# ---- datapath_ctrl ----
datapath_ctrl, placed standard cells:
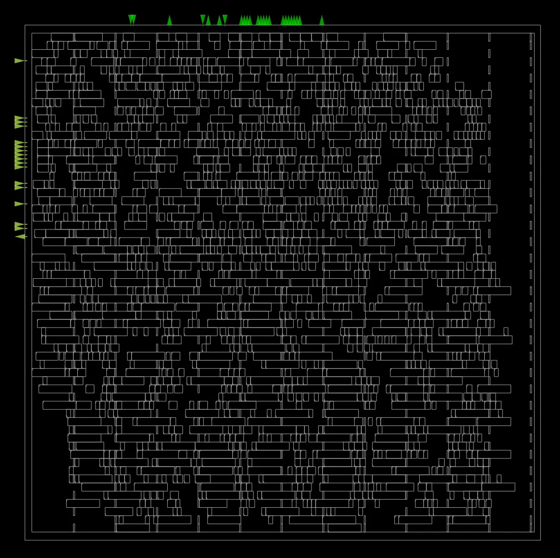
datapath_ctrl, cell area per tile:
The bar under the picture is 50 um long. The die is cut into 17 by 17 equal tiles; white is low, dark blue is high, 0 to 100% covered.
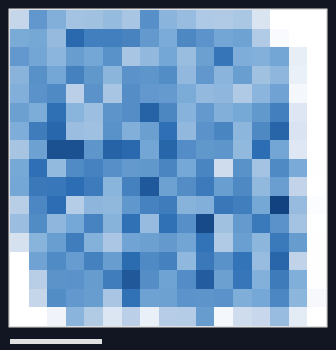
==> config.mk <==
export PLATFORM = sky130hd
export DESIGN_NAME = datapath_ctrl
export DESIGN_NICKNAME = d
export VERILOG_FILES = /design/src/rtl/datapath_ctrl.sv
export SDC_FILE = /design/constraint.sdc
export NUM_CORES = 1
export LEC_CHECK = 0
export ABC_AREA = 1
export CAP_MARGIN = 20
export CORE_MARGIN = 2
export CORE_UTILIZATION = 45
export DETAILED_ROUTE_END_ITERATION = 12
export HOLD_SLACK_MARGIN = 0.1
export SLEW_MARGIN = 20
export SYNTH_ARGS = -nofsm -noshare
export SYNTH_HDL_FRONTEND = slang
export SYNTH_SLANG_ARGS = --single-unit
==> constraint.sdc <==
create_clock -name clk -period 3.2 [get_ports clk]
set_input_delay 0.96 -clock clk [delete_from_list [all_inputs] [get_ports clk]]
set_output_delay 0.96 -clock clk [all_outputs]
set_load 0.02 [all_outputs]
==> src/rtl/datapath_ctrl.sv <==
// datapath_ctrl: multi-cycle controller and datapath for a small register
// machine. It holds an instruction register, eight general registers (R0-R7),
// operand registers A and B, result register C and the Z/N/V status flags.
// A seven-state FSM steps each instruction through decode, operand fetch,
// ALU evaluation and register write-back.
//
// Handshake: w=1 means the FSM sits in WAIT and is ready. While w=1, a 1 on s
// at a rising edge starts the instruction held in IR. s is ignored until w
// returns to 1. If s stays high, the next instruction starts on the first
// edge spent in WAIT. load may be asserted at any time. It updates IR only.
// The running instruction keeps the fields it latched when it left DECODE.
//
// WIDTH is legal from 16 to 64. The 8-bit immediate is sign-extended to WIDTH.
module datapath_ctrl #(
  parameter int WIDTH = 16
) (
  input  logic             clk,
  input  logic             reset,
  input  logic [15:0]      in,
  input  logic             load,
  input  logic             s,
  output logic             w,
  output logic [WIDTH-1:0] out,
  output logic             Z,
  output logic             N,
  output logic             V,
  output logic             err
);

  typedef enum logic [2:0] {
    ST_WAIT      = 3'd0,
    ST_DECODE    = 3'd1,
    ST_GET_A     = 3'd2,
    ST_GET_B     = 3'd3,
    ST_CALC      = 3'd4,
    ST_WRITE_REG = 3'd5,
    ST_WRITE_IMM = 3'd6
  } state_t;

  typedef enum logic [2:0] {
    CLS_MOV_IMM = 3'd0,
    CLS_MOV_REG = 3'd1,
    CLS_ADD     = 3'd2,
    CLS_CMP     = 3'd3,
    CLS_AND     = 3'd4,
    CLS_MVN     = 3'd5,
    CLS_ILLEGAL = 3'd6
  } cls_t;

  state_t state;
  state_t state_next;

  logic [15:0]      ir;
  logic [15:0]      cur;
  logic [WIDTH-1:0] reg_a;
  logic [WIDTH-1:0] reg_b;
  logic [WIDTH-1:0] reg_c;
  logic [WIDTH-1:0] regs [8];
  logic             flag_z;
  logic             flag_n;
  logic             flag_v;

  cls_t ir_cls;
  cls_t cur_cls;

  logic [2:0]       cur_rn;
  logic [2:0]       cur_rd;
  logic [1:0]       cur_sh;
  logic [2:0]       cur_rm;
  logic [WIDTH-1:0] imm_ext;

  logic [WIDTH-1:0] b_shift;
  logic [WIDTH-1:0] diff;
  logic [WIDTH-1:0] alu_res;
  logic             diff_v;

  // Map opcode/op onto an instruction class. Any combination not listed
  // is illegal.
  function automatic cls_t decode_cls(input logic [15:0] word);
    cls_t c;
    c = CLS_ILLEGAL;
    case ({word[15:13], word[12:11]})
      5'b110_10: c = CLS_MOV_IMM;
      5'b110_00: c = CLS_MOV_REG;
      5'b101_00: c = CLS_ADD;
      5'b101_01: c = CLS_CMP;
      5'b101_10: c = CLS_AND;
      5'b101_11: c = CLS_MVN;
      default:   c = CLS_ILLEGAL;
    endcase
    return c;
  endfunction

  assign ir_cls  = decode_cls(ir);
  assign cur_cls = decode_cls(cur);
  assign cur_rn  = cur[10:8];
  assign cur_rd  = cur[7:5];
  assign cur_sh  = cur[4:3];
  assign cur_rm  = cur[2:0];
  assign imm_ext = {{(WIDTH-8){cur[7]}}, cur[7:0]};

  // State register. Reset returns to WAIT from any state and aborts the
  // current instruction.
  always_ff @(posedge clk) begin
    if (reset) begin
      state <= ST_WAIT;
    end else begin
      state <= state_next;
    end
  end

  // Next-state logic. err flags an illegal opcode during its DECODE cycle.
  always_comb begin
    state_next = state;
    err        = 1'b0;
    case (state)
      ST_WAIT: begin
        if (s) state_next = ST_DECODE;
      end
      ST_DECODE: begin
        case (ir_cls)
          CLS_MOV_IMM:               state_next = ST_WRITE_IMM;
          CLS_MOV_REG, CLS_MVN:      state_next = ST_GET_B;
          CLS_ADD, CLS_AND, CLS_CMP: state_next = ST_GET_A;
          default: begin
            state_next = ST_WAIT;
            err        = 1'b1;
          end
        endcase
      end
      ST_GET_A:     state_next = ST_GET_B;
      ST_GET_B:     state_next = ST_CALC;
      ST_CALC:      state_next = (cur_cls == CLS_CMP) ? ST_WAIT : ST_WRITE_REG;
      ST_WRITE_REG: state_next = ST_WAIT;
      ST_WRITE_IMM: state_next = ST_WAIT;
      default:      state_next = ST_WAIT;
    endcase
  end

  // Shifter on operand B, then the ALU. MOV reg relies on A having been
  // forced to 0, so that A+B passes the shifted B through unchanged.
  always_comb begin
    b_shift = reg_b;
    case (cur_sh)
      2'b01:   b_shift = {reg_b[WIDTH-2:0], 1'b0};
      2'b10:   b_shift = {1'b0, reg_b[WIDTH-1:1]};
      2'b11:   b_shift = {reg_b[WIDTH-1], reg_b[WIDTH-1:1]};
      default: b_shift = reg_b;
    endcase
    diff   = reg_a - b_shift;
    diff_v = (reg_a[WIDTH-1] != b_shift[WIDTH-1]) &&
             (diff[WIDTH-1] != reg_a[WIDTH-1]);
    case (cur_cls)
      CLS_CMP: alu_res = diff;
      CLS_AND: alu_res = reg_a & b_shift;
      CLS_MVN: alu_res = ~b_shift;
      default: alu_res = reg_a + b_shift;
    endcase
  end

  // Datapath registers. IR follows load at any time. The working copy of
  // the instruction is taken on the edge that leaves DECODE. Every later
  // step reads its register numbers and immediate from that copy.
  always_ff @(posedge clk) begin
    if (reset) begin
      ir     <= '0;
      cur    <= '0;
      reg_a  <= '0;
      reg_b  <= '0;
      reg_c  <= '0;
      flag_z <= 1'b0;
      flag_n <= 1'b0;
      flag_v <= 1'b0;
      for (int i = 0; i < 8; i++) regs[i] <= '0;
    end else begin
      if (load) ir <= in;
      case (state)
        ST_DECODE: begin
          cur <= ir;
          if (ir_cls == CLS_MOV_REG || ir_cls == CLS_MVN) reg_a <= '0;
        end
        ST_GET_A: reg_a <= regs[cur_rn];
        ST_GET_B: reg_b <= regs[cur_rm];
        ST_CALC: begin
          reg_c <= alu_res;
          if (cur_cls == CLS_CMP) begin
            flag_z <= (diff == '0);
            flag_n <= diff[WIDTH-1];
            flag_v <= diff_v;
          end
        end
        ST_WRITE_REG: regs[cur_rd] <= reg_c;
        ST_WRITE_IMM: regs[cur_rn] <= imm_ext;
        default: ;
      endcase
    end
  end

  assign w   = (state == ST_WAIT);
  assign out = reg_c;
  assign Z   = flag_z;
  assign N   = flag_n;
  assign V   = flag_v;

endmodule

==> metrics.sh <==
AREA.SHARE.COMBINATIONAL=0.407
VDD_IR_DROP_MAX_mV=0.332
POST_SYNTH_INST_COUNT=1651
POST-SYNTH-TOP-AREA-CELL='edfxtp_1'
DETAIL-ROUTE-ANTENNA-NETS=0
CLOCK_SINK_COUNT=217
FINAL_LAYOUT_SIZE_SUFFIX_GT1_FRAC=0.103
CRITICAL_PATH.STARTPOINT_TYPE='register'
SYNTH.CELLS.MOST_FREQUENT='nand2_1 (247), nor2_1 (243), inv_1 (180)'
ANTENNA-DIODE-COUNT=0
SYNTH_ADDER_AREA_SHARE=0.0359
TAP-CELL-COUNT=378
LARGESTPOWERGROUP='registers'
CRITPATHTOPFAMILY='buffers and inverters'
TOP_USAGE_LAYER='met2'
PORTBUFFERS=40
SLEW_VIOLATIONS=0
LAYOUT_TOP_CELLS='nand2_1 (247), nor2_1 (240), inv_1 (178), o21ai_0 (170), a21oi_1 (165)'
POSTSYNTHSEQSHARE=0.446
CP-END-KIND='primary output'
YOSYS.AREA.TOP_TYPE_SHARE=0.305
DP_HPWL_MM=28.8
STATUS='finished clean'
GRT_OVERFLOW=0
## Picture notes: 'placed standard cells' of datapath_ctrl
CORE AREA: 27,700 um2
sequential cells: 217
flop share of the area: 0.389
Placement Rows: 61
post-route non-filler standard cell count: 2,083

## Picture notes: 'cell area per tile' of datapath_ctrl
tiles over 75% full = 6.6%
mean over tiles = 48%
emptiest ninth of the die = upper right
nearly empty tiles = 8.3%

==> layer usage <==
| layer | up-vias | routed length [um] | share of wire |
|---|---|---|---|
| met4 | 0 | 1560 | 0.037 |
| li1 | 5641 | - | - |
| met1 | 5585 | 18300 | 0.44 |
| met3 | 93 | 3280 | 0.079 |
| met5 | - | 0 | 0 |
| met2 | 560 | 18600 | 0.45 |
==> tightest hold or removal path, delay by kind of cell (launching register included) <==
kind / cells / cell delay (ns)
DFF: 1 / 0.31
AOI/OAI and AO/OA: 1 / 0.05
and+or+nand+nor: 1 / 0.06

# ---- tick_gen ----
File: src/rtl/tick_gen_pkg.sv
// Shared constants for the tick generator: default widths, channel roles and
// the 100 MHz reset divisors.
package tick_gen_pkg;

  localparam int CNT_W_DEFAULT  = 27;
  localparam int NUM_CH_DEFAULT = 4;

  typedef logic [CNT_W_DEFAULT-1:0] div_t;

  localparam int CH_DISP_MUX = 0;
  localparam int CH_ONE_HZ   = 1;
  localparam int CH_TWO_HZ   = 2;
  localparam int CH_BLINK    = 3;

  // Channel 0 sits in the LSBs.
  localparam logic [NUM_CH_DEFAULT*CNT_W_DEFAULT-1:0] DIV_INIT_DEFAULT = {
    27'd250_000, 27'd25_000_000, 27'd50_000_000, 27'd100_000
  };

endpackage

File: src/rtl/tick_gen_channel.sv
// One tick channel: shadow/active divisor pair, phase counter, tick and
// optional level output (built only with TICK_GEN_LEVEL_OUT_EN).
module tick_gen_channel #(
  parameter int               CNT_W   = 27,
  parameter logic [CNT_W-1:0] DIV_RST = '0
) (
  input  logic             clk_i,
  input  logic             rst_ni,
  input  logic             en_i,
  input  logic             clr_i,
  input  logic             we_i,
  input  logic [CNT_W-1:0] div_val_i,
  output logic             tick_o,
  output logic             level_o
);

  logic [CNT_W-1:0] shd_q, shd_d;
  logic [CNT_W-1:0] act_q, act_d;
  logic [CNT_W-1:0] cnt_q, cnt_d;
  logic             tick_q, tick_d;
  logic [CNT_W-1:0] last_cnt;
  logic             wrap;

  // Divisors 0 and 1 both collapse to a terminal count of 0.
  always_comb begin
    last_cnt = (act_q > CNT_W'(1)) ? act_q - CNT_W'(1) : '0;
    wrap     = en_i && (cnt_q == last_cnt);
  end

  always_comb begin
    shd_d  = we_i ? div_val_i : shd_q;
    act_d  = act_q;
    cnt_d  = cnt_q;
    tick_d = 1'b0;
    if (clr_i) begin
      cnt_d = '0;
      act_d = shd_d;
    end else if (wrap) begin
      cnt_d  = '0;
      act_d  = shd_d;
      tick_d = 1'b1;
    end else if (en_i) begin
      cnt_d = cnt_q + CNT_W'(1);
    end
  end

  always_ff @(posedge clk_i or negedge rst_ni) begin
    if (!rst_ni) begin
      shd_q  <= DIV_RST;
      act_q  <= DIV_RST;
      cnt_q  <= '0;
      tick_q <= 1'b0;
    end else begin
      shd_q  <= shd_d;
      act_q  <= act_d;
      cnt_q  <= cnt_d;
      tick_q <= tick_d;
    end
  end

  assign tick_o = tick_q;

`ifdef TICK_GEN_LEVEL_OUT_EN
  logic level_q, level_d;

  always_comb begin
    level_d = level_q;
    if (clr_i) begin
      level_d = 1'b0;
    end else if (wrap) begin
      level_d = ~level_q;
    end
  end

  always_ff @(posedge clk_i or negedge rst_ni) begin
    if (!rst_ni) begin
      level_q <= 1'b0;
    end else begin
      level_q <= level_d;
    end
  end

  assign level_o = level_q;
`else
  assign level_o = 1'b0;
`endif

endmodule

File: src/rtl/tick_gen.sv
// Multi-channel clock-enable generator; level outputs exist only when
// TICK_GEN_LEVEL_OUT_EN is defined, otherwise level is tied low.
module tick_gen
  import tick_gen_pkg::*;
#(
  parameter int                        NUM_CH   = NUM_CH_DEFAULT,
  parameter int                        CNT_W    = CNT_W_DEFAULT,
  parameter logic [NUM_CH*CNT_W-1:0]   DIV_INIT = DIV_INIT_DEFAULT,
  localparam int                       SEL_W    = (NUM_CH > 1) ? $clog2(NUM_CH) : 1
) (
  input  logic              clk,
  input  logic              rst,
  input  logic              en,
  input  logic              clr,
  input  logic              div_we,
  input  logic [SEL_W-1:0]  div_sel,
  input  logic [CNT_W-1:0]  div_val,
  output logic [NUM_CH-1:0] tick,
  output logic [NUM_CH-1:0] level
);

  // Selects that match no channel simply enable no write.
  for (genvar i = 0; i < NUM_CH; i++) begin : g_ch
    logic we_ch;
    assign we_ch = div_we && (div_sel == SEL_W'(i));

    tick_gen_channel #(
      .CNT_W   (CNT_W),
      .DIV_RST (DIV_INIT[i*CNT_W +: CNT_W])
    ) u_ch (
      .clk_i     (clk),
      .rst_ni    (rst),
      .en_i      (en),
      .clr_i     (clr),
      .we_i      (we_ch),
      .div_val_i (div_val),
      .tick_o    (tick[i]),
      .level_o   (level[i])
    );
  end

endmodule

File: config.mk
export PLATFORM = sky130hd
export DESIGN_NAME = tick_gen
export DESIGN_NICKNAME = d
export VERILOG_FILES = /design/src/rtl/tick_gen_pkg.sv /design/src/rtl/tick_gen_channel.sv /design/src/rtl/tick_gen.sv
export SDC_FILE = /design/constraint.sdc
export NUM_CORES = 1
export LEC_CHECK = 0
export ABC_AREA = 1
export CELL_PAD_IN_SITES_DETAIL_PLACEMENT = 1
export CELL_PAD_IN_SITES_GLOBAL_PLACEMENT = 1
export CORE_ASPECT_RATIO = 0.6
export CORE_MARGIN = 2
export CORE_UTILIZATION = 47
export DETAILED_ROUTE_END_ITERATION = 6
export GPL_TIMING_DRIVEN = 0
export PLACE_DENSITY = 0.77
export SETUP_SLACK_MARGIN = 0.05
export SLEW_MARGIN = 20
export SYNTH_ARGS = -nofsm -noshare
export SYNTH_HDL_FRONTEND = slang
export SYNTH_HIERARCHICAL = 1
export SYNTH_SLANG_ARGS = --single-unit
File: constraint.sdc
create_clock -name clk -period 4.13 [get_ports clk]
set_input_delay 0.6195 -clock clk [delete_from_list [all_inputs] [get_ports clk]]
set_output_delay 0.6195 -clock clk [all_outputs]
set_load 0.1 [all_outputs]
tick_gen, cells colored by instance:
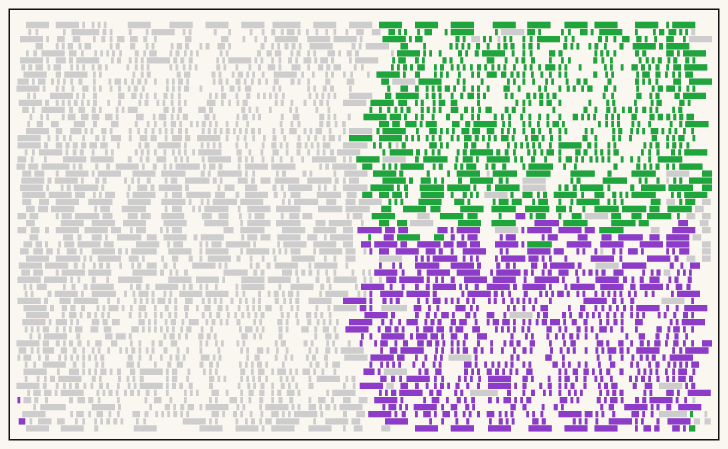
g_ch[3].u_ch -> purple  # cells 693
g_ch[2].u_ch -> green  # cells 674
not colored = 1,496

tick_gen, I/O nets highlighted:
The bar under the picture is 100 um long.
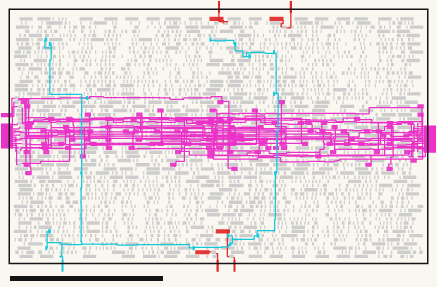
div_val -> magenta  # bits 27, direction input, edge 14 left, 13 right, end cells 108, buffers 27, wire 5,770 um
clr -> cyan  # bits 1, direction input, edge bottom, end cells 16, buffers 1, wire 547 um
tick -> red  # bits 4, direction output, edge 2 bottom, 2 top, end cells 4, buffers 4, wire 66.8 um

tick_gen, floorplan with the power grid:
The bar under the picture is 100 um long. Pins as bars on the die edge. Tap cells in gray.
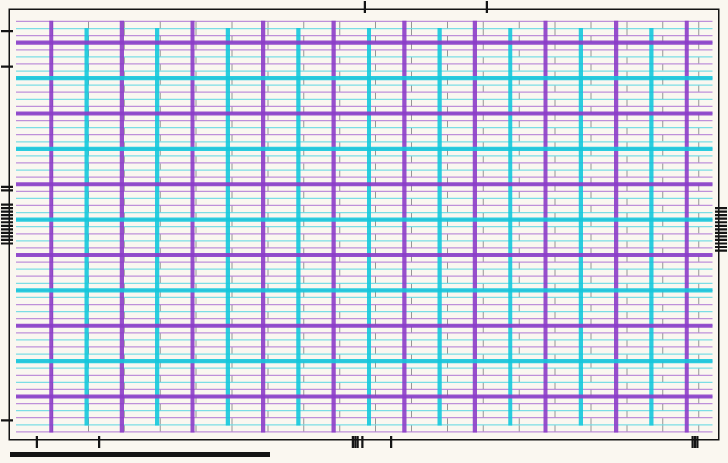
VSS -> purple
VDD -> cyan
tap cells = 570
met1 rails = 59
met5 straps = 11
rows = 58

==> metrics.sh <==
GRT_OVERFLOW=0
SYNTH.NET_COUNT=2807
FIN_CELLS=3433
POWER.STATIC_LEAKAGE_nW=10.6
FINALWORSTPATHREQUIREDPERIOD_NS=3.30
RRSETUPSLACK_NS=0.83
CP-ENDPOINT='g_ch[3].u_ch/act_q[23]'
WORST_PATH_LARGEST_CELL_DELAY_NS=0.59
DESIGN.DIE.AREA_UM2=44900
WORST_HOLD_PATH_TYPE='primary input to asynchronous set/reset pin'
MAX_CLOCK_FREQ_MHz=303
FINALHOLDVIOLATIONS=1
FIN_UTIL=0.536
FINAL_LAYOUT_SIZE_SUFFIX_GT1_FRAC=0.118
REGAREA_UM2=8300
CRITPATHTOPFAMILY='simple AND/OR/NAND/NOR gates'
STATUS='complete, but fails checks'
SLEW_VIOLATIONS=0
ANTENNA-DIODE-COUNT=0
DIEHEIGHT_UM=165
CTS_RESIZED=0
USE_MET2=0.435
SYNTH.CELLS.MOST_FREQUENT='nand2_1 (869), nor2_1 (429), nand3_1 (257)'
YOSYS-MUX-AREA-FRACTION=0.0600
PWR-SHARE-SEQ=0.416
SYNTH.CELL_AREA_UM2=20300
FAILED_CHECKS='negative hold slack'
WORST_HOLD_MARGIN_NS=-0.000531
POST_SYNTH_INST_COUNT=2761
==> placed cells by master (no fill, tap or decap), drive strengths merged, types with 43 or more instances in the layout <==
cell / Yosys / layout
buf: 65 / 71
clkbuf: 15 / 64
dfrtp: 254 / 254
dfstp: 74 / 74
inv: 262 / 262
mux2: 108 / 108
nand2: 882 / 882
nand3: 260 / 260
nand4: 75 / 75
nor2: 451 / 451
nor3: 45 / 45
o21ai: 43 / 43
xor2: 118 / 118

# ---- delay_probe_flat ----
delay_probe_flat, where the registers sit:
The bar under the picture is 20 um long.
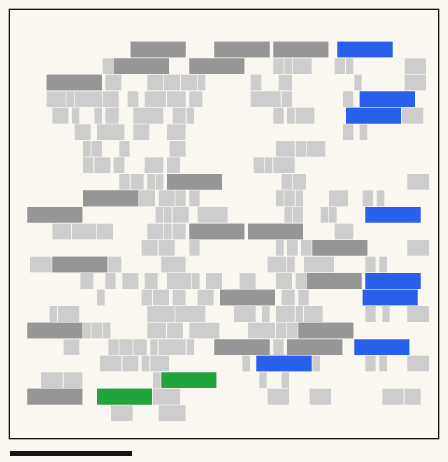
**config.mk**
```make
export PLATFORM = sky130hd
export DESIGN_NAME = delay_probe_flat
export DESIGN_NICKNAME = d
export VERILOG_FILES = /design/src/rtl/delay_probe_if.sv /design/src/rtl/delay_probe.sv /design/src/flat_wrapper.sv
export SDC_FILE = /design/constraint.sdc
export NUM_CORES = 1
export LEC_CHECK = 0
export CAP_MARGIN = 30
export CELL_PAD_IN_SITES_DETAIL_PLACEMENT = 0
export CELL_PAD_IN_SITES_GLOBAL_PLACEMENT = 1
export CORE_MARGIN = 1
export CORE_UTILIZATION = 35
export DETAILED_ROUTE_END_ITERATION = 16
export PLACE_DENSITY_LB_ADDON = 0.05
export SLEW_MARGIN = 20
export SYNTH_ARGS = -nofsm -noshare
export SYNTH_HDL_FRONTEND = slang
export SYNTH_SLANG_ARGS = --single-unit
```
**constraint.sdc**
```tcl
create_clock -name clk -period 2.8 [get_ports clk]
set_clock_uncertainty 0.15 [all_clocks]
set_input_delay 0.84 -clock clk [delete_from_list [all_inputs] [get_ports clk]]
set_output_delay 0.84 -clock clk [all_outputs]
set_load 0.005 [all_outputs]
```
**src/rtl/delay_probe_if.sv**
```systemverilog
// Probe/echo handshake bundle between a delay_probe and whatever drives and observes it.
// The master side issues start and returns the echo; the slave side is the probe engine.
interface delay_probe_if #(
  parameter int CNT_W = 8
);
  logic             start;
  logic             echo_in;
  logic             probe_out;
  logic             busy;
  logic             done;
  logic             timeout;
  logic [CNT_W-1:0] latency;

  modport master (
    output start,
    output echo_in,
    input  probe_out,
    input  busy,
    input  done,
    input  timeout,
    input  latency
  );

  modport slave (
    input  start,
    input  echo_in,
    output probe_out,
    output busy,
    output done,
    output timeout,
    output latency
  );
endinterface

```
**src/rtl/delay_probe.sv**
```systemverilog
// Round-trip latency probe: fires a pulse on probe_out and counts clock edges until the
// echo's rising edge comes back on echo_in, or reports a timeout.
//
// state  | meaning
// IDLE   | waiting for start; outputs hold last result
// SEND   | probe_out high, counting, watching for echo
// WAIT   | probe_out low, counting, watching for echo
module delay_probe #(
  parameter int CNT_W     = 8,
  parameter int TIMEOUT   = 200,
  parameter int PULSE_LEN = 1
) (
  input  logic          clk,
  input  logic          rst_n,
  delay_probe_if.slave  bus
);

  localparam logic [1:0] S_IDLE = 2'd0;
  localparam logic [1:0] S_SEND = 2'd1;
  localparam logic [1:0] S_WAIT = 2'd2;

  localparam logic [CNT_W-1:0] C_TIMEOUT = CNT_W'(TIMEOUT);
  localparam logic [CNT_W-1:0] C_PULSE   = CNT_W'(PULSE_LEN);
  localparam logic [CNT_W-1:0] C_ONE     = CNT_W'(1);

  logic [1:0]       r_state;
  logic [CNT_W-1:0] r_cnt;
  logic [CNT_W-1:0] r_pcnt;
  logic [CNT_W-1:0] r_latency;
  logic             r_probe;
  logic             r_busy;
  logic             r_done;
  logic             r_timeout;
  logic             r_echo_q;

  logic [CNT_W-1:0] w_k;
  logic             w_rise;
  logic             w_expire;

  // w_k is the edge index k of the edge currently being taken (r_cnt holds k-1)
  assign w_k      = r_cnt + C_ONE;
  assign w_rise   = bus.echo_in & ~r_echo_q;
  assign w_expire = (w_k == C_TIMEOUT);

  always_ff @(posedge clk or negedge rst_n) begin
    if (!rst_n) begin
      r_state   <= S_IDLE;
      r_cnt     <= '0;
      r_pcnt    <= '0;
      r_latency <= '0;
      r_probe   <= 1'b0;
      r_busy    <= 1'b0;
      r_done    <= 1'b0;
      r_timeout <= 1'b0;
      r_echo_q  <= 1'b0;
    end else begin
      r_echo_q  <= bus.echo_in;
      r_done    <= 1'b0;
      r_timeout <= 1'b0;
      case (r_state)
        S_IDLE: begin
          if (bus.start) begin
            r_state <= S_SEND;
            r_busy  <= 1'b1;
            r_probe <= 1'b1;
            r_cnt   <= '0;
            r_pcnt  <= C_ONE;
          end
        end
        S_SEND, S_WAIT: begin
          r_cnt <= w_k;
          // echo beats timeout on the same edge, and may cut the probe pulse short
          if (w_rise) begin
            r_latency <= w_k;
            r_done    <= 1'b1;
            r_probe   <= 1'b0;
            r_busy    <= 1'b0;
            r_state   <= S_IDLE;
          end else if (w_expire) begin
            r_timeout <= 1'b1;
            r_probe   <= 1'b0;
            r_busy    <= 1'b0;
            r_state   <= S_IDLE;
          end else if (r_state == S_SEND) begin
            if (r_pcnt == C_PULSE) begin
              r_probe <= 1'b0;
              r_state <= S_WAIT;
            end else begin
              r_pcnt <= r_pcnt + C_ONE;
            end
          end
        end
        default: begin
          r_state <= S_IDLE;
          r_probe <= 1'b0;
          r_busy  <= 1'b0;
        end
      endcase
    end
  end

  assign bus.probe_out = r_probe;
  assign bus.busy      = r_busy;
  assign bus.done      = r_done;
  assign bus.timeout   = r_timeout;
  assign bus.latency   = r_latency;

endmodule

```
**src/flat_wrapper.sv**
```systemverilog
// flat-port wrapper written by rule: the top's interface ports become plain ports
module delay_probe_flat 
#(
  parameter int CNT_W     = 8,
  parameter int TIMEOUT   = 200,
  parameter int PULSE_LEN = 1
)
  (clk, rst_n, bus_start, bus_echo_in, bus_probe_out, bus_busy, bus_done, bus_timeout, bus_latency);
  delay_probe_if #(.CNT_W(CNT_W)) bus_i ();
  input  logic clk;
  input  logic rst_n;
  input wire logic [$bits(bus_i.start)-1:0] bus_start;
  input wire logic [$bits(bus_i.echo_in)-1:0] bus_echo_in;
  output wire logic [$bits(bus_i.probe_out)-1:0] bus_probe_out;
  output wire logic [$bits(bus_i.busy)-1:0] bus_busy;
  output wire logic [$bits(bus_i.done)-1:0] bus_done;
  output wire logic [$bits(bus_i.timeout)-1:0] bus_timeout;
  output wire logic [$bits(bus_i.latency)-1:0] bus_latency;
  assign bus_i.start = bus_start;
  assign bus_i.echo_in = bus_echo_in;
  assign bus_probe_out = bus_i.probe_out;
  assign bus_busy = bus_i.busy;
  assign bus_done = bus_i.done;
  assign bus_timeout = bus_i.timeout;
  assign bus_latency = bus_i.latency;
  delay_probe #(.CNT_W(CNT_W), .TIMEOUT(TIMEOUT), .PULSE_LEN(PULSE_LEN)) u_core (.clk(clk), .rst_n(rst_n), .bus(bus_i));
endmodule
```
==> metrics.sh <==
CP-END-KIND='register'
DR_WL_MET3_UM=130
CRITICAL_PATH_MAXIMUM_FANOUT=9
PORTBUFFERS=15
HIGHEST_LAYER='met4'
GROUTE.LAYER.MET1.USAGE=0.202
POWER.COMBINATIONAL.FRACTION=0.487
STATUS='finished clean'
HOLD_END='u_core.bus.latency[2]'
SYNTHFLOPTYPE='dfrtp_1'
FIN_CRIT_SH=0.957
MAX_CLOCK_FREQ_MHz=373
NUMBER_OF_SYNTHESIZED_FLOPS_WITH_AN_ENABLE_PIN=0
POWER.STATIC_LEAKAGE_nW=0.831
DR.FIRST_ITER.DRC_COUNT=65
N_ALL_INVERTERS=7
REG2REG_DEPTH=8
SYNTH_ADDER_AREA_SHARE=0.0534
NUMBER_OF_ANTENNA_VIOLATIONS_AT_THE_FIRST_CHECK_IN_GLOBAL_ROUTING=0
HP_START='u_core.bus.latency[2]'
PATH_CLK_SLEW_NS=0.07
DP_HPWL_MM=2.53
WORST_HOLD_MARGIN_NS=0.325
PLACEMENT.CELL_AREA_UM2=1880
FIN_UTIL=0.451
PWR.GROUP.COMBINATIONAL_W=0.00101
SEQ-CELL-SHARE=0.377
SYNTH_FLOPS=30
NMULTIINPUTCOMBCELLS=130
BOUNDARYPINS=16
## Picture notes: 'where the registers sit' of delay_probe_flat
u_core.bus.latency -> blue  # flops 8
u_core.r_state -> green  # flops 2
not colored = 20

-- cell usage after synthesis, drive strengths merged (4+ instances only) --
cell type	instances	area (um2)
ha	7	87.6
buf	6	47.5
o311ai	4	35.0
nor2	9	33.8
or4	6	45.0
o211ai	5	37.5
inv	6	22.5
nand2b	4	25.0
nand2	28	105
a21oi	5	25.0
nand3	11	55.1
dfrtp	30	751
o21ai	18	93.8
-- critical path: stages --
cell and delay [ns]:
clkdlybuf4s50_1 0.46, nand2b_1 0.14, o21ai_2 0.08, a2111o_1 0.48, buf_4 0.19, or4_1 0.47, nand3_1 0.09

# ---- sram_mem_stage ----
[src/rtl/sram_mem_stage_pkg.sv]
// Shared types and defaults for the SRAM memory-access stage.
package sram_mem_stage_pkg;

  typedef enum logic [1:0] {
    IDLE = 2'd0,
    LOW  = 2'd1,
    HIGH = 2'd2,
    DONE = 2'd3
  } state_t;

  localparam logic [31:0] DEF_BASE_ADDR   = 32'd1024;
  localparam int          DEF_WAIT_CYCLES = 2;
  localparam int          DEF_SRAM_AW     = 18;

  // Halfword select: appended as the SRAM address LSB.
  localparam logic HW_LO = 1'b0;
  localparam logic HW_HI = 1'b1;

  function automatic logic [31:0] byte_offset(input logic [31:0] addr,
                                              input logic [31:0] base);
    return addr - base;
  endfunction

endpackage

[src/rtl/sram_wait_counter.sv]
// Per-halfword wait counter: clear, increment, terminal flag at WAIT_CYCLES-1.
// Zero latency on tc; no backpressure.
module sram_wait_counter #(
  parameter int WAIT_CYCLES = 2
) (
  input  logic clk,
  input  logic rst,
  input  logic clr,
  input  logic inc,
  output logic tc
);

  localparam int CW = (WAIT_CYCLES > 1) ? $clog2(WAIT_CYCLES) : 1;

  logic [CW-1:0] cnt;

  always_ff @(posedge clk or negedge rst) begin
    if (!rst) begin
      cnt <= '0;
    end else if (clr) begin
      cnt <= '0;
    end else if (inc) begin
      cnt <= cnt + 1'b1;
    end
  end

  assign tc = (cnt == CW'(WAIT_CYCLES - 1));

endmodule

[src/rtl/sram_mem_stage.sv]
// 32-bit load/store stage over a 16-bit async SRAM as two halfword accesses.
// Result after 2*WAIT_CYCLES+1 cycles; ready low freezes upstream meanwhile.
module sram_mem_stage
  import sram_mem_stage_pkg::*;
#(
  parameter logic [31:0] BASE_ADDR   = DEF_BASE_ADDR,
  parameter int          WAIT_CYCLES = DEF_WAIT_CYCLES,
  parameter int          SRAM_AW     = DEF_SRAM_AW
) (
  input  logic               clk,
  input  logic               rst,
  input  logic               mem_read_en,
  input  logic               mem_write_en,
  input  logic [31:0]        address,
  input  logic [31:0]        write_data,
  output logic [31:0]        read_data,
  output logic               ready,
  output logic [SRAM_AW-1:0] sram_addr,
  output logic [15:0]        sram_dq_out,
  input  logic [15:0]        sram_dq_in,
  output logic               sram_dq_oe,
  output logic               sram_we_n
);

  localparam int WA = SRAM_AW - 1;

  state_t        state, state_nxt;
  logic          req;
  logic          tc, cnt_clr, cnt_inc;
  logic [31:0]   offset;
  logic [WA-1:0] word_in, word_q;
  logic [31:0]   data_q;
  logic          wr_q;
  logic [15:0]   rdata_lo;
  logic          unused_offset_bits;

  assign req     = mem_read_en | mem_write_en;
  assign offset  = byte_offset(address, BASE_ADDR);
  assign word_in = offset[SRAM_AW:2];
  assign ready   = ~req | (state == DONE);

  // Byte lane and out-of-range bits are dropped, so addresses wrap silently.
  assign unused_offset_bits = ^{offset[31:SRAM_AW+1], offset[1:0]};

  sram_wait_counter #(.WAIT_CYCLES(WAIT_CYCLES)) u_wait (
    .clk (clk),
    .rst (rst),
    .clr (cnt_clr),
    .inc (cnt_inc),
    .tc  (tc)
  );

  always_ff @(posedge clk or negedge rst) begin
    if (!rst) begin
      state <= IDLE;
    end else begin
      state <= state_nxt;
    end
  end

  always_comb begin
    state_nxt = state;
    cnt_clr   = 1'b0;
    cnt_inc   = 1'b0;
    case (state)
      IDLE: begin
        cnt_clr = 1'b1;
        if (req) state_nxt = LOW;
      end
      LOW: begin
        if (tc) begin
          cnt_clr   = 1'b1;
          state_nxt = HIGH;
        end else begin
          cnt_inc = 1'b1;
        end
      end
      HIGH: begin
        if (tc) begin
          cnt_clr   = 1'b1;
          state_nxt = DONE;
        end else begin
          cnt_inc = 1'b1;
        end
      end
      DONE: begin
        cnt_clr   = 1'b1;
        state_nxt = IDLE;
      end
      default: state_nxt = IDLE;
    endcase
  end

  // SRAM pins are registered on the edge entering each phase, so address,
  // data and strobe change together and stay put for the whole wait window.
  always_ff @(posedge clk or negedge rst) begin
    if (!rst) begin
      word_q      <= '0;
      data_q      <= '0;
      wr_q        <= 1'b0;
      rdata_lo    <= '0;
      read_data   <= '0;
      sram_addr   <= '0;
      sram_dq_out <= '0;
      sram_dq_oe  <= 1'b0;
      sram_we_n   <= 1'b1;
    end else begin
      case (state)
        IDLE: begin
          if (req) begin
            word_q      <= word_in;
            data_q      <= write_data;
            wr_q        <= mem_write_en;
            sram_addr   <= {word_in, HW_LO};
            sram_dq_out <= write_data[15:0];
            sram_dq_oe  <= mem_write_en;
            sram_we_n   <= ~mem_write_en;
          end
        end
        LOW: begin
          if (tc) begin
            if (!wr_q) rdata_lo <= sram_dq_in;
            sram_addr   <= {word_q, HW_HI};
            sram_dq_out <= data_q[31:16];
          end
        end
        HIGH: begin
          if (tc) begin
            if (!wr_q) read_data <= {sram_dq_in, rdata_lo};
            sram_dq_oe <= 1'b0;
            sram_we_n  <= 1'b1;
          end
        end
        default: ;
      endcase
    end
  end

endmodule

[config.mk]
export PLATFORM = sky130hd
export DESIGN_NAME = sram_mem_stage
export DESIGN_NICKNAME = d
export VERILOG_FILES = /design/src/rtl/sram_mem_stage_pkg.sv /design/src/rtl/sram_wait_counter.sv /design/src/rtl/sram_mem_stage.sv
export SDC_FILE = /design/constraint.sdc
export NUM_CORES = 1
export LEC_CHECK = 0
export CAP_MARGIN = 40
export CORE_ASPECT_RATIO = 1.2
export CORE_MARGIN = 8
export CORE_UTILIZATION = 40
export DETAILED_ROUTE_END_ITERATION = 7
export GPL_TIMING_DRIVEN = 0
export PLACE_DENSITY_LB_ADDON = 0.05
export SLEW_MARGIN = 5
export SYNTH_ARGS = -nofsm -noshare
export SYNTH_HDL_FRONTEND = slang
export SYNTH_SLANG_ARGS = --single-unit
[constraint.sdc]
create_clock -name clk -period 4.9 [get_ports clk]
set_input_delay 0.735 -clock clk [delete_from_list [all_inputs] [get_ports clk]]
set_output_delay 0.735 -clock clk [all_outputs]
set_load 0.02 [all_outputs]
sram_mem_stage, cell area per tile:
The bar under the picture is 20 um long. The die is cut into 12 by 14 equal tiles; white is low, dark blue is high, 0 to 100% covered.
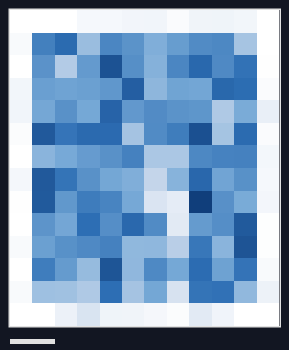
mean over tiles = 43%
tiles over 75% full = 13%
fullest tile = 95%
nearly empty tiles = 11%

==> metrics.sh <==
STATUS='finished clean'
GRT_MAX_DEGREE=63
FINAL.SIGNAL_BUFFER_COUNT=160
ROUTED_WIRELENGTH_NORMALIZED_BY_INSTANCE_COUNT_UM=16.7
POST_SYNTH.CELL_AREA_AVG_UM2=13.1
POST-SYNTH-TOP-COUNT-CELL='dfrtp_1'
YOSYS.AREA_SHARE.AOI=0.0705
CLOCK_TREE.BUFFER_DEPTH=2
WORST_HOLD_PATH_TYPE='primary input to asynchronous set/reset pin'
PATH_BUFFERS=2
GATE_AREA_UM2=1880
WORST_HOLD_MARGIN_NS=0.305
FLOORPLAN.CORE_UTIL=0.406
CLOCK_CELL_AREA_SHARE=0.0792
YOSYS-STAT-AREA_UM2=5070
FIN_AREA_UM2=7250
CRIT_REQUIRED_NS=4.16
DRT-TOTAL-WL_MM=12.0
NMULTIINPUTCOMBCELLS=238
CLOCK_INSERTION_DELAY_WORST_SKEW_NS=0.40
ASYNCSETRESETFLOPFRACSYNTH=1.00
REGAREA_UM2=3030
SYNTHFLOPTYPE='dfrtp_1'
AREA.SHARE.COMBINATIONAL=0.259
YOSYS.AREA.TOP_TYPE_SHARE=0.592
VDD_IR_DROP_MAX_mV=0.283
CTS-HOLD-FIX-BUFFERS=0
TOP_REGISTER='read_data'
==> final timing paths <==
path | cells past startpoint | slack, ns | from | endpoint
hold / removal | 1 | 0.31 | rst | rdata_lo[8]
setup reg to reg | 8 | 2.87 | state[1] | rdata_lo[10]
setup / recovery | 4 | 1.95 | mem_write_en | ready
hold reg to reg | 2 | 0.48 | sram_dq_out[10] | sram_dq_out[10]
min in group clk | 2 | 0.48 | sram_dq_out[10] | sram_dq_out[10]
max in group asynchronous | 2 | 3.89 | rst | sram_we_n
==> power by group <==
part	switching (W)	internal, W
clock network	0.000412	0.000800
registers	0.000260	0.00152
logic	0.00115	0.00118

# ---- uart_tx_arbiter ----
File: config.mk
export PLATFORM = sky130hd
export DESIGN_NAME = uart_tx_arbiter
export DESIGN_NICKNAME = d
export VERILOG_FILES = /design/src/rtl/uart_pkg.sv /design/src/rtl/uart_tx_arbiter_rr_pick.sv /design/src/rtl/uart_tx_arbiter.sv
export SDC_FILE = /design/constraint.sdc
export NUM_CORES = 1
export LEC_CHECK = 0
export ABC_AREA = 1
export CORE_MARGIN = 2
export CORE_UTILIZATION = 45
export DETAILED_ROUTE_END_ITERATION = 7
export PLACE_DENSITY = 0.77
export SLEW_MARGIN = 20
export SYNTH_ARGS = -nofsm -noshare
export SYNTH_HDL_FRONTEND = slang
export SYNTH_SLANG_ARGS = --single-unit
File: constraint.sdc
create_clock -name clk -period 2.2 [get_ports clk]
set_input_delay 0.44 -clock clk [delete_from_list [all_inputs] [get_ports clk]]
set_output_delay 0.44 -clock clk [all_outputs]
set_load 0.05 [all_outputs]
File: src/rtl/uart_pkg.sv
// Shared definitions for the UART-side blocks: default byte width,
// arbiter state encoding and a constant-friendly ceil(log2) helper.
package uart_pkg;

  localparam int DATA_SIZE_DEF = 8;

  typedef enum logic {
    ST_IDLE = 1'b0,
    ST_XFER = 1'b1
  } arb_state_e;

  // ceil(log2(value)); returns 0 for value <= 1
  function automatic int clog2(input int value);
    int r;
    r = 0;
    for (int i = 0; i < 31; i++) begin
      if ((1 << i) < value) r = i + 1;
    end
    return r;
  endfunction

endpackage

File: src/rtl/uart_tx_arbiter_rr_pick.sv
// Combinational round-robin selector: scans from last_grant+1 upward
// (wrapping) and returns the first asserted request as a one-hot pick.
module rr_pick
  import uart_pkg::*;
#(
  parameter  int N  = 4,
  localparam int IW = clog2(N)
) (
  input  logic [N-1:0]  req_i,
  input  logic [IW-1:0] last_grant_i,
  output logic [N-1:0]  pick_o,
  output logic          any_o
);

  logic          found;
  logic [IW-1:0] idx;

  // First valid index after the previous owner wins
  always_comb begin
    pick_o = '0;
    found  = 1'b0;
    idx    = '0;
    for (int k = 1; k <= N; k++) begin
      idx = IW'((int'(last_grant_i) + k) % N);
      if (!found && req_i[idx]) begin
        pick_o[idx] = 1'b1;
        found       = 1'b1;
      end
    end
  end

  assign any_o = |req_i;

endmodule

File: src/rtl/uart_tx_arbiter.sv
// Packet-locked round-robin arbiter in front of the single UART TX path.
// The owner keeps the grant until its last byte is accepted or until the
// stall watchdog reclaims it after STALL_TIMEOUT cycles without data.
module uart_tx_arbiter
  import uart_pkg::*;
#(
  parameter  int NUM_REQ       = 4,
  parameter  int DATA_SIZE     = DATA_SIZE_DEF,
  parameter  int STALL_TIMEOUT = 1024,
  parameter  int CNT_W         = 16,
  localparam int ID_W          = clog2(NUM_REQ)
) (
  input  logic                         clk,
  input  logic                         reset_n,
  input  logic [NUM_REQ-1:0]           req_valid,
  input  logic [NUM_REQ*DATA_SIZE-1:0] req_data,
  input  logic [NUM_REQ-1:0]           req_last,
  output logic [NUM_REQ-1:0]           req_ready,
  input  logic                         wait_request_write,
  output logic                         trans,
  output logic [DATA_SIZE-1:0]         bus_data_in,
  output logic [NUM_REQ-1:0]           grant,
  output logic                         busy,
  output logic                         pkt_done,
  output logic                         stall_err,
  output logic [ID_W-1:0]              stall_id,
  output logic [CNT_W-1:0]             tx_count
);

  localparam int              SC_W       = clog2(STALL_TIMEOUT);
  localparam logic [SC_W-1:0] STALL_LAST = SC_W'(STALL_TIMEOUT - 1);

  arb_state_e            state_q, state_d;
  logic [NUM_REQ-1:0]    grant_q, grant_d;
  logic [ID_W-1:0]       last_grant_q, last_grant_d;
  logic [ID_W-1:0]       stall_id_q, stall_id_d;
  logic [SC_W-1:0]       stall_q, stall_d;
  logic [CNT_W-1:0]      tx_count_q, tx_count_d;
  logic                  pkt_done_q, pkt_done_d;
  logic                  stall_err_q, stall_err_d;

  logic [NUM_REQ-1:0]    pick;
  logic                  any_valid;
  logic [ID_W-1:0]       owner_idx;
  logic                  own_valid;
  logic                  own_last;
  logic [DATA_SIZE-1:0]  own_data;
  logic                  in_xfer;
  logic                  accept;

  rr_pick #(
    .N(NUM_REQ)
  ) u_pick (
    .req_i       (req_valid),
    .last_grant_i(last_grant_q),
    .pick_o      (pick),
    .any_o       (any_valid)
  );

  // Route the owner's request lane out of the one-hot grant
  always_comb begin
    owner_idx = '0;
    own_valid = 1'b0;
    own_last  = 1'b0;
    own_data  = '0;
    for (int i = 0; i < NUM_REQ; i++) begin
      if (grant_q[i]) begin
        owner_idx = ID_W'(i);
        own_valid = req_valid[i];
        own_last  = req_last[i];
        own_data  = req_data[i*DATA_SIZE +: DATA_SIZE];
      end
    end
  end

  assign in_xfer     = (state_q == ST_XFER);
  assign accept      = in_xfer & own_valid & ~wait_request_write;
  assign trans       = accept;
  assign bus_data_in = accept ? own_data : '0;
  assign req_ready   = (in_xfer && !wait_request_write) ? grant_q : '0;
  assign grant       = grant_q;
  assign busy        = in_xfer;
  assign pkt_done    = pkt_done_q;
  assign stall_err   = stall_err_q;
  assign stall_id    = stall_id_q;
  assign tx_count    = tx_count_q;

  // Next-state: arbitration in IDLE, byte transfer and watchdog in XFER
  always_comb begin
    state_d      = state_q;
    grant_d      = grant_q;
    last_grant_d = last_grant_q;
    stall_id_d   = stall_id_q;
    stall_d      = stall_q;
    tx_count_d   = tx_count_q;
    pkt_done_d   = 1'b0;
    stall_err_d  = 1'b0;
    case (state_q)
      ST_IDLE: begin
        if (any_valid) begin
          grant_d = pick;
          stall_d = '0;
          state_d = ST_XFER;
        end
      end
      ST_XFER: begin
        if (accept) begin
          if (tx_count_q != {CNT_W{1'b1}}) tx_count_d = tx_count_q + 1'b1;
          stall_d = '0;
          if (own_last) begin
            pkt_done_d   = 1'b1;
            last_grant_d = owner_idx;
            grant_d      = '0;
            state_d      = ST_IDLE;
          end
        end else if (!own_valid) begin
          // Owner went quiet mid-packet; backpressure alone never counts
          if (stall_q == STALL_LAST) begin
            stall_err_d  = 1'b1;
            stall_id_d   = owner_idx;
            last_grant_d = owner_idx;
            grant_d      = '0;
            stall_d      = '0;
            state_d      = ST_IDLE;
          end else begin
            stall_d = stall_q + 1'b1;
          end
        end
      end
      default: begin
        grant_d = '0;
        state_d = ST_IDLE;
      end
    endcase
  end

  // State register; reset aborts any packet in flight
  always_ff @(posedge clk or negedge reset_n) begin
    if (!reset_n) begin
      state_q      <= ST_IDLE;
      grant_q      <= '0;
      last_grant_q <= ID_W'(NUM_REQ - 1);
      stall_id_q   <= '0;
      stall_q      <= '0;
      tx_count_q   <= '0;
      pkt_done_q   <= 1'b0;
      stall_err_q  <= 1'b0;
    end else begin
      state_q      <= state_d;
      grant_q      <= grant_d;
      last_grant_q <= last_grant_d;
      stall_id_q   <= stall_id_d;
      stall_q      <= stall_d;
      tx_count_q   <= tx_count_d;
      pkt_done_q   <= pkt_done_d;
      stall_err_q  <= stall_err_d;
    end
  end

endmodule

==> metrics.sh <==
STATUS='finished clean'
NETLIST-CELL-TYPE-COUNT=32
MET2WIRELENGTH_MM=4.27
GRT_OVERFLOW=0
FIN_AREA_UM2=4340
DESIGN.DIE.AREA_UM2=6620
REGAREA_UM2=933
ROUTED_WIRELENGTH_NORMALIZED_BY_INSTANCE_COUNT_UM=14.1
SYNTH.CELLS.MOST_FREQUENT='nand2_1 (120), nand3_1 (43), inv_1 (36)'
WORSTSETUPPATHDEPTH=6
SLEW_VIOLATIONS=0
POST_SYNTH.CELL_AREA_AVG_UM2=7.03
CRITICAL_PATH.STARTPOINT_TYPE='primary input'
GRT_UTIL_ALL_LAYERS=0.246
MET1WIRELENGTH_MM=3.43
GRT_MAX_DEGREE=37
POWER_SEQUENTIAL_W=0.000696
LARGESTPOWERGROUP='registers'
FIN_TNS_SETUP_NS=0
FIN_CELLS=576
HIGHEST_LAYER='met4'
==> kinds of logic (layout without fill, tap and decap cells) <==
logic type,after synthesis,count (layout),synth area share
AND/OR/NAND/NOR,239,239,0.405
adder cells (fa/ha/maj),10,10,0.0465
buffers and inverters,49,167,0.0757
XOR/XNOR,16,16,0.0520
flip-flops,37,37,0.345
AND-OR/OR-AND,32,32,0.0757
==> registers in the layout (all words and copies together), names as in the netlist <==
| register | cells |
|---|---|
| tx_count | 16 |
| stall_q | 10 |
| grant | 4 |
| last_grant_q | 2 |
| stall_id | 2 |
| busy | 1 |
| pkt_done | 1 |
| stall_err | 1 |
uart_tx_arbiter, where the registers sit:
The bar under the picture is 20 um long.
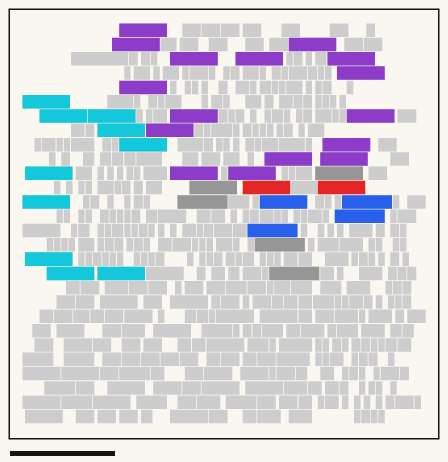
stall_id -> red  # flops 2
tx_count -> purple  # flops 16
grant -> blue  # flops 4, where middle right
stall_q -> cyan  # flops 10

uart_tx_arbiter, placed standard cells:
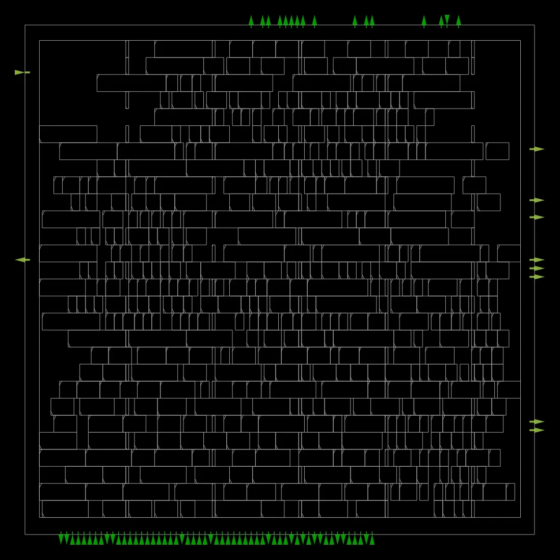
CORE AREA: 5850 um2
TAP cells: 75
core utilization of the finished layout: 0.742


# ---- micro_sequencer ----
micro_sequencer, where the registers sit:
The bar under the picture is 20 um long.
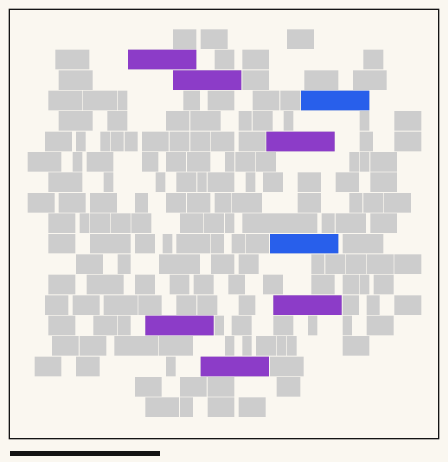
micro_sequencer, placed standard cells:
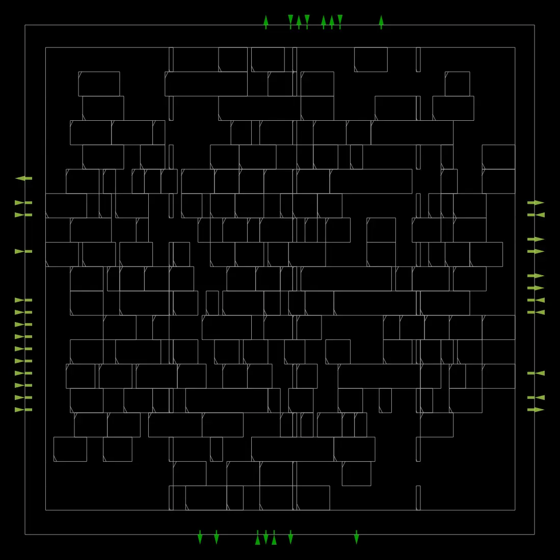
===== src/rtl/micro_sequencer_pkg.sv =====
// Shared definitions for the micro-sequencer: TY encodings, FSM states,
// address width, control-store depth and the address increment helper.
package micro_sequencer_pkg;

  localparam int ADDR_W      = 6;
  localparam int STORE_DEPTH = 36;
  localparam int OPCODE_W    = 4;

  localparam logic [ADDR_W-1:0] STORE_LAST = ADDR_W'(STORE_DEPTH - 1);
  localparam logic [ADDR_W-1:0] ADDR_ZERO  = '0;

  // TY field of a control word selects where the next address comes from.
  typedef enum logic [1:0] {
    TY_NA       = 2'b00,
    TY_COND     = 2'b01,
    TY_INC      = 2'b10,
    TY_DISPATCH = 2'b11
  } selType_e;

  typedef enum logic [1:0] {
    ST_PRIME = 2'b00,
    ST_RUN   = 2'b01,
    ST_STALL = 2'b10,
    ST_HALT  = 2'b11
  } seqState_e;

  // 6-bit arithmetic wraps 63 back to 0.
  function automatic logic [ADDR_W-1:0] incAddr(input logic [ADDR_W-1:0] a);
    return a + ADDR_W'(1);
  endfunction

endpackage


===== src/rtl/opcode_dispatch_map.sv =====
// Combinational dispatch ROM: maps an instruction opcode to the first
// microword of its routine, flagging opcodes with no routine as invalid.
module opcode_dispatch_map
  import micro_sequencer_pkg::*;
(
  input  logic [OPCODE_W-1:0] Opcode,
  output logic [ADDR_W-1:0]   DispatchAddress,
  output logic                DispatchValid
);

  logic [ADDR_W-1:0] tableAddr;
  logic              tableHit;

  // Routines are two words apart starting at word 8; opcodes 12..15 are unused.
  always_comb begin
    tableAddr = ADDR_ZERO;
    tableHit  = 1'b1;
    case (Opcode)
      4'd0:    tableAddr = 6'd8;
      4'd1:    tableAddr = 6'd10;
      4'd2:    tableAddr = 6'd12;
      4'd3:    tableAddr = 6'd14;
      4'd4:    tableAddr = 6'd16;
      4'd5:    tableAddr = 6'd18;
      4'd6:    tableAddr = 6'd20;
      4'd7:    tableAddr = 6'd22;
      4'd8:    tableAddr = 6'd24;
      4'd9:    tableAddr = 6'd26;
      4'd10:   tableAddr = 6'd28;
      4'd11:   tableAddr = 6'd30;
      default: tableHit  = 1'b0;
    endcase
  end

  // An entry pointing past the populated store is treated as unmapped.
  always_comb begin
    DispatchValid   = tableHit && (tableAddr <= STORE_LAST);
    DispatchAddress = DispatchValid ? tableAddr : ADDR_ZERO;
  end

endmodule


===== src/rtl/micro_sequencer.sv =====
// Zero-bubble micro-sequencer: ControlAddress feeds a registered control store
// so the store word and CAR update on the same edge.
// Optional single-step mode is enabled by defining MSEQ_SINGLE_STEP_EN.
//
// Handshake: a word with MemRequest=1 commits only in the cycle MemReady=1;
// until then CAR holds and MicroValid stays low.
module micro_sequencer
  import micro_sequencer_pkg::*;
(
  input  logic                ClockInput,
  input  logic                ResetInputN,
  input  logic [1:0]          SelectionTypeTY,
  input  logic [ADDR_W-1:0]   NextAddressNA,
  input  logic [OPCODE_W-1:0] OpcodeIR,
  input  logic [3:0]          ConditionFlags,
  input  logic [1:0]          ConditionSelect,
  input  logic                MemRequest,
  input  logic                MemReady,
  input  logic                HaltRequest,
`ifdef MSEQ_SINGLE_STEP_EN
  input  logic                StepReq,
`endif
  output logic [ADDR_W-1:0]   ControlAddress,
  output logic [ADDR_W-1:0]   CurrentAddress,
  output logic                MicroValid,
  output logic                Halted,
  output logic                IllegalOpcode,
  output logic [1:0]          StateDebug
);

  seqState_e         state;
  seqState_e         stateNext;
  logic [ADDR_W-1:0] car;
  logic [ADDR_W-1:0] nextSel;
  logic [ADDR_W-1:0] dispatchAddr;
  logic              dispatchValid;
  logic              dispatchSel;
  logic              memStall;
  logic              takeNext;
  logic              stepOk;
  selType_e          selType;

  assign selType = selType_e'(SelectionTypeTY);

`ifdef MSEQ_SINGLE_STEP_EN
  assign stepOk = StepReq;
`else
  assign stepOk = 1'b1;
`endif

  opcode_dispatch_map uDispatch (
    .Opcode          (OpcodeIR),
    .DispatchAddress (dispatchAddr),
    .DispatchValid   (dispatchValid)
  );

  always_comb begin
    nextSel     = incAddr(car);
    dispatchSel = 1'b0;
    case (selType)
      TY_NA:       nextSel = NextAddressNA;
      TY_COND:     nextSel = ConditionFlags[ConditionSelect] ? NextAddressNA : incAddr(car);
      TY_INC:      nextSel = incAddr(car);
      TY_DISPATCH: begin
        nextSel     = dispatchAddr;
        dispatchSel = 1'b1;
      end
      default:     nextSel = incAddr(car);
    endcase
  end

  assign memStall = MemRequest && !MemReady;

  // Stall wins over halt: a stalled word never reaches the boundary check.
  always_comb begin
    stateNext = state;
    takeNext  = 1'b0;
    case (state)
      ST_PRIME: stateNext = ST_RUN;
      ST_RUN: begin
        if (memStall) begin
          stateNext = ST_STALL;
        end else if (stepOk) begin
          takeNext = 1'b1;
          if (HaltRequest && (nextSel == ADDR_ZERO)) stateNext = ST_HALT;
        end
      end
      ST_STALL: begin
        if (MemReady) begin
          takeNext  = 1'b1;
          stateNext = ST_RUN;
        end
      end
      ST_HALT: begin
        if (!HaltRequest) stateNext = ST_RUN;
      end
      default: stateNext = ST_PRIME;
    endcase
  end

  always_comb begin
    ControlAddress = takeNext ? nextSel : car;
    MicroValid     = takeNext;
    IllegalOpcode  = takeNext && dispatchSel && !dispatchValid;
    Halted         = (state == ST_HALT);
  end

  always_ff @(posedge ClockInput or negedge ResetInputN) begin
    if (!ResetInputN) begin
      state <= ST_PRIME;
      car   <= ADDR_ZERO;
    end else begin
      state <= stateNext;
      car   <= ControlAddress;
    end
  end

  assign CurrentAddress = car;
  assign StateDebug     = state;

endmodule


===== config.mk =====
export PLATFORM = sky130hd
export DESIGN_NAME = micro_sequencer
export DESIGN_NICKNAME = d
export VERILOG_FILES = /design/src/rtl/micro_sequencer_pkg.sv /design/src/rtl/opcode_dispatch_map.sv /design/src/rtl/micro_sequencer.sv
export SDC_FILE = /design/constraint.sdc
export NUM_CORES = 1
export LEC_CHECK = 0
export CAP_MARGIN = 0
export CELL_PAD_IN_SITES_DETAIL_PLACEMENT = 0
export CELL_PAD_IN_SITES_GLOBAL_PLACEMENT = 1
export CORE_MARGIN = 2
export CORE_UTILIZATION = 32
export DETAILED_ROUTE_END_ITERATION = 10
export GPL_ROUTABILITY_DRIVEN = 0
export PLACE_DENSITY = 0.82
export SYNTH_ARGS = -nofsm -noshare
export SYNTH_HDL_FRONTEND = slang
export SYNTH_SLANG_ARGS = --single-unit

===== constraint.sdc =====
create_clock -name ClockInput -period 2.4 [get_ports ClockInput]
set_input_delay 0.24 -clock ClockInput [delete_from_list [all_inputs] [get_ports ClockInput]]
set_output_delay 0.24 -clock ClockInput [all_outputs]
set_load 0.01 [all_outputs]

==> metrics.sh <==
STATUS='finished clean'
MET1WIRELENGTH_MM=1.14
CRIT_REQUIRED_NS=2.16
FIN_UTIL=0.567
YOSYSWARNINGS=0
SYNTH_FLOPS=8
HIGHEST_LAYER='met4'
PG_CLK_W=0.000106
USE_MET2=0.315
DRT-TOTAL-WL_MM=2.77
PWR.GROUP.COMBINATIONAL_W=0.00105
TOP_LOGIC_CELL_FAMILY_IN_THE_SYNTHESIZED_NETLIST='AND-OR/OR-AND gates'
CTS-HOLD-FIX-BUFFERS=0
LARGESTPOWERGROUP='combinational logic'
NUMBER_OF_SYNTHESIZED_FLOPS_WITH_AN_ENABLE_PIN=0
SWITCHING_POWER_W=0.000615
ROUTED_WIRELENGTH_NORMALIZED_BY_INSTANCE_COUNT_UM=14.1
FIN_CRIT_SH=0.984
FINAL.SIGNAL_BUFFER_COUNT=60
YOSYS-MUX-AREA-FRACTION=0.0866
PATH_BUFFERS=3
DR_WL_MET3_UM=130
## Picture notes: 'where the registers sit' of micro_sequencer
CurrentAddress -> purple  # flops 6
StateDebug -> blue  # flops 2

## Picture notes: 'placed standard cells' of micro_sequencer
flop share of the area: 0.130
post-route non-filler standard cell count: 196
number of fill cells: 267
TAP cells: 31

==> worst max path at each step <==
stage | from | to | slack (ns) | cells after the start
final | ConditionFlags[1] | ControlAddress[4] | 0.04 | 8
after global routing | OpcodeIR[3] | ControlAddress[3] | -0.04 | 9
after CTS | ConditionSelect[0] | ControlAddress[4] | 0.005 | 8
after detailed placement | OpcodeIR[2] | ControlAddress[1] | -0.27 | 9
after global placement | ConditionSelect[1] | ControlAddress[4] | -0.21 | 7
after floorplan | StateDebug[0] | ControlAddress[0] | 0.58 | 7

# ---- mem_serial_ctrl ----
`src/rtl/mem_serial_ctrl.sv`:
```
// Serial command sequencer for the on-chip memory array: beats in, timed array access, beats out.
// Optional MEM_CTRL_WRITE_GUARD_EN adds PRE/POST hold cycles around the write pulse for latch arrays.
module mem_serial_ctrl #(
   parameter int ADDR_BITS   = 6,
   parameter int DATA_BITS   = 8,
   parameter int SERIAL_BITS = 2
) (
   input  logic                   clk,
   input  logic                   rst_n,
   input  logic [SERIAL_BITS-1:0] in_data,
   input  logic                   in_valid,
   output logic                   in_ready,
   output logic [SERIAL_BITS-1:0] out_data,
   output logic                   out_valid,
   output logic [ADDR_BITS-1:0]   mem_addr,
   output logic                   mem_we,
   output logic [DATA_BITS-1:0]   mem_wdata,
   input  logic [DATA_BITS-1:0]   mem_rdata,
   output logic [2:0]             dbg_state
);

   localparam int A_BEATS   = ADDR_BITS / SERIAL_BITS;
   localparam int D_BEATS   = DATA_BITS / SERIAL_BITS;
   localparam int MAX_BEATS = (A_BEATS > D_BEATS) ? A_BEATS : D_BEATS;
   localparam int CNT_W     = (MAX_BEATS > 1) ? $clog2(MAX_BEATS) : 1;
   localparam logic [CNT_W-1:0] A_LAST = CNT_W'(A_BEATS - 1);
   localparam logic [CNT_W-1:0] D_LAST = CNT_W'(D_BEATS - 1);

   typedef enum logic [2:0] {
      S_HDR  = 3'd0,
      S_ADDR = 3'd1,
      S_DATA = 3'd2,
`ifdef MEM_CTRL_WRITE_GUARD_EN
      S_PRE  = 3'd3,
      S_POST = 3'd5,
`endif
      S_WR   = 3'd4,
      S_RD   = 3'd6,
      S_OUT  = 3'd7
   } state_t;

   // Handshake: a beat transfers on a rising edge where in_valid && in_ready;
   // out_valid marks a read beat and has no ready (the receiver must take it).
   state_t                 state, state_nxt;
   logic [CNT_W-1:0]       cnt;
   logic                   wr_flag;
   logic [ADDR_BITS-1:0]   addr_sr, addr_shift;
   logic [DATA_BITS-1:0]   data_sr, data_shift, rd_sr;
   logic                   accept, last_addr, last_data, load_mem;

   always_comb begin
      state_nxt  = state;
      in_ready   = (state == S_HDR) || (state == S_ADDR) || (state == S_DATA);
      accept     = in_valid && in_ready;
      addr_shift = {in_data, addr_sr[ADDR_BITS-1:SERIAL_BITS]};
      data_shift = {in_data, data_sr[DATA_BITS-1:SERIAL_BITS]};
      last_addr  = accept && (state == S_ADDR) && (cnt == A_LAST);
      last_data  = accept && (state == S_DATA) && (cnt == D_LAST);
      // Array-side registers take the completed command, including the beat arriving now.
      load_mem   = (last_addr && !wr_flag) || last_data;
      out_valid  = (state == S_OUT);
      out_data   = out_valid ? rd_sr[SERIAL_BITS-1:0] : '0;
      dbg_state  = state;
      case (state)
         S_HDR:  if (accept) state_nxt = S_ADDR;
         S_ADDR: if (last_addr) state_nxt = wr_flag ? S_DATA : S_RD;
`ifdef MEM_CTRL_WRITE_GUARD_EN
         S_DATA: if (last_data) state_nxt = S_PRE;
         S_PRE:  state_nxt = S_WR;
         S_WR:   state_nxt = S_POST;
         S_POST: state_nxt = S_HDR;
`else
         S_DATA: if (last_data) state_nxt = S_WR;
         S_WR:   state_nxt = S_HDR;
`endif
         S_RD:   state_nxt = S_OUT;
         S_OUT:  if (cnt == D_LAST) state_nxt = S_HDR;
         default: state_nxt = S_HDR;
      endcase
   end

   always_ff @(posedge clk) begin
      if (!rst_n) begin
         state     <= S_HDR;
         cnt       <= '0;
         wr_flag   <= 1'b0;
         addr_sr   <= '0;
         data_sr   <= '0;
         rd_sr     <= '0;
         mem_addr  <= '0;
         mem_wdata <= '0;
         mem_we    <= 1'b0;
      end else begin
         state <= state_nxt;
         if (state_nxt != state)
            cnt <= '0;
         else if (accept || (state == S_OUT))
            cnt <= cnt + 1'b1;
         if ((state == S_HDR) && accept) wr_flag <= in_data[0];
         if ((state == S_ADDR) && accept) addr_sr <= addr_shift;
         if ((state == S_DATA) && accept) data_sr <= data_shift;
         if (state == S_RD)
            rd_sr <= mem_rdata;
         else if (state == S_OUT)
            rd_sr <= rd_sr >> SERIAL_BITS;
         if (load_mem) begin
            mem_addr  <= (state == S_ADDR) ? addr_shift : addr_sr;
            mem_wdata <= (state == S_DATA) ? data_shift : data_sr;
         end
         mem_we <= (state_nxt == S_WR);
      end
   end

endmodule
```
`config.mk`:
```
export PLATFORM = sky130hd
export DESIGN_NAME = mem_serial_ctrl
export DESIGN_NICKNAME = d
export VERILOG_FILES = /design/src/rtl/mem_serial_ctrl.sv
export SDC_FILE = /design/constraint.sdc
export NUM_CORES = 1
export LEC_CHECK = 0
export ABC_CLOCK_PERIOD_IN_PS = 1800
export CORE_MARGIN = 2
export CORE_UTILIZATION = 52
export DETAILED_ROUTE_END_ITERATION = 8
export PLACE_DENSITY = 0.88
export SLEW_MARGIN = 15
export SYNTH_ARGS = -nofsm -noshare
export SYNTH_HDL_FRONTEND = slang
export SYNTH_SLANG_ARGS = --single-unit
```
`constraint.sdc`:
```
create_clock -name clk -period 1.8 [get_ports clk]
set_input_delay 0.18 -clock clk [delete_from_list [all_inputs] [get_ports clk]]
set_output_delay 0.18 -clock clk [all_outputs]
set_load 0.02 [all_outputs]
```
mem_serial_ctrl, cell area per tile:
The bar under the picture is 20 um long. The die is cut into 7 by 7 equal tiles; white is low, dark blue is high, 0 to 100% covered.
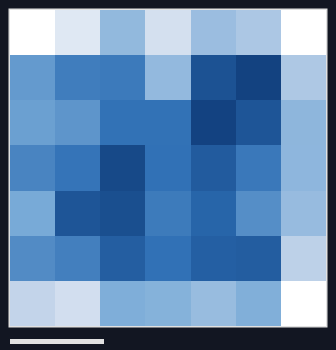
mean over tiles = 56%
fullest tile = 93%
tiles over 75% full = 25%
nearly empty tiles = 6.1%
densest ninth of the die = center

mem_serial_ctrl, where the registers sit:
The bar under the picture is 20 um long.
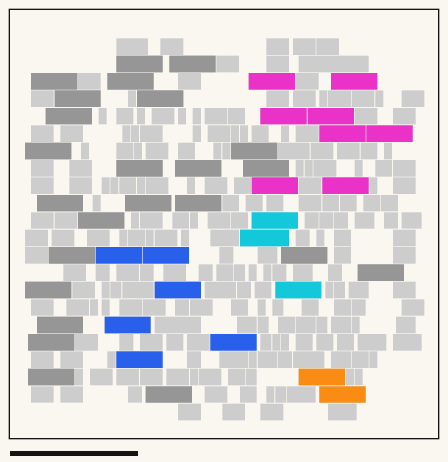
rd_sr -> magenta  # flops 8, where upper right
cnt -> orange  # flops 2
dbg_state -> cyan  # flops 3
addr_sr -> blue  # flops 6

==> metrics.sh <==
STATUS='finished clean'
CTS-HOLD-FIX-BUFFERS=0
FINAL.SIGNAL_BUFFER_COUNT=48
POST-CTS-SETUP-BUFFERS=0
FINISH.NET_COUNT=269
PWR-SHARE-CLK=0.387
CLOCK_CELL_AREA_SHARE=0.0437
CRITICAL_PATH.SLOWEST_CELL='clkdlybuf4s50_1'
PATH_CLK_SLEW_NS=0.08
YOSYS-STAT-CELLS=217
NETLIST-CELL-TYPE-COUNT=36
TIMING_WORST_SETUP_PATH_TYPE='register to primary output'
NUMBER_OF_ANTENNA_VIOLATIONS_AT_THE_FIRST_CHECK_IN_GLOBAL_ROUTING=0
FIN_AREA_UM2=2580
TOTAL_NUMBER_OF_H_TREE_LEVELS=2
==> worst min-delay path by stage <==
stage                            start           end  slack (ns)  cells after the start
after floorplan                  rst_n  dbg_state[2]        0.31                      1
after global placement        rd_sr[6]      rd_sr[6]        0.45                      2
after detailed placement      rd_sr[7]      rd_sr[7]        0.46                      2
after CTS                 mem_rdata[7]      rd_sr[7]        0.46                      3
after global routing          rd_sr[7]      rd_sr[7]        0.49                      2
final                     mem_rdata[7]      rd_sr[7]        0.47                      3

# ---- program_loader_flat ----
`src/rtl/program_loader_if.sv`:
```
// Bundles the loader's upstream word stream, the ROM/RAM write ports and the
// control/status lines to the downstream computer.
// The environment drives the master side and the loader drives the slave side.
interface program_loader_if #(
  parameter int rom_size = 22,
  parameter int ram_size = 32
);
  localparam int RA = $clog2(rom_size);
  localparam int MA = $clog2(ram_size);

  // Upstream word stream
  logic          in_valid;
  logic [15:0]   in_data;
  logic          in_ready;

  // ROM write port
  logic          rom_we;
  logic [RA-1:0] rom_addr;
  logic [15:0]   rom_wdata;

  // RAM write port
  logic          ram_we;
  logic [MA-1:0] ram_addr;
  logic [15:0]   ram_wdata;

  // Downstream computer control and loader status
  logic          cpu_ended;
  logic          cpu_reset;
  logic          done;
  logic          error;

  modport master (
    output in_valid, in_data, cpu_ended,
    input  in_ready, rom_we, rom_addr, rom_wdata,
           ram_we, ram_addr, ram_wdata, cpu_reset, done, error
  );

  modport slave (
    input  in_valid, in_data, cpu_ended,
    output in_ready, rom_we, rom_addr, rom_wdata,
           ram_we, ram_addr, ram_wdata, cpu_reset, done, error
  );
endinterface

```
`src/rtl/program_loader.sv`:
```
// Program loader: takes header-framed word streams and writes the payload
// into ROM or RAM. It holds the downstream computer in reset while loading,
// releases it on a zero-count header and reports when the computer has ended.
// A malformed header locks the loader in ERROR until the next reset.
module program_loader #(
  parameter int rom_size = 22,
  parameter int ram_size = 32
) (
  input  logic             clk,
  input  logic             reset,
  program_loader_if.slave  bus
);
  localparam int RA = $clog2(rom_size);
  localparam int MA = $clog2(ram_size);
  localparam logic [13:0] ROM_DEPTH = 14'(rom_size);
  localparam logic [13:0] RAM_DEPTH = 14'(ram_size);

  typedef enum logic [2:0] {
    HEADER,
    DATA,
    RUN,
    DONE,
    ERROR
  } state_t;

  state_t        state, next_state;

  // Frame context latched from the header
  logic          target_q;      // 0 = ROM, 1 = RAM
  logic [13:0]   count_q;       // payload words in this frame
  logic [13:0]   counter_q;     // index of the next payload word

  // Registered outputs
  logic          in_ready_q;
  logic          cpu_reset_q;
  logic          rom_we_q, ram_we_q;
  logic [RA-1:0] rom_addr_q;
  logic [MA-1:0] ram_addr_q;
  logic [15:0]   rom_wdata_q, ram_wdata_q;

  // Decoded controls
  logic          accept;
  logic          load_hdr;
  logic          write_word;
  logic          last_word;
  logic          hdr_target, hdr_rsvd, hdr_fits;
  logic [13:0]   hdr_count;

  assign accept     = bus.in_valid & in_ready_q;
  assign hdr_target = bus.in_data[15];
  assign hdr_rsvd   = bus.in_data[14];
  assign hdr_count  = bus.in_data[13:0];
  assign hdr_fits   = hdr_target ? (hdr_count <= RAM_DEPTH) : (hdr_count <= ROM_DEPTH);

  // Next-state and per-cycle control decode
  always_comb begin
    // NOTE: every signal written here gets a default first, so no path can leave one unassigned and infer a latch.
    next_state = state;
    load_hdr   = 1'b0;
    write_word = 1'b0;
    last_word  = 1'b0;
    case (state)
      HEADER, DONE: begin
        if (accept) begin
          if (hdr_rsvd || !hdr_fits) begin
            next_state = ERROR;
          end else if (hdr_count == 14'd0) begin
            next_state = RUN;
          end else begin
            next_state = DATA;
            load_hdr   = 1'b1;
          end
        end
      end
      DATA: begin
        if (accept) begin
          write_word = 1'b1;
          if (counter_q == count_q - 14'd1) begin
            last_word  = 1'b1;
            next_state = HEADER;
          end
        end
      end
      RUN: begin
        if (bus.cpu_ended) next_state = RUN == state ? DONE : state;
      end
      ERROR: next_state = ERROR;
      default: next_state = HEADER;
    endcase
  end

  // State register
  always_ff @(posedge clk or negedge reset) begin
    // NOTE: sequential state uses non-blocking assignments so every register samples pre-edge values.
    if (!reset) state <= HEADER;
    else        state <= next_state;
  end

  // Frame context, write ports and registered control outputs
  always_ff @(posedge clk or negedge reset) begin
    // NOTE: every register here is reset, including addresses and data, because their reset values are visible outputs.
    if (!reset) begin
      target_q    <= 1'b0;
      count_q     <= '0;
      counter_q   <= '0;
      in_ready_q  <= 1'b0;
      cpu_reset_q <= 1'b1;
      rom_we_q    <= 1'b0;
      ram_we_q    <= 1'b0;
      rom_addr_q  <= '0;
      ram_addr_q  <= '0;
      rom_wdata_q <= '0;
      ram_wdata_q <= '0;
    end else begin
      // Ready follows the state being entered, so it is low through reset and in RUN/ERROR.
      in_ready_q  <= (next_state == HEADER) || (next_state == DATA) || (next_state == DONE);
      // The computer reset follows the current state, one cycle behind the transition.
      cpu_reset_q <= !((state == RUN) || (state == DONE));
      rom_we_q    <= write_word & ~target_q;
      ram_we_q    <= write_word & target_q;

      if (load_hdr) begin
        target_q  <= hdr_target;
        count_q   <= hdr_count;
        counter_q <= '0;
      end

      if (write_word) begin
        counter_q <= last_word ? 14'd0 : counter_q + 14'd1;
        if (target_q) begin
          ram_addr_q  <= counter_q[MA-1:0];
          ram_wdata_q <= bus.in_data;
        end else begin
          rom_addr_q  <= counter_q[RA-1:0];
          rom_wdata_q <= bus.in_data;
        end
      end
    end
  end

  assign bus.in_ready  = in_ready_q;
  assign bus.cpu_reset = cpu_reset_q;
  assign bus.rom_we    = rom_we_q;
  assign bus.rom_addr  = rom_addr_q;
  assign bus.rom_wdata = rom_wdata_q;
  assign bus.ram_we    = ram_we_q;
  assign bus.ram_addr  = ram_addr_q;
  assign bus.ram_wdata = ram_wdata_q;
  assign bus.done      = (state == DONE);
  assign bus.error     = (state == ERROR);
endmodule

```
`src/flat_wrapper.sv`:
```
// flat-port wrapper written by rule: the top's interface ports become plain ports
module program_loader_flat 
#(
  parameter int rom_size = 22,
  parameter int ram_size = 32
)
  (clk, reset, bus_in_valid, bus_in_data, bus_cpu_ended, bus_in_ready, bus_rom_we, bus_rom_addr, bus_rom_wdata, bus_ram_we, bus_ram_addr, bus_ram_wdata, bus_cpu_reset, bus_done, bus_error);
  program_loader_if #(.rom_size(rom_size), .ram_size(ram_size)) bus_i ();
  input  logic clk;
  input  logic reset;
  input wire logic [$bits(bus_i.in_valid)-1:0] bus_in_valid;
  input wire logic [$bits(bus_i.in_data)-1:0] bus_in_data;
  input wire logic [$bits(bus_i.cpu_ended)-1:0] bus_cpu_ended;
  output wire logic [$bits(bus_i.in_ready)-1:0] bus_in_ready;
  output wire logic [$bits(bus_i.rom_we)-1:0] bus_rom_we;
  output wire logic [$bits(bus_i.rom_addr)-1:0] bus_rom_addr;
  output wire logic [$bits(bus_i.rom_wdata)-1:0] bus_rom_wdata;
  output wire logic [$bits(bus_i.ram_we)-1:0] bus_ram_we;
  output wire logic [$bits(bus_i.ram_addr)-1:0] bus_ram_addr;
  output wire logic [$bits(bus_i.ram_wdata)-1:0] bus_ram_wdata;
  output wire logic [$bits(bus_i.cpu_reset)-1:0] bus_cpu_reset;
  output wire logic [$bits(bus_i.done)-1:0] bus_done;
  output wire logic [$bits(bus_i.error)-1:0] bus_error;
  assign bus_i.in_valid = bus_in_valid;
  assign bus_i.in_data = bus_in_data;
  assign bus_i.cpu_ended = bus_cpu_ended;
  assign bus_in_ready = bus_i.in_ready;
  assign bus_rom_we = bus_i.rom_we;
  assign bus_rom_addr = bus_i.rom_addr;
  assign bus_rom_wdata = bus_i.rom_wdata;
  assign bus_ram_we = bus_i.ram_we;
  assign bus_ram_addr = bus_i.ram_addr;
  assign bus_ram_wdata = bus_i.ram_wdata;
  assign bus_cpu_reset = bus_i.cpu_reset;
  assign bus_done = bus_i.done;
  assign bus_error = bus_i.error;
  program_loader #(.rom_size(rom_size), .ram_size(ram_size)) u_core (.clk(clk), .reset(reset), .bus(bus_i));
endmodule
```
`config.mk`:
```
export PLATFORM = sky130hd
export DESIGN_NAME = program_loader_flat
export DESIGN_NICKNAME = d
export VERILOG_FILES = /design/src/rtl/program_loader_if.sv /design/src/rtl/program_loader.sv /design/src/flat_wrapper.sv
export SDC_FILE = /design/constraint.sdc
export NUM_CORES = 1
export LEC_CHECK = 0
export CORE_ASPECT_RATIO = 0.6
export CORE_UTILIZATION = 48
export DETAILED_ROUTE_END_ITERATION = 10
export GPL_TIMING_DRIVEN = 0
export HOLD_SLACK_MARGIN = 0.15
export PLACE_DENSITY = 0.74
export SLEW_MARGIN = 20
export SYNTH_ARGS = -nofsm -noshare
export SYNTH_HDL_FRONTEND = slang
export SYNTH_SLANG_ARGS = --single-unit
```
`constraint.sdc`:
```
create_clock -name clk -period 7.1 [get_ports clk]
set_input_delay 1.42 -clock clk [delete_from_list [all_inputs] [get_ports clk]]
set_output_delay 1.42 -clock clk [all_outputs]
set_load 0.01 [all_outputs]
```
program_loader_flat, where the registers sit:
The bar under the picture is 20 um long.
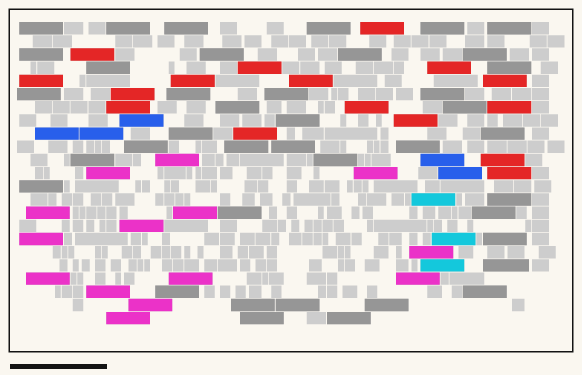
u_core.state -> cyan  # flops 3
u_core.counter_q -> magenta  # flops 14
u_core.bus.ram_wdata -> red  # flops 16
u_core.bus.rom_addr -> blue  # flops 5
not colored = 40

==> metrics.sh <==
POST_SYNTH_INST_COUNT=336
STATUS='finished clean'
WORST_HOLD_PATH_TYPE='register to register'
WORST_HOLD_PATH.NUM_CELLS=2
POST-SYNTH-TOP-COUNT-CELL='dfrtp_1'
SYNTHFLOPTYPE='dfrtp_1'
CRIT_REQUIRED_NS=7.34
GRT_OVERFLOW=0
DIE_W_UM=116
CRIT_PATH_CELL_TRACE='clkdlybuf4s50_1 -> nor4_1 -> a31oi_1 -> nor3_1 -> nand3_1 -> clkbuf_1 -> o21a_1 -> o21ai_0'
SEQ-CELL-SHARE=0.399
POST_SYNTH_MAIN_AREA_CONTRIBUTORS='dfrtp_1 (51%), mux2_2 (14%), a31oi_1 (2.3%)'
NUMBER_OF_SYNTHESIZED_FLOPS_WITH_AN_ENABLE_PIN=0
YOSYSWARNINGS=0
GRT_SETUP_UNREPAIRED='no'
TOP_USAGE_LAYER='met1'
GRT_MAX_DEGREE=43
CRITICAL_PATH_MAXIMUM_FANOUT=10
FIN_TNS_SETUP_NS=0
RRSETUPSLACK_NS=4.04
USE_MET2=0.337
YOSYS.AREA.TOP_TYPE_SHARE=0.515
PLACE.DETAILED.INSTANCES=508
TOTAL_NUMBER_OF_H_TREE_LEVELS=3
program_loader_flat, floorplan with the power grid:
The bar under the picture is 20 um long. Pins as bars on the die edge. Tap cells in gray.
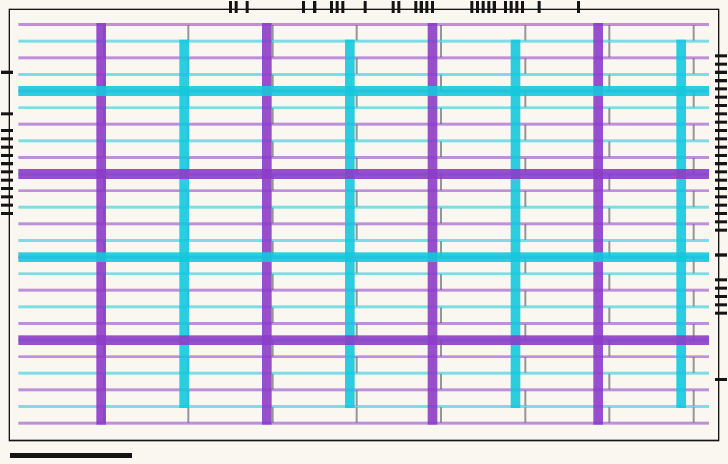
VDD -> cyan
VSS -> purple
met4 straps = 8
met5 straps = 4

==> power breakdown <==
| group | switching (W) | internal (W) |
|---|---|---|
| registers | 0.0000227 | 0.000468 |
| logic | 0.0000594 | 0.0000652 |
| clock network | 0.000172 | 0.000343 |
| total | 0.000254 | 0.000877 |
==> logic make-up after synthesis <==
| family | synth area share |
|---|---|
| fa+ha+maj | 0.00669 |
| simple gates | 0.155 |
| compound gates | 0.0926 |
| flops | 0.522 |
| xor+xnor | 0.0398 |
| mux | 0.144 |
| buf+inv | 0.0405 |

# ---- product_bcd_display ----
product_bcd_display, where the registers sit:
The bar under the picture is 20 um long.
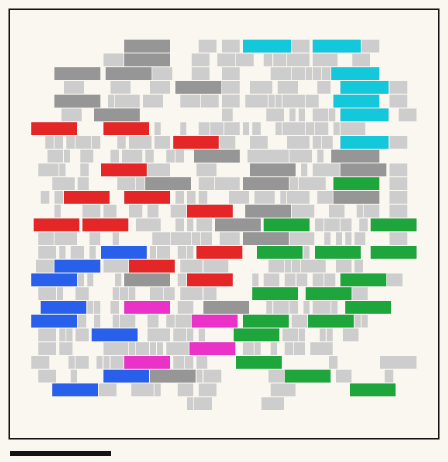
product_bcd_display, cell area per tile:
The bar under the picture is 20 um long. The die is cut into 8 by 8 equal tiles; white is low, dark blue is high, 0 to 100% covered.
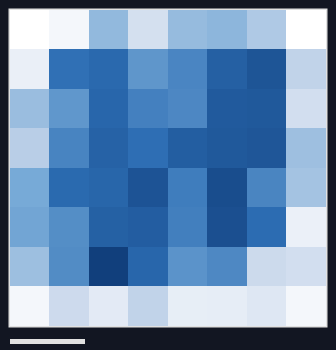
product_bcd_display, floorplan with the power grid:
The bar under the picture is 20 um long. Pins as bars on the die edge. Tap cells in gray.
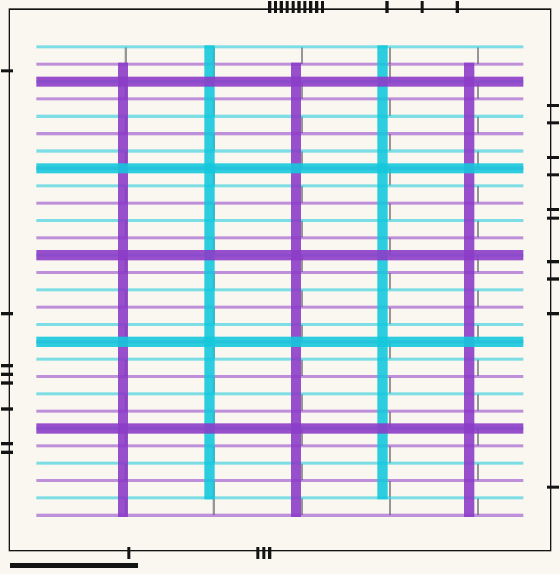
--- src/rtl/product_bcd_display.sv ---
// Captures an 8-bit product, converts it to BCD with a bit-serial double-dabble
// engine, and scans the three digits onto a multiplexed 7-segment display.
`timescale 1ns/1ps
module product_bcd_display #(
  parameter int unsigned REFRESH_DIV   = 1024,
  parameter bit          BLANK_LEADING = 1'b1
) (
  input  logic       clk,
  input  logic       rst_n,
  input  logic [7:0] prod_in,
  input  logic       prod_valid,
  output logic       busy,
  output logic       done,
  output logic [3:0] bcd_hund,
  output logic [3:0] bcd_tens,
  output logic [3:0] bcd_ones,
  output logic [6:0] seg,
  output logic [2:0] dig_sel
);

  typedef enum logic [1:0] {IDLE, SHIFT, DONE} state_e;

  state_e      state_q, state_d;
  logic [7:0]  shreg_q, shreg_d;
  logic [11:0] scratch_q, scratch_d;
  logic [3:0]  bit_cnt_q, bit_cnt_d;
  logic [3:0]  hund_q, tens_q, ones_q;
  logic        armed_q;
  logic        accept;
  logic        last_shift;

  logic [15:0] scan_q;
  logic [1:0]  idx_q;
  logic [6:0]  seg_q, seg_d;
  logic [2:0]  dig_sel_q, dig_sel_d;
  logic [3:0]  cur_digit;
  logic        blank;
  logic        scan_wrap;

  function automatic logic [11:0] add3_adjust(input logic [11:0] s);
    logic [11:0] r;
    for (int n = 0; n < 3; n++) begin
      r[n*4 +: 4] = (s[n*4 +: 4] >= 4'd5) ? s[n*4 +: 4] + 4'd3 : s[n*4 +: 4];
    end
    return r;
  endfunction

  function automatic logic [6:0] seg_decode(input logic [3:0] d);
    case (d)
      4'd0:    return 7'b0111111;
      4'd1:    return 7'b0000110;
      4'd2:    return 7'b1011011;
      4'd3:    return 7'b1001111;
      4'd4:    return 7'b1100110;
      4'd5:    return 7'b1101101;
      4'd6:    return 7'b1111101;
      4'd7:    return 7'b0000111;
      4'd8:    return 7'b1111111;
      4'd9:    return 7'b1101111;
      default: return 7'b1000000;
    endcase
  endfunction

  // armed_q keeps a strobe coincident with reset release from being taken.
  assign accept     = (state_q == IDLE) && prod_valid && armed_q;
  assign last_shift = (state_q == SHIFT) && (bit_cnt_q == 4'd8);

  // NOTE: sequential state uses non-blocking assignments so every flop samples
  // pre-edge values; comb blocks use blocking assignments.
  always_ff @(posedge clk or negedge rst_n) begin
    if (!rst_n) state_q <= IDLE;
    else        state_q <= state_d;
  end

  always_comb begin
    state_d = state_q;
    case (state_q)
      IDLE:    if (accept)     state_d = SHIFT;
      SHIFT:   if (last_shift) state_d = DONE;
      DONE:                    state_d = IDLE;
      default:                 state_d = IDLE;
    endcase
  end

  always_comb begin
    busy = (state_q != IDLE);
    done = (state_q == DONE);
  end

  // NOTE: every comb output gets a default first so no path infers a latch.
  always_comb begin
    shreg_d   = shreg_q;
    scratch_d = scratch_q;
    bit_cnt_d = bit_cnt_q;
    if (accept) begin
      shreg_d   = prod_in;
      scratch_d = '0;
      bit_cnt_d = '0;
    end else if (state_q == SHIFT && !last_shift) begin
      {scratch_d, shreg_d} = {add3_adjust(scratch_q), shreg_q} << 1;
      bit_cnt_d = bit_cnt_q + 4'd1;
    end
  end

  // NOTE: the datapath is small and feeds visible outputs, so it is reset too.
  always_ff @(posedge clk or negedge rst_n) begin
    if (!rst_n) begin
      shreg_q   <= '0;
      scratch_q <= '0;
      bit_cnt_q <= '0;
      hund_q    <= '0;
      tens_q    <= '0;
      ones_q    <= '0;
      armed_q   <= 1'b0;
    end else begin
      shreg_q   <= shreg_d;
      scratch_q <= scratch_d;
      bit_cnt_q <= bit_cnt_d;
      armed_q   <= 1'b1;
      if (last_shift) begin
        hund_q <= scratch_q[11:8];
        tens_q <= scratch_q[7:4];
        ones_q <= scratch_q[3:0];
      end
    end
  end

  assign bcd_hund = hund_q;
  assign bcd_tens = tens_q;
  assign bcd_ones = ones_q;

  // Display scan: index 0 = ones, 1 = tens, 2 = hundreds.
  assign scan_wrap = (scan_q == 16'(REFRESH_DIV - 1));

  always_comb begin
    cur_digit = ones_q;
    blank     = 1'b0;
    dig_sel_d = 3'b001;
    case (idx_q)
      2'd1: begin
        cur_digit = tens_q;
        blank     = BLANK_LEADING && (hund_q == 4'd0) && (tens_q == 4'd0);
        dig_sel_d = 3'b010;
      end
      2'd2: begin
        cur_digit = hund_q;
        blank     = BLANK_LEADING && (hund_q == 4'd0);
        dig_sel_d = 3'b100;
      end
      default: ;
    endcase
    seg_d = blank ? 7'b0000000 : seg_decode(cur_digit);
  end

  always_ff @(posedge clk or negedge rst_n) begin
    if (!rst_n) begin
      scan_q    <= '0;
      idx_q     <= '0;
      seg_q     <= 7'b0111111;
      dig_sel_q <= 3'b001;
    end else begin
      seg_q     <= seg_d;
      dig_sel_q <= dig_sel_d;
      if (scan_wrap) begin
        scan_q <= '0;
        idx_q  <= (idx_q == 2'd2) ? 2'd0 : idx_q + 2'd1;
      end else begin
        scan_q <= scan_q + 16'd1;
      end
    end
  end

  assign seg     = seg_q;
  assign dig_sel = dig_sel_q;

endmodule

--- config.mk ---
export PLATFORM = sky130hd
export DESIGN_NAME = product_bcd_display
export DESIGN_NICKNAME = d
export VERILOG_FILES = /design/src/rtl/product_bcd_display.sv
export SDC_FILE = /design/constraint.sdc
export NUM_CORES = 1
export LEC_CHECK = 0
export CAP_MARGIN = 30
export CORE_MARGIN = 4
export CORE_UTILIZATION = 55
export CTS_BUF_LIST = sky130_fd_sc_hd__clkbuf_8
export DETAILED_ROUTE_END_ITERATION = 6
export PLACE_DENSITY = 0.78
export SLEW_MARGIN = 0
export SYNTH_ARGS = -nofsm -noshare
export SYNTH_HDL_FRONTEND = slang
export SYNTH_SLANG_ARGS = --single-unit
--- constraint.sdc ---
create_clock -name clk -period 2.7 [get_ports clk]
set_input_delay 0.675 -clock clk [delete_from_list [all_inputs] [get_ports clk]]
set_output_delay 0.675 -clock clk [all_outputs]
set_load 0.005 [all_outputs]
==> metrics.sh <==
STATUS='finished clean'
GRTUSAGEMET3=0.0343
GROUTE.LAYER.MET1.USAGE=0.246
VDD_IR_DROP_MAX_mV=0.525
HIGHEST_COUNT_LOGIC_CELL_IN_THE_FINAL_LAYOUT='dfrtp_1'
SYNTH_FLOPS=67
WORST-ENDPOINT-ARRIVAL_NS=2.62
GRT_SETUP_UNREPAIRED='no'
P_PER_AREA_nW_PER_UM2=969
GRT_MAX_DEGREE=68
FIN_TNS_SETUP_NS=0
WORST_SLEW_PIN_SLEW_NS=0.690
CRITPATHLAUNCH='idx_q[1]'
CORE_UM2=5610
TOP_USAGE_LAYER='met2'
DRT_DRC_VIOLATIONS_LEFT=0
FILLERS=439
FP-ROW-COUNT=27
FINALWORSTPATHREQUIREDPERIOD_NS=2.38
FINALHOLDVIOLATIONS=0
ANTENNA-DIODE-COUNT=0
OPENROAD.WARNINGS=37
FINAL_LAYOUT_SIZE_SUFFIX_GT1_FRAC=0.151
## Picture notes: 'where the registers sit' of product_bcd_display
scan_q -> green  # flops 16
shreg_q -> blue  # flops 8
seg -> cyan  # flops 7, where upper right
scratch_q -> red  # flops 12
bit_cnt_q -> magenta  # flops 4, where bottom center

## Picture notes: 'cell area per tile' of product_bcd_display
mean over tiles = 52%
emptiest ninth of the die = lower right
fullest tile = 94%
tiles over 75% full = 31%
densest ninth of the die = center

## Picture notes: 'floorplan with the power grid' of product_bcd_display
VSS -> purple
VDD -> cyan
met4 straps = 5
rows = 27
tap cells = 72

cell type report:
type | count | area [um2] | area share
multi-input cells | 195 | 1430 | 0.377
clock inverters | 5 | 22.5 | 0.00593
repair buffers | 36 | 363 | 0.0955
well taps | 72 | 90.1 | 0.0237
inverters | 18 | 67.6 | 0.0178
clock buffers | 10 | 138 | 0.0362
flip-flops and latches | 67 | 1690 | 0.444


==> screenshots <==
Where the registers sit.
Plate I
The bar under the picture is 50 um long.
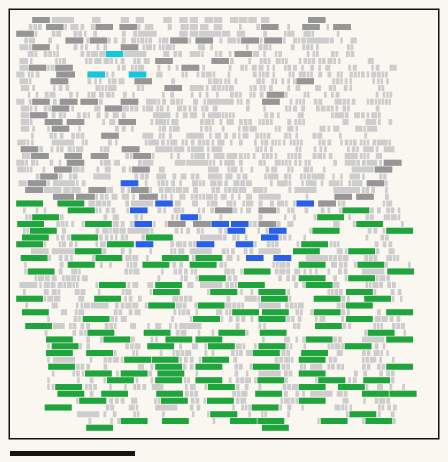
Plate II
The bar under the picture is 20 um long.
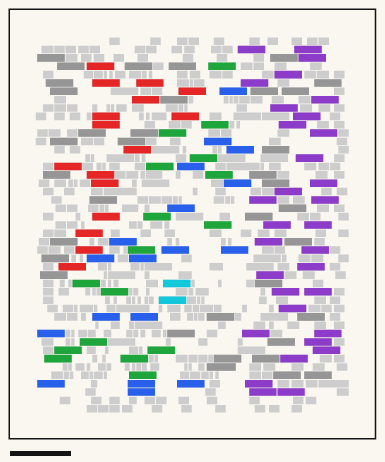
Plate III
The bar under the picture is 100 um long.
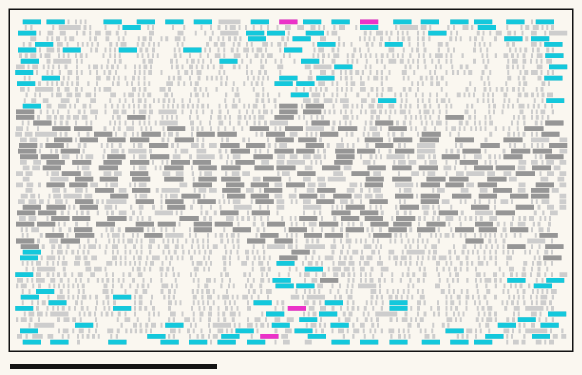
The one with the most sequential cells is Plate III.
Plate III is tick_gen.
Plate II is sram_mem_stage.
Plate I is datapath_ctrl.

Key to Plate II:
sram_addr -> blue  # flops 18
read_data -> purple  # flops 32, where a column on the right
word_q -> green  # flops 17
state -> cyan  # flops 2
sram_dq_out -> red  # flops 16


==> layout pictures side by side <==
Floorplan with the power grid.
(a)
The bar under the picture is 20 um long. Pins as bars on the die edge. Tap cells in gray.
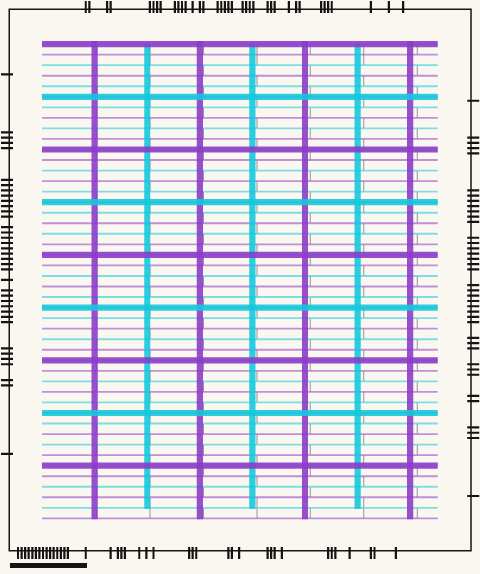
(b)
The bar under the picture is 20 um long. Pins as bars on the die edge. Tap cells in gray.
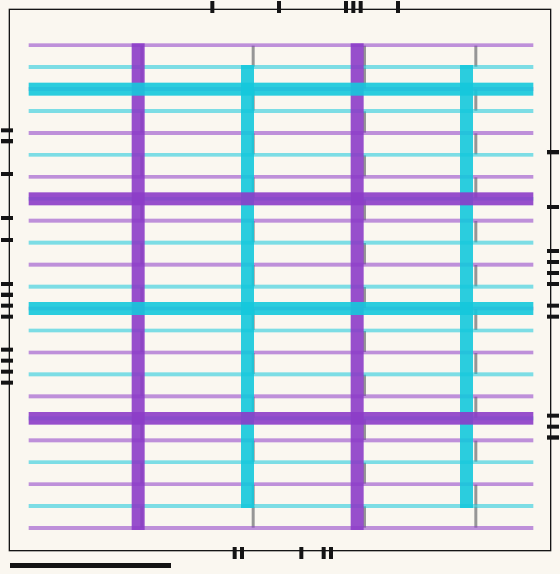
(c)
The bar under the picture is 20 um long. Pins as bars on the die edge. Tap cells in gray.
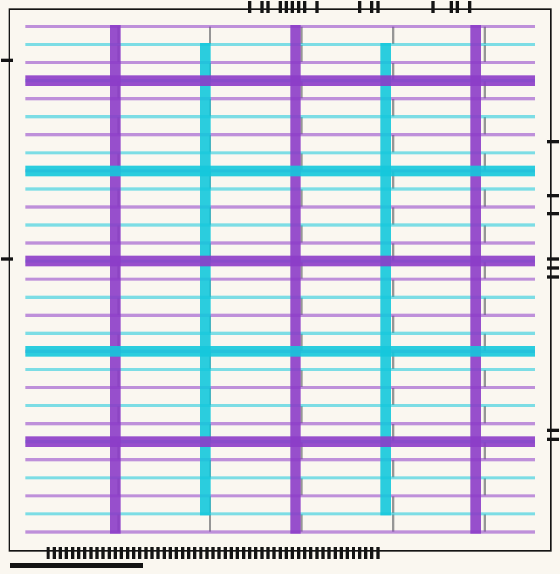
(d)
The bar under the picture is 20 um long. Pins as bars on the die edge. Tap cells in gray.
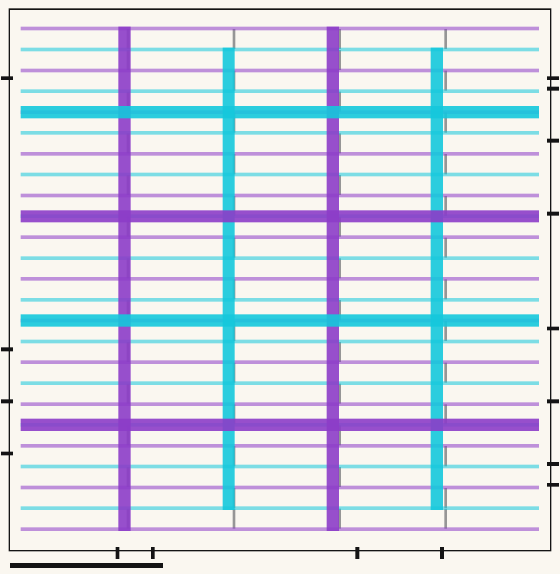
(e)
The bar under the picture is 20 um long. Pins as bars on the die edge. Tap cells in gray.
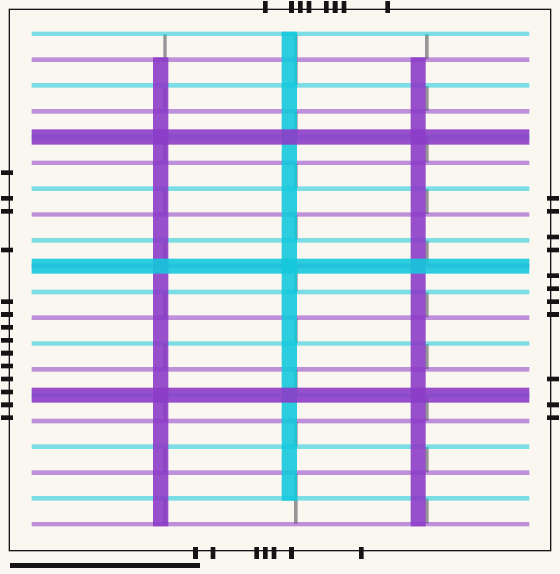
(f)
The bar under the picture is 50 um long. Pins as bars on the die edge. Tap cells in gray.
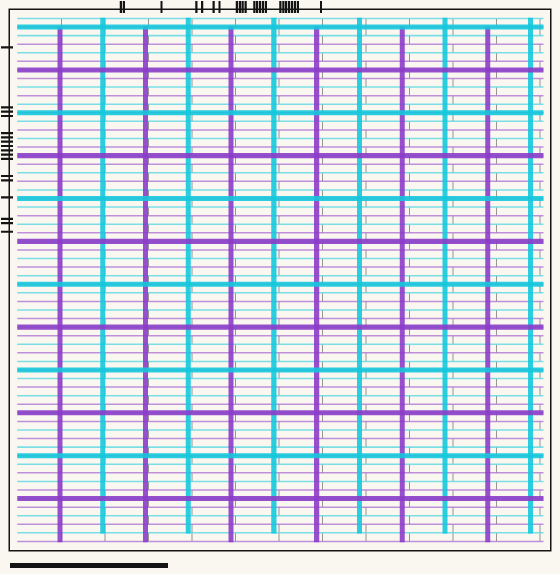
(a) -> sram_mem_stage
(b) -> mem_serial_ctrl
(d) -> delay_probe_flat
(f) -> datapath_ctrl
(c) -> uart_tx_arbiter
(e) -> micro_sequencer
Of these, largest die: (f)
Of these, smallest die: (e)

Key to (c):
VSS -> purple
VDD -> cyan
signal pins = 81
rows = 28
tap cells = 75
met4 straps = 5
met1 rails = 29

No activity file was given, so power comes from the tool's default toggle rates.
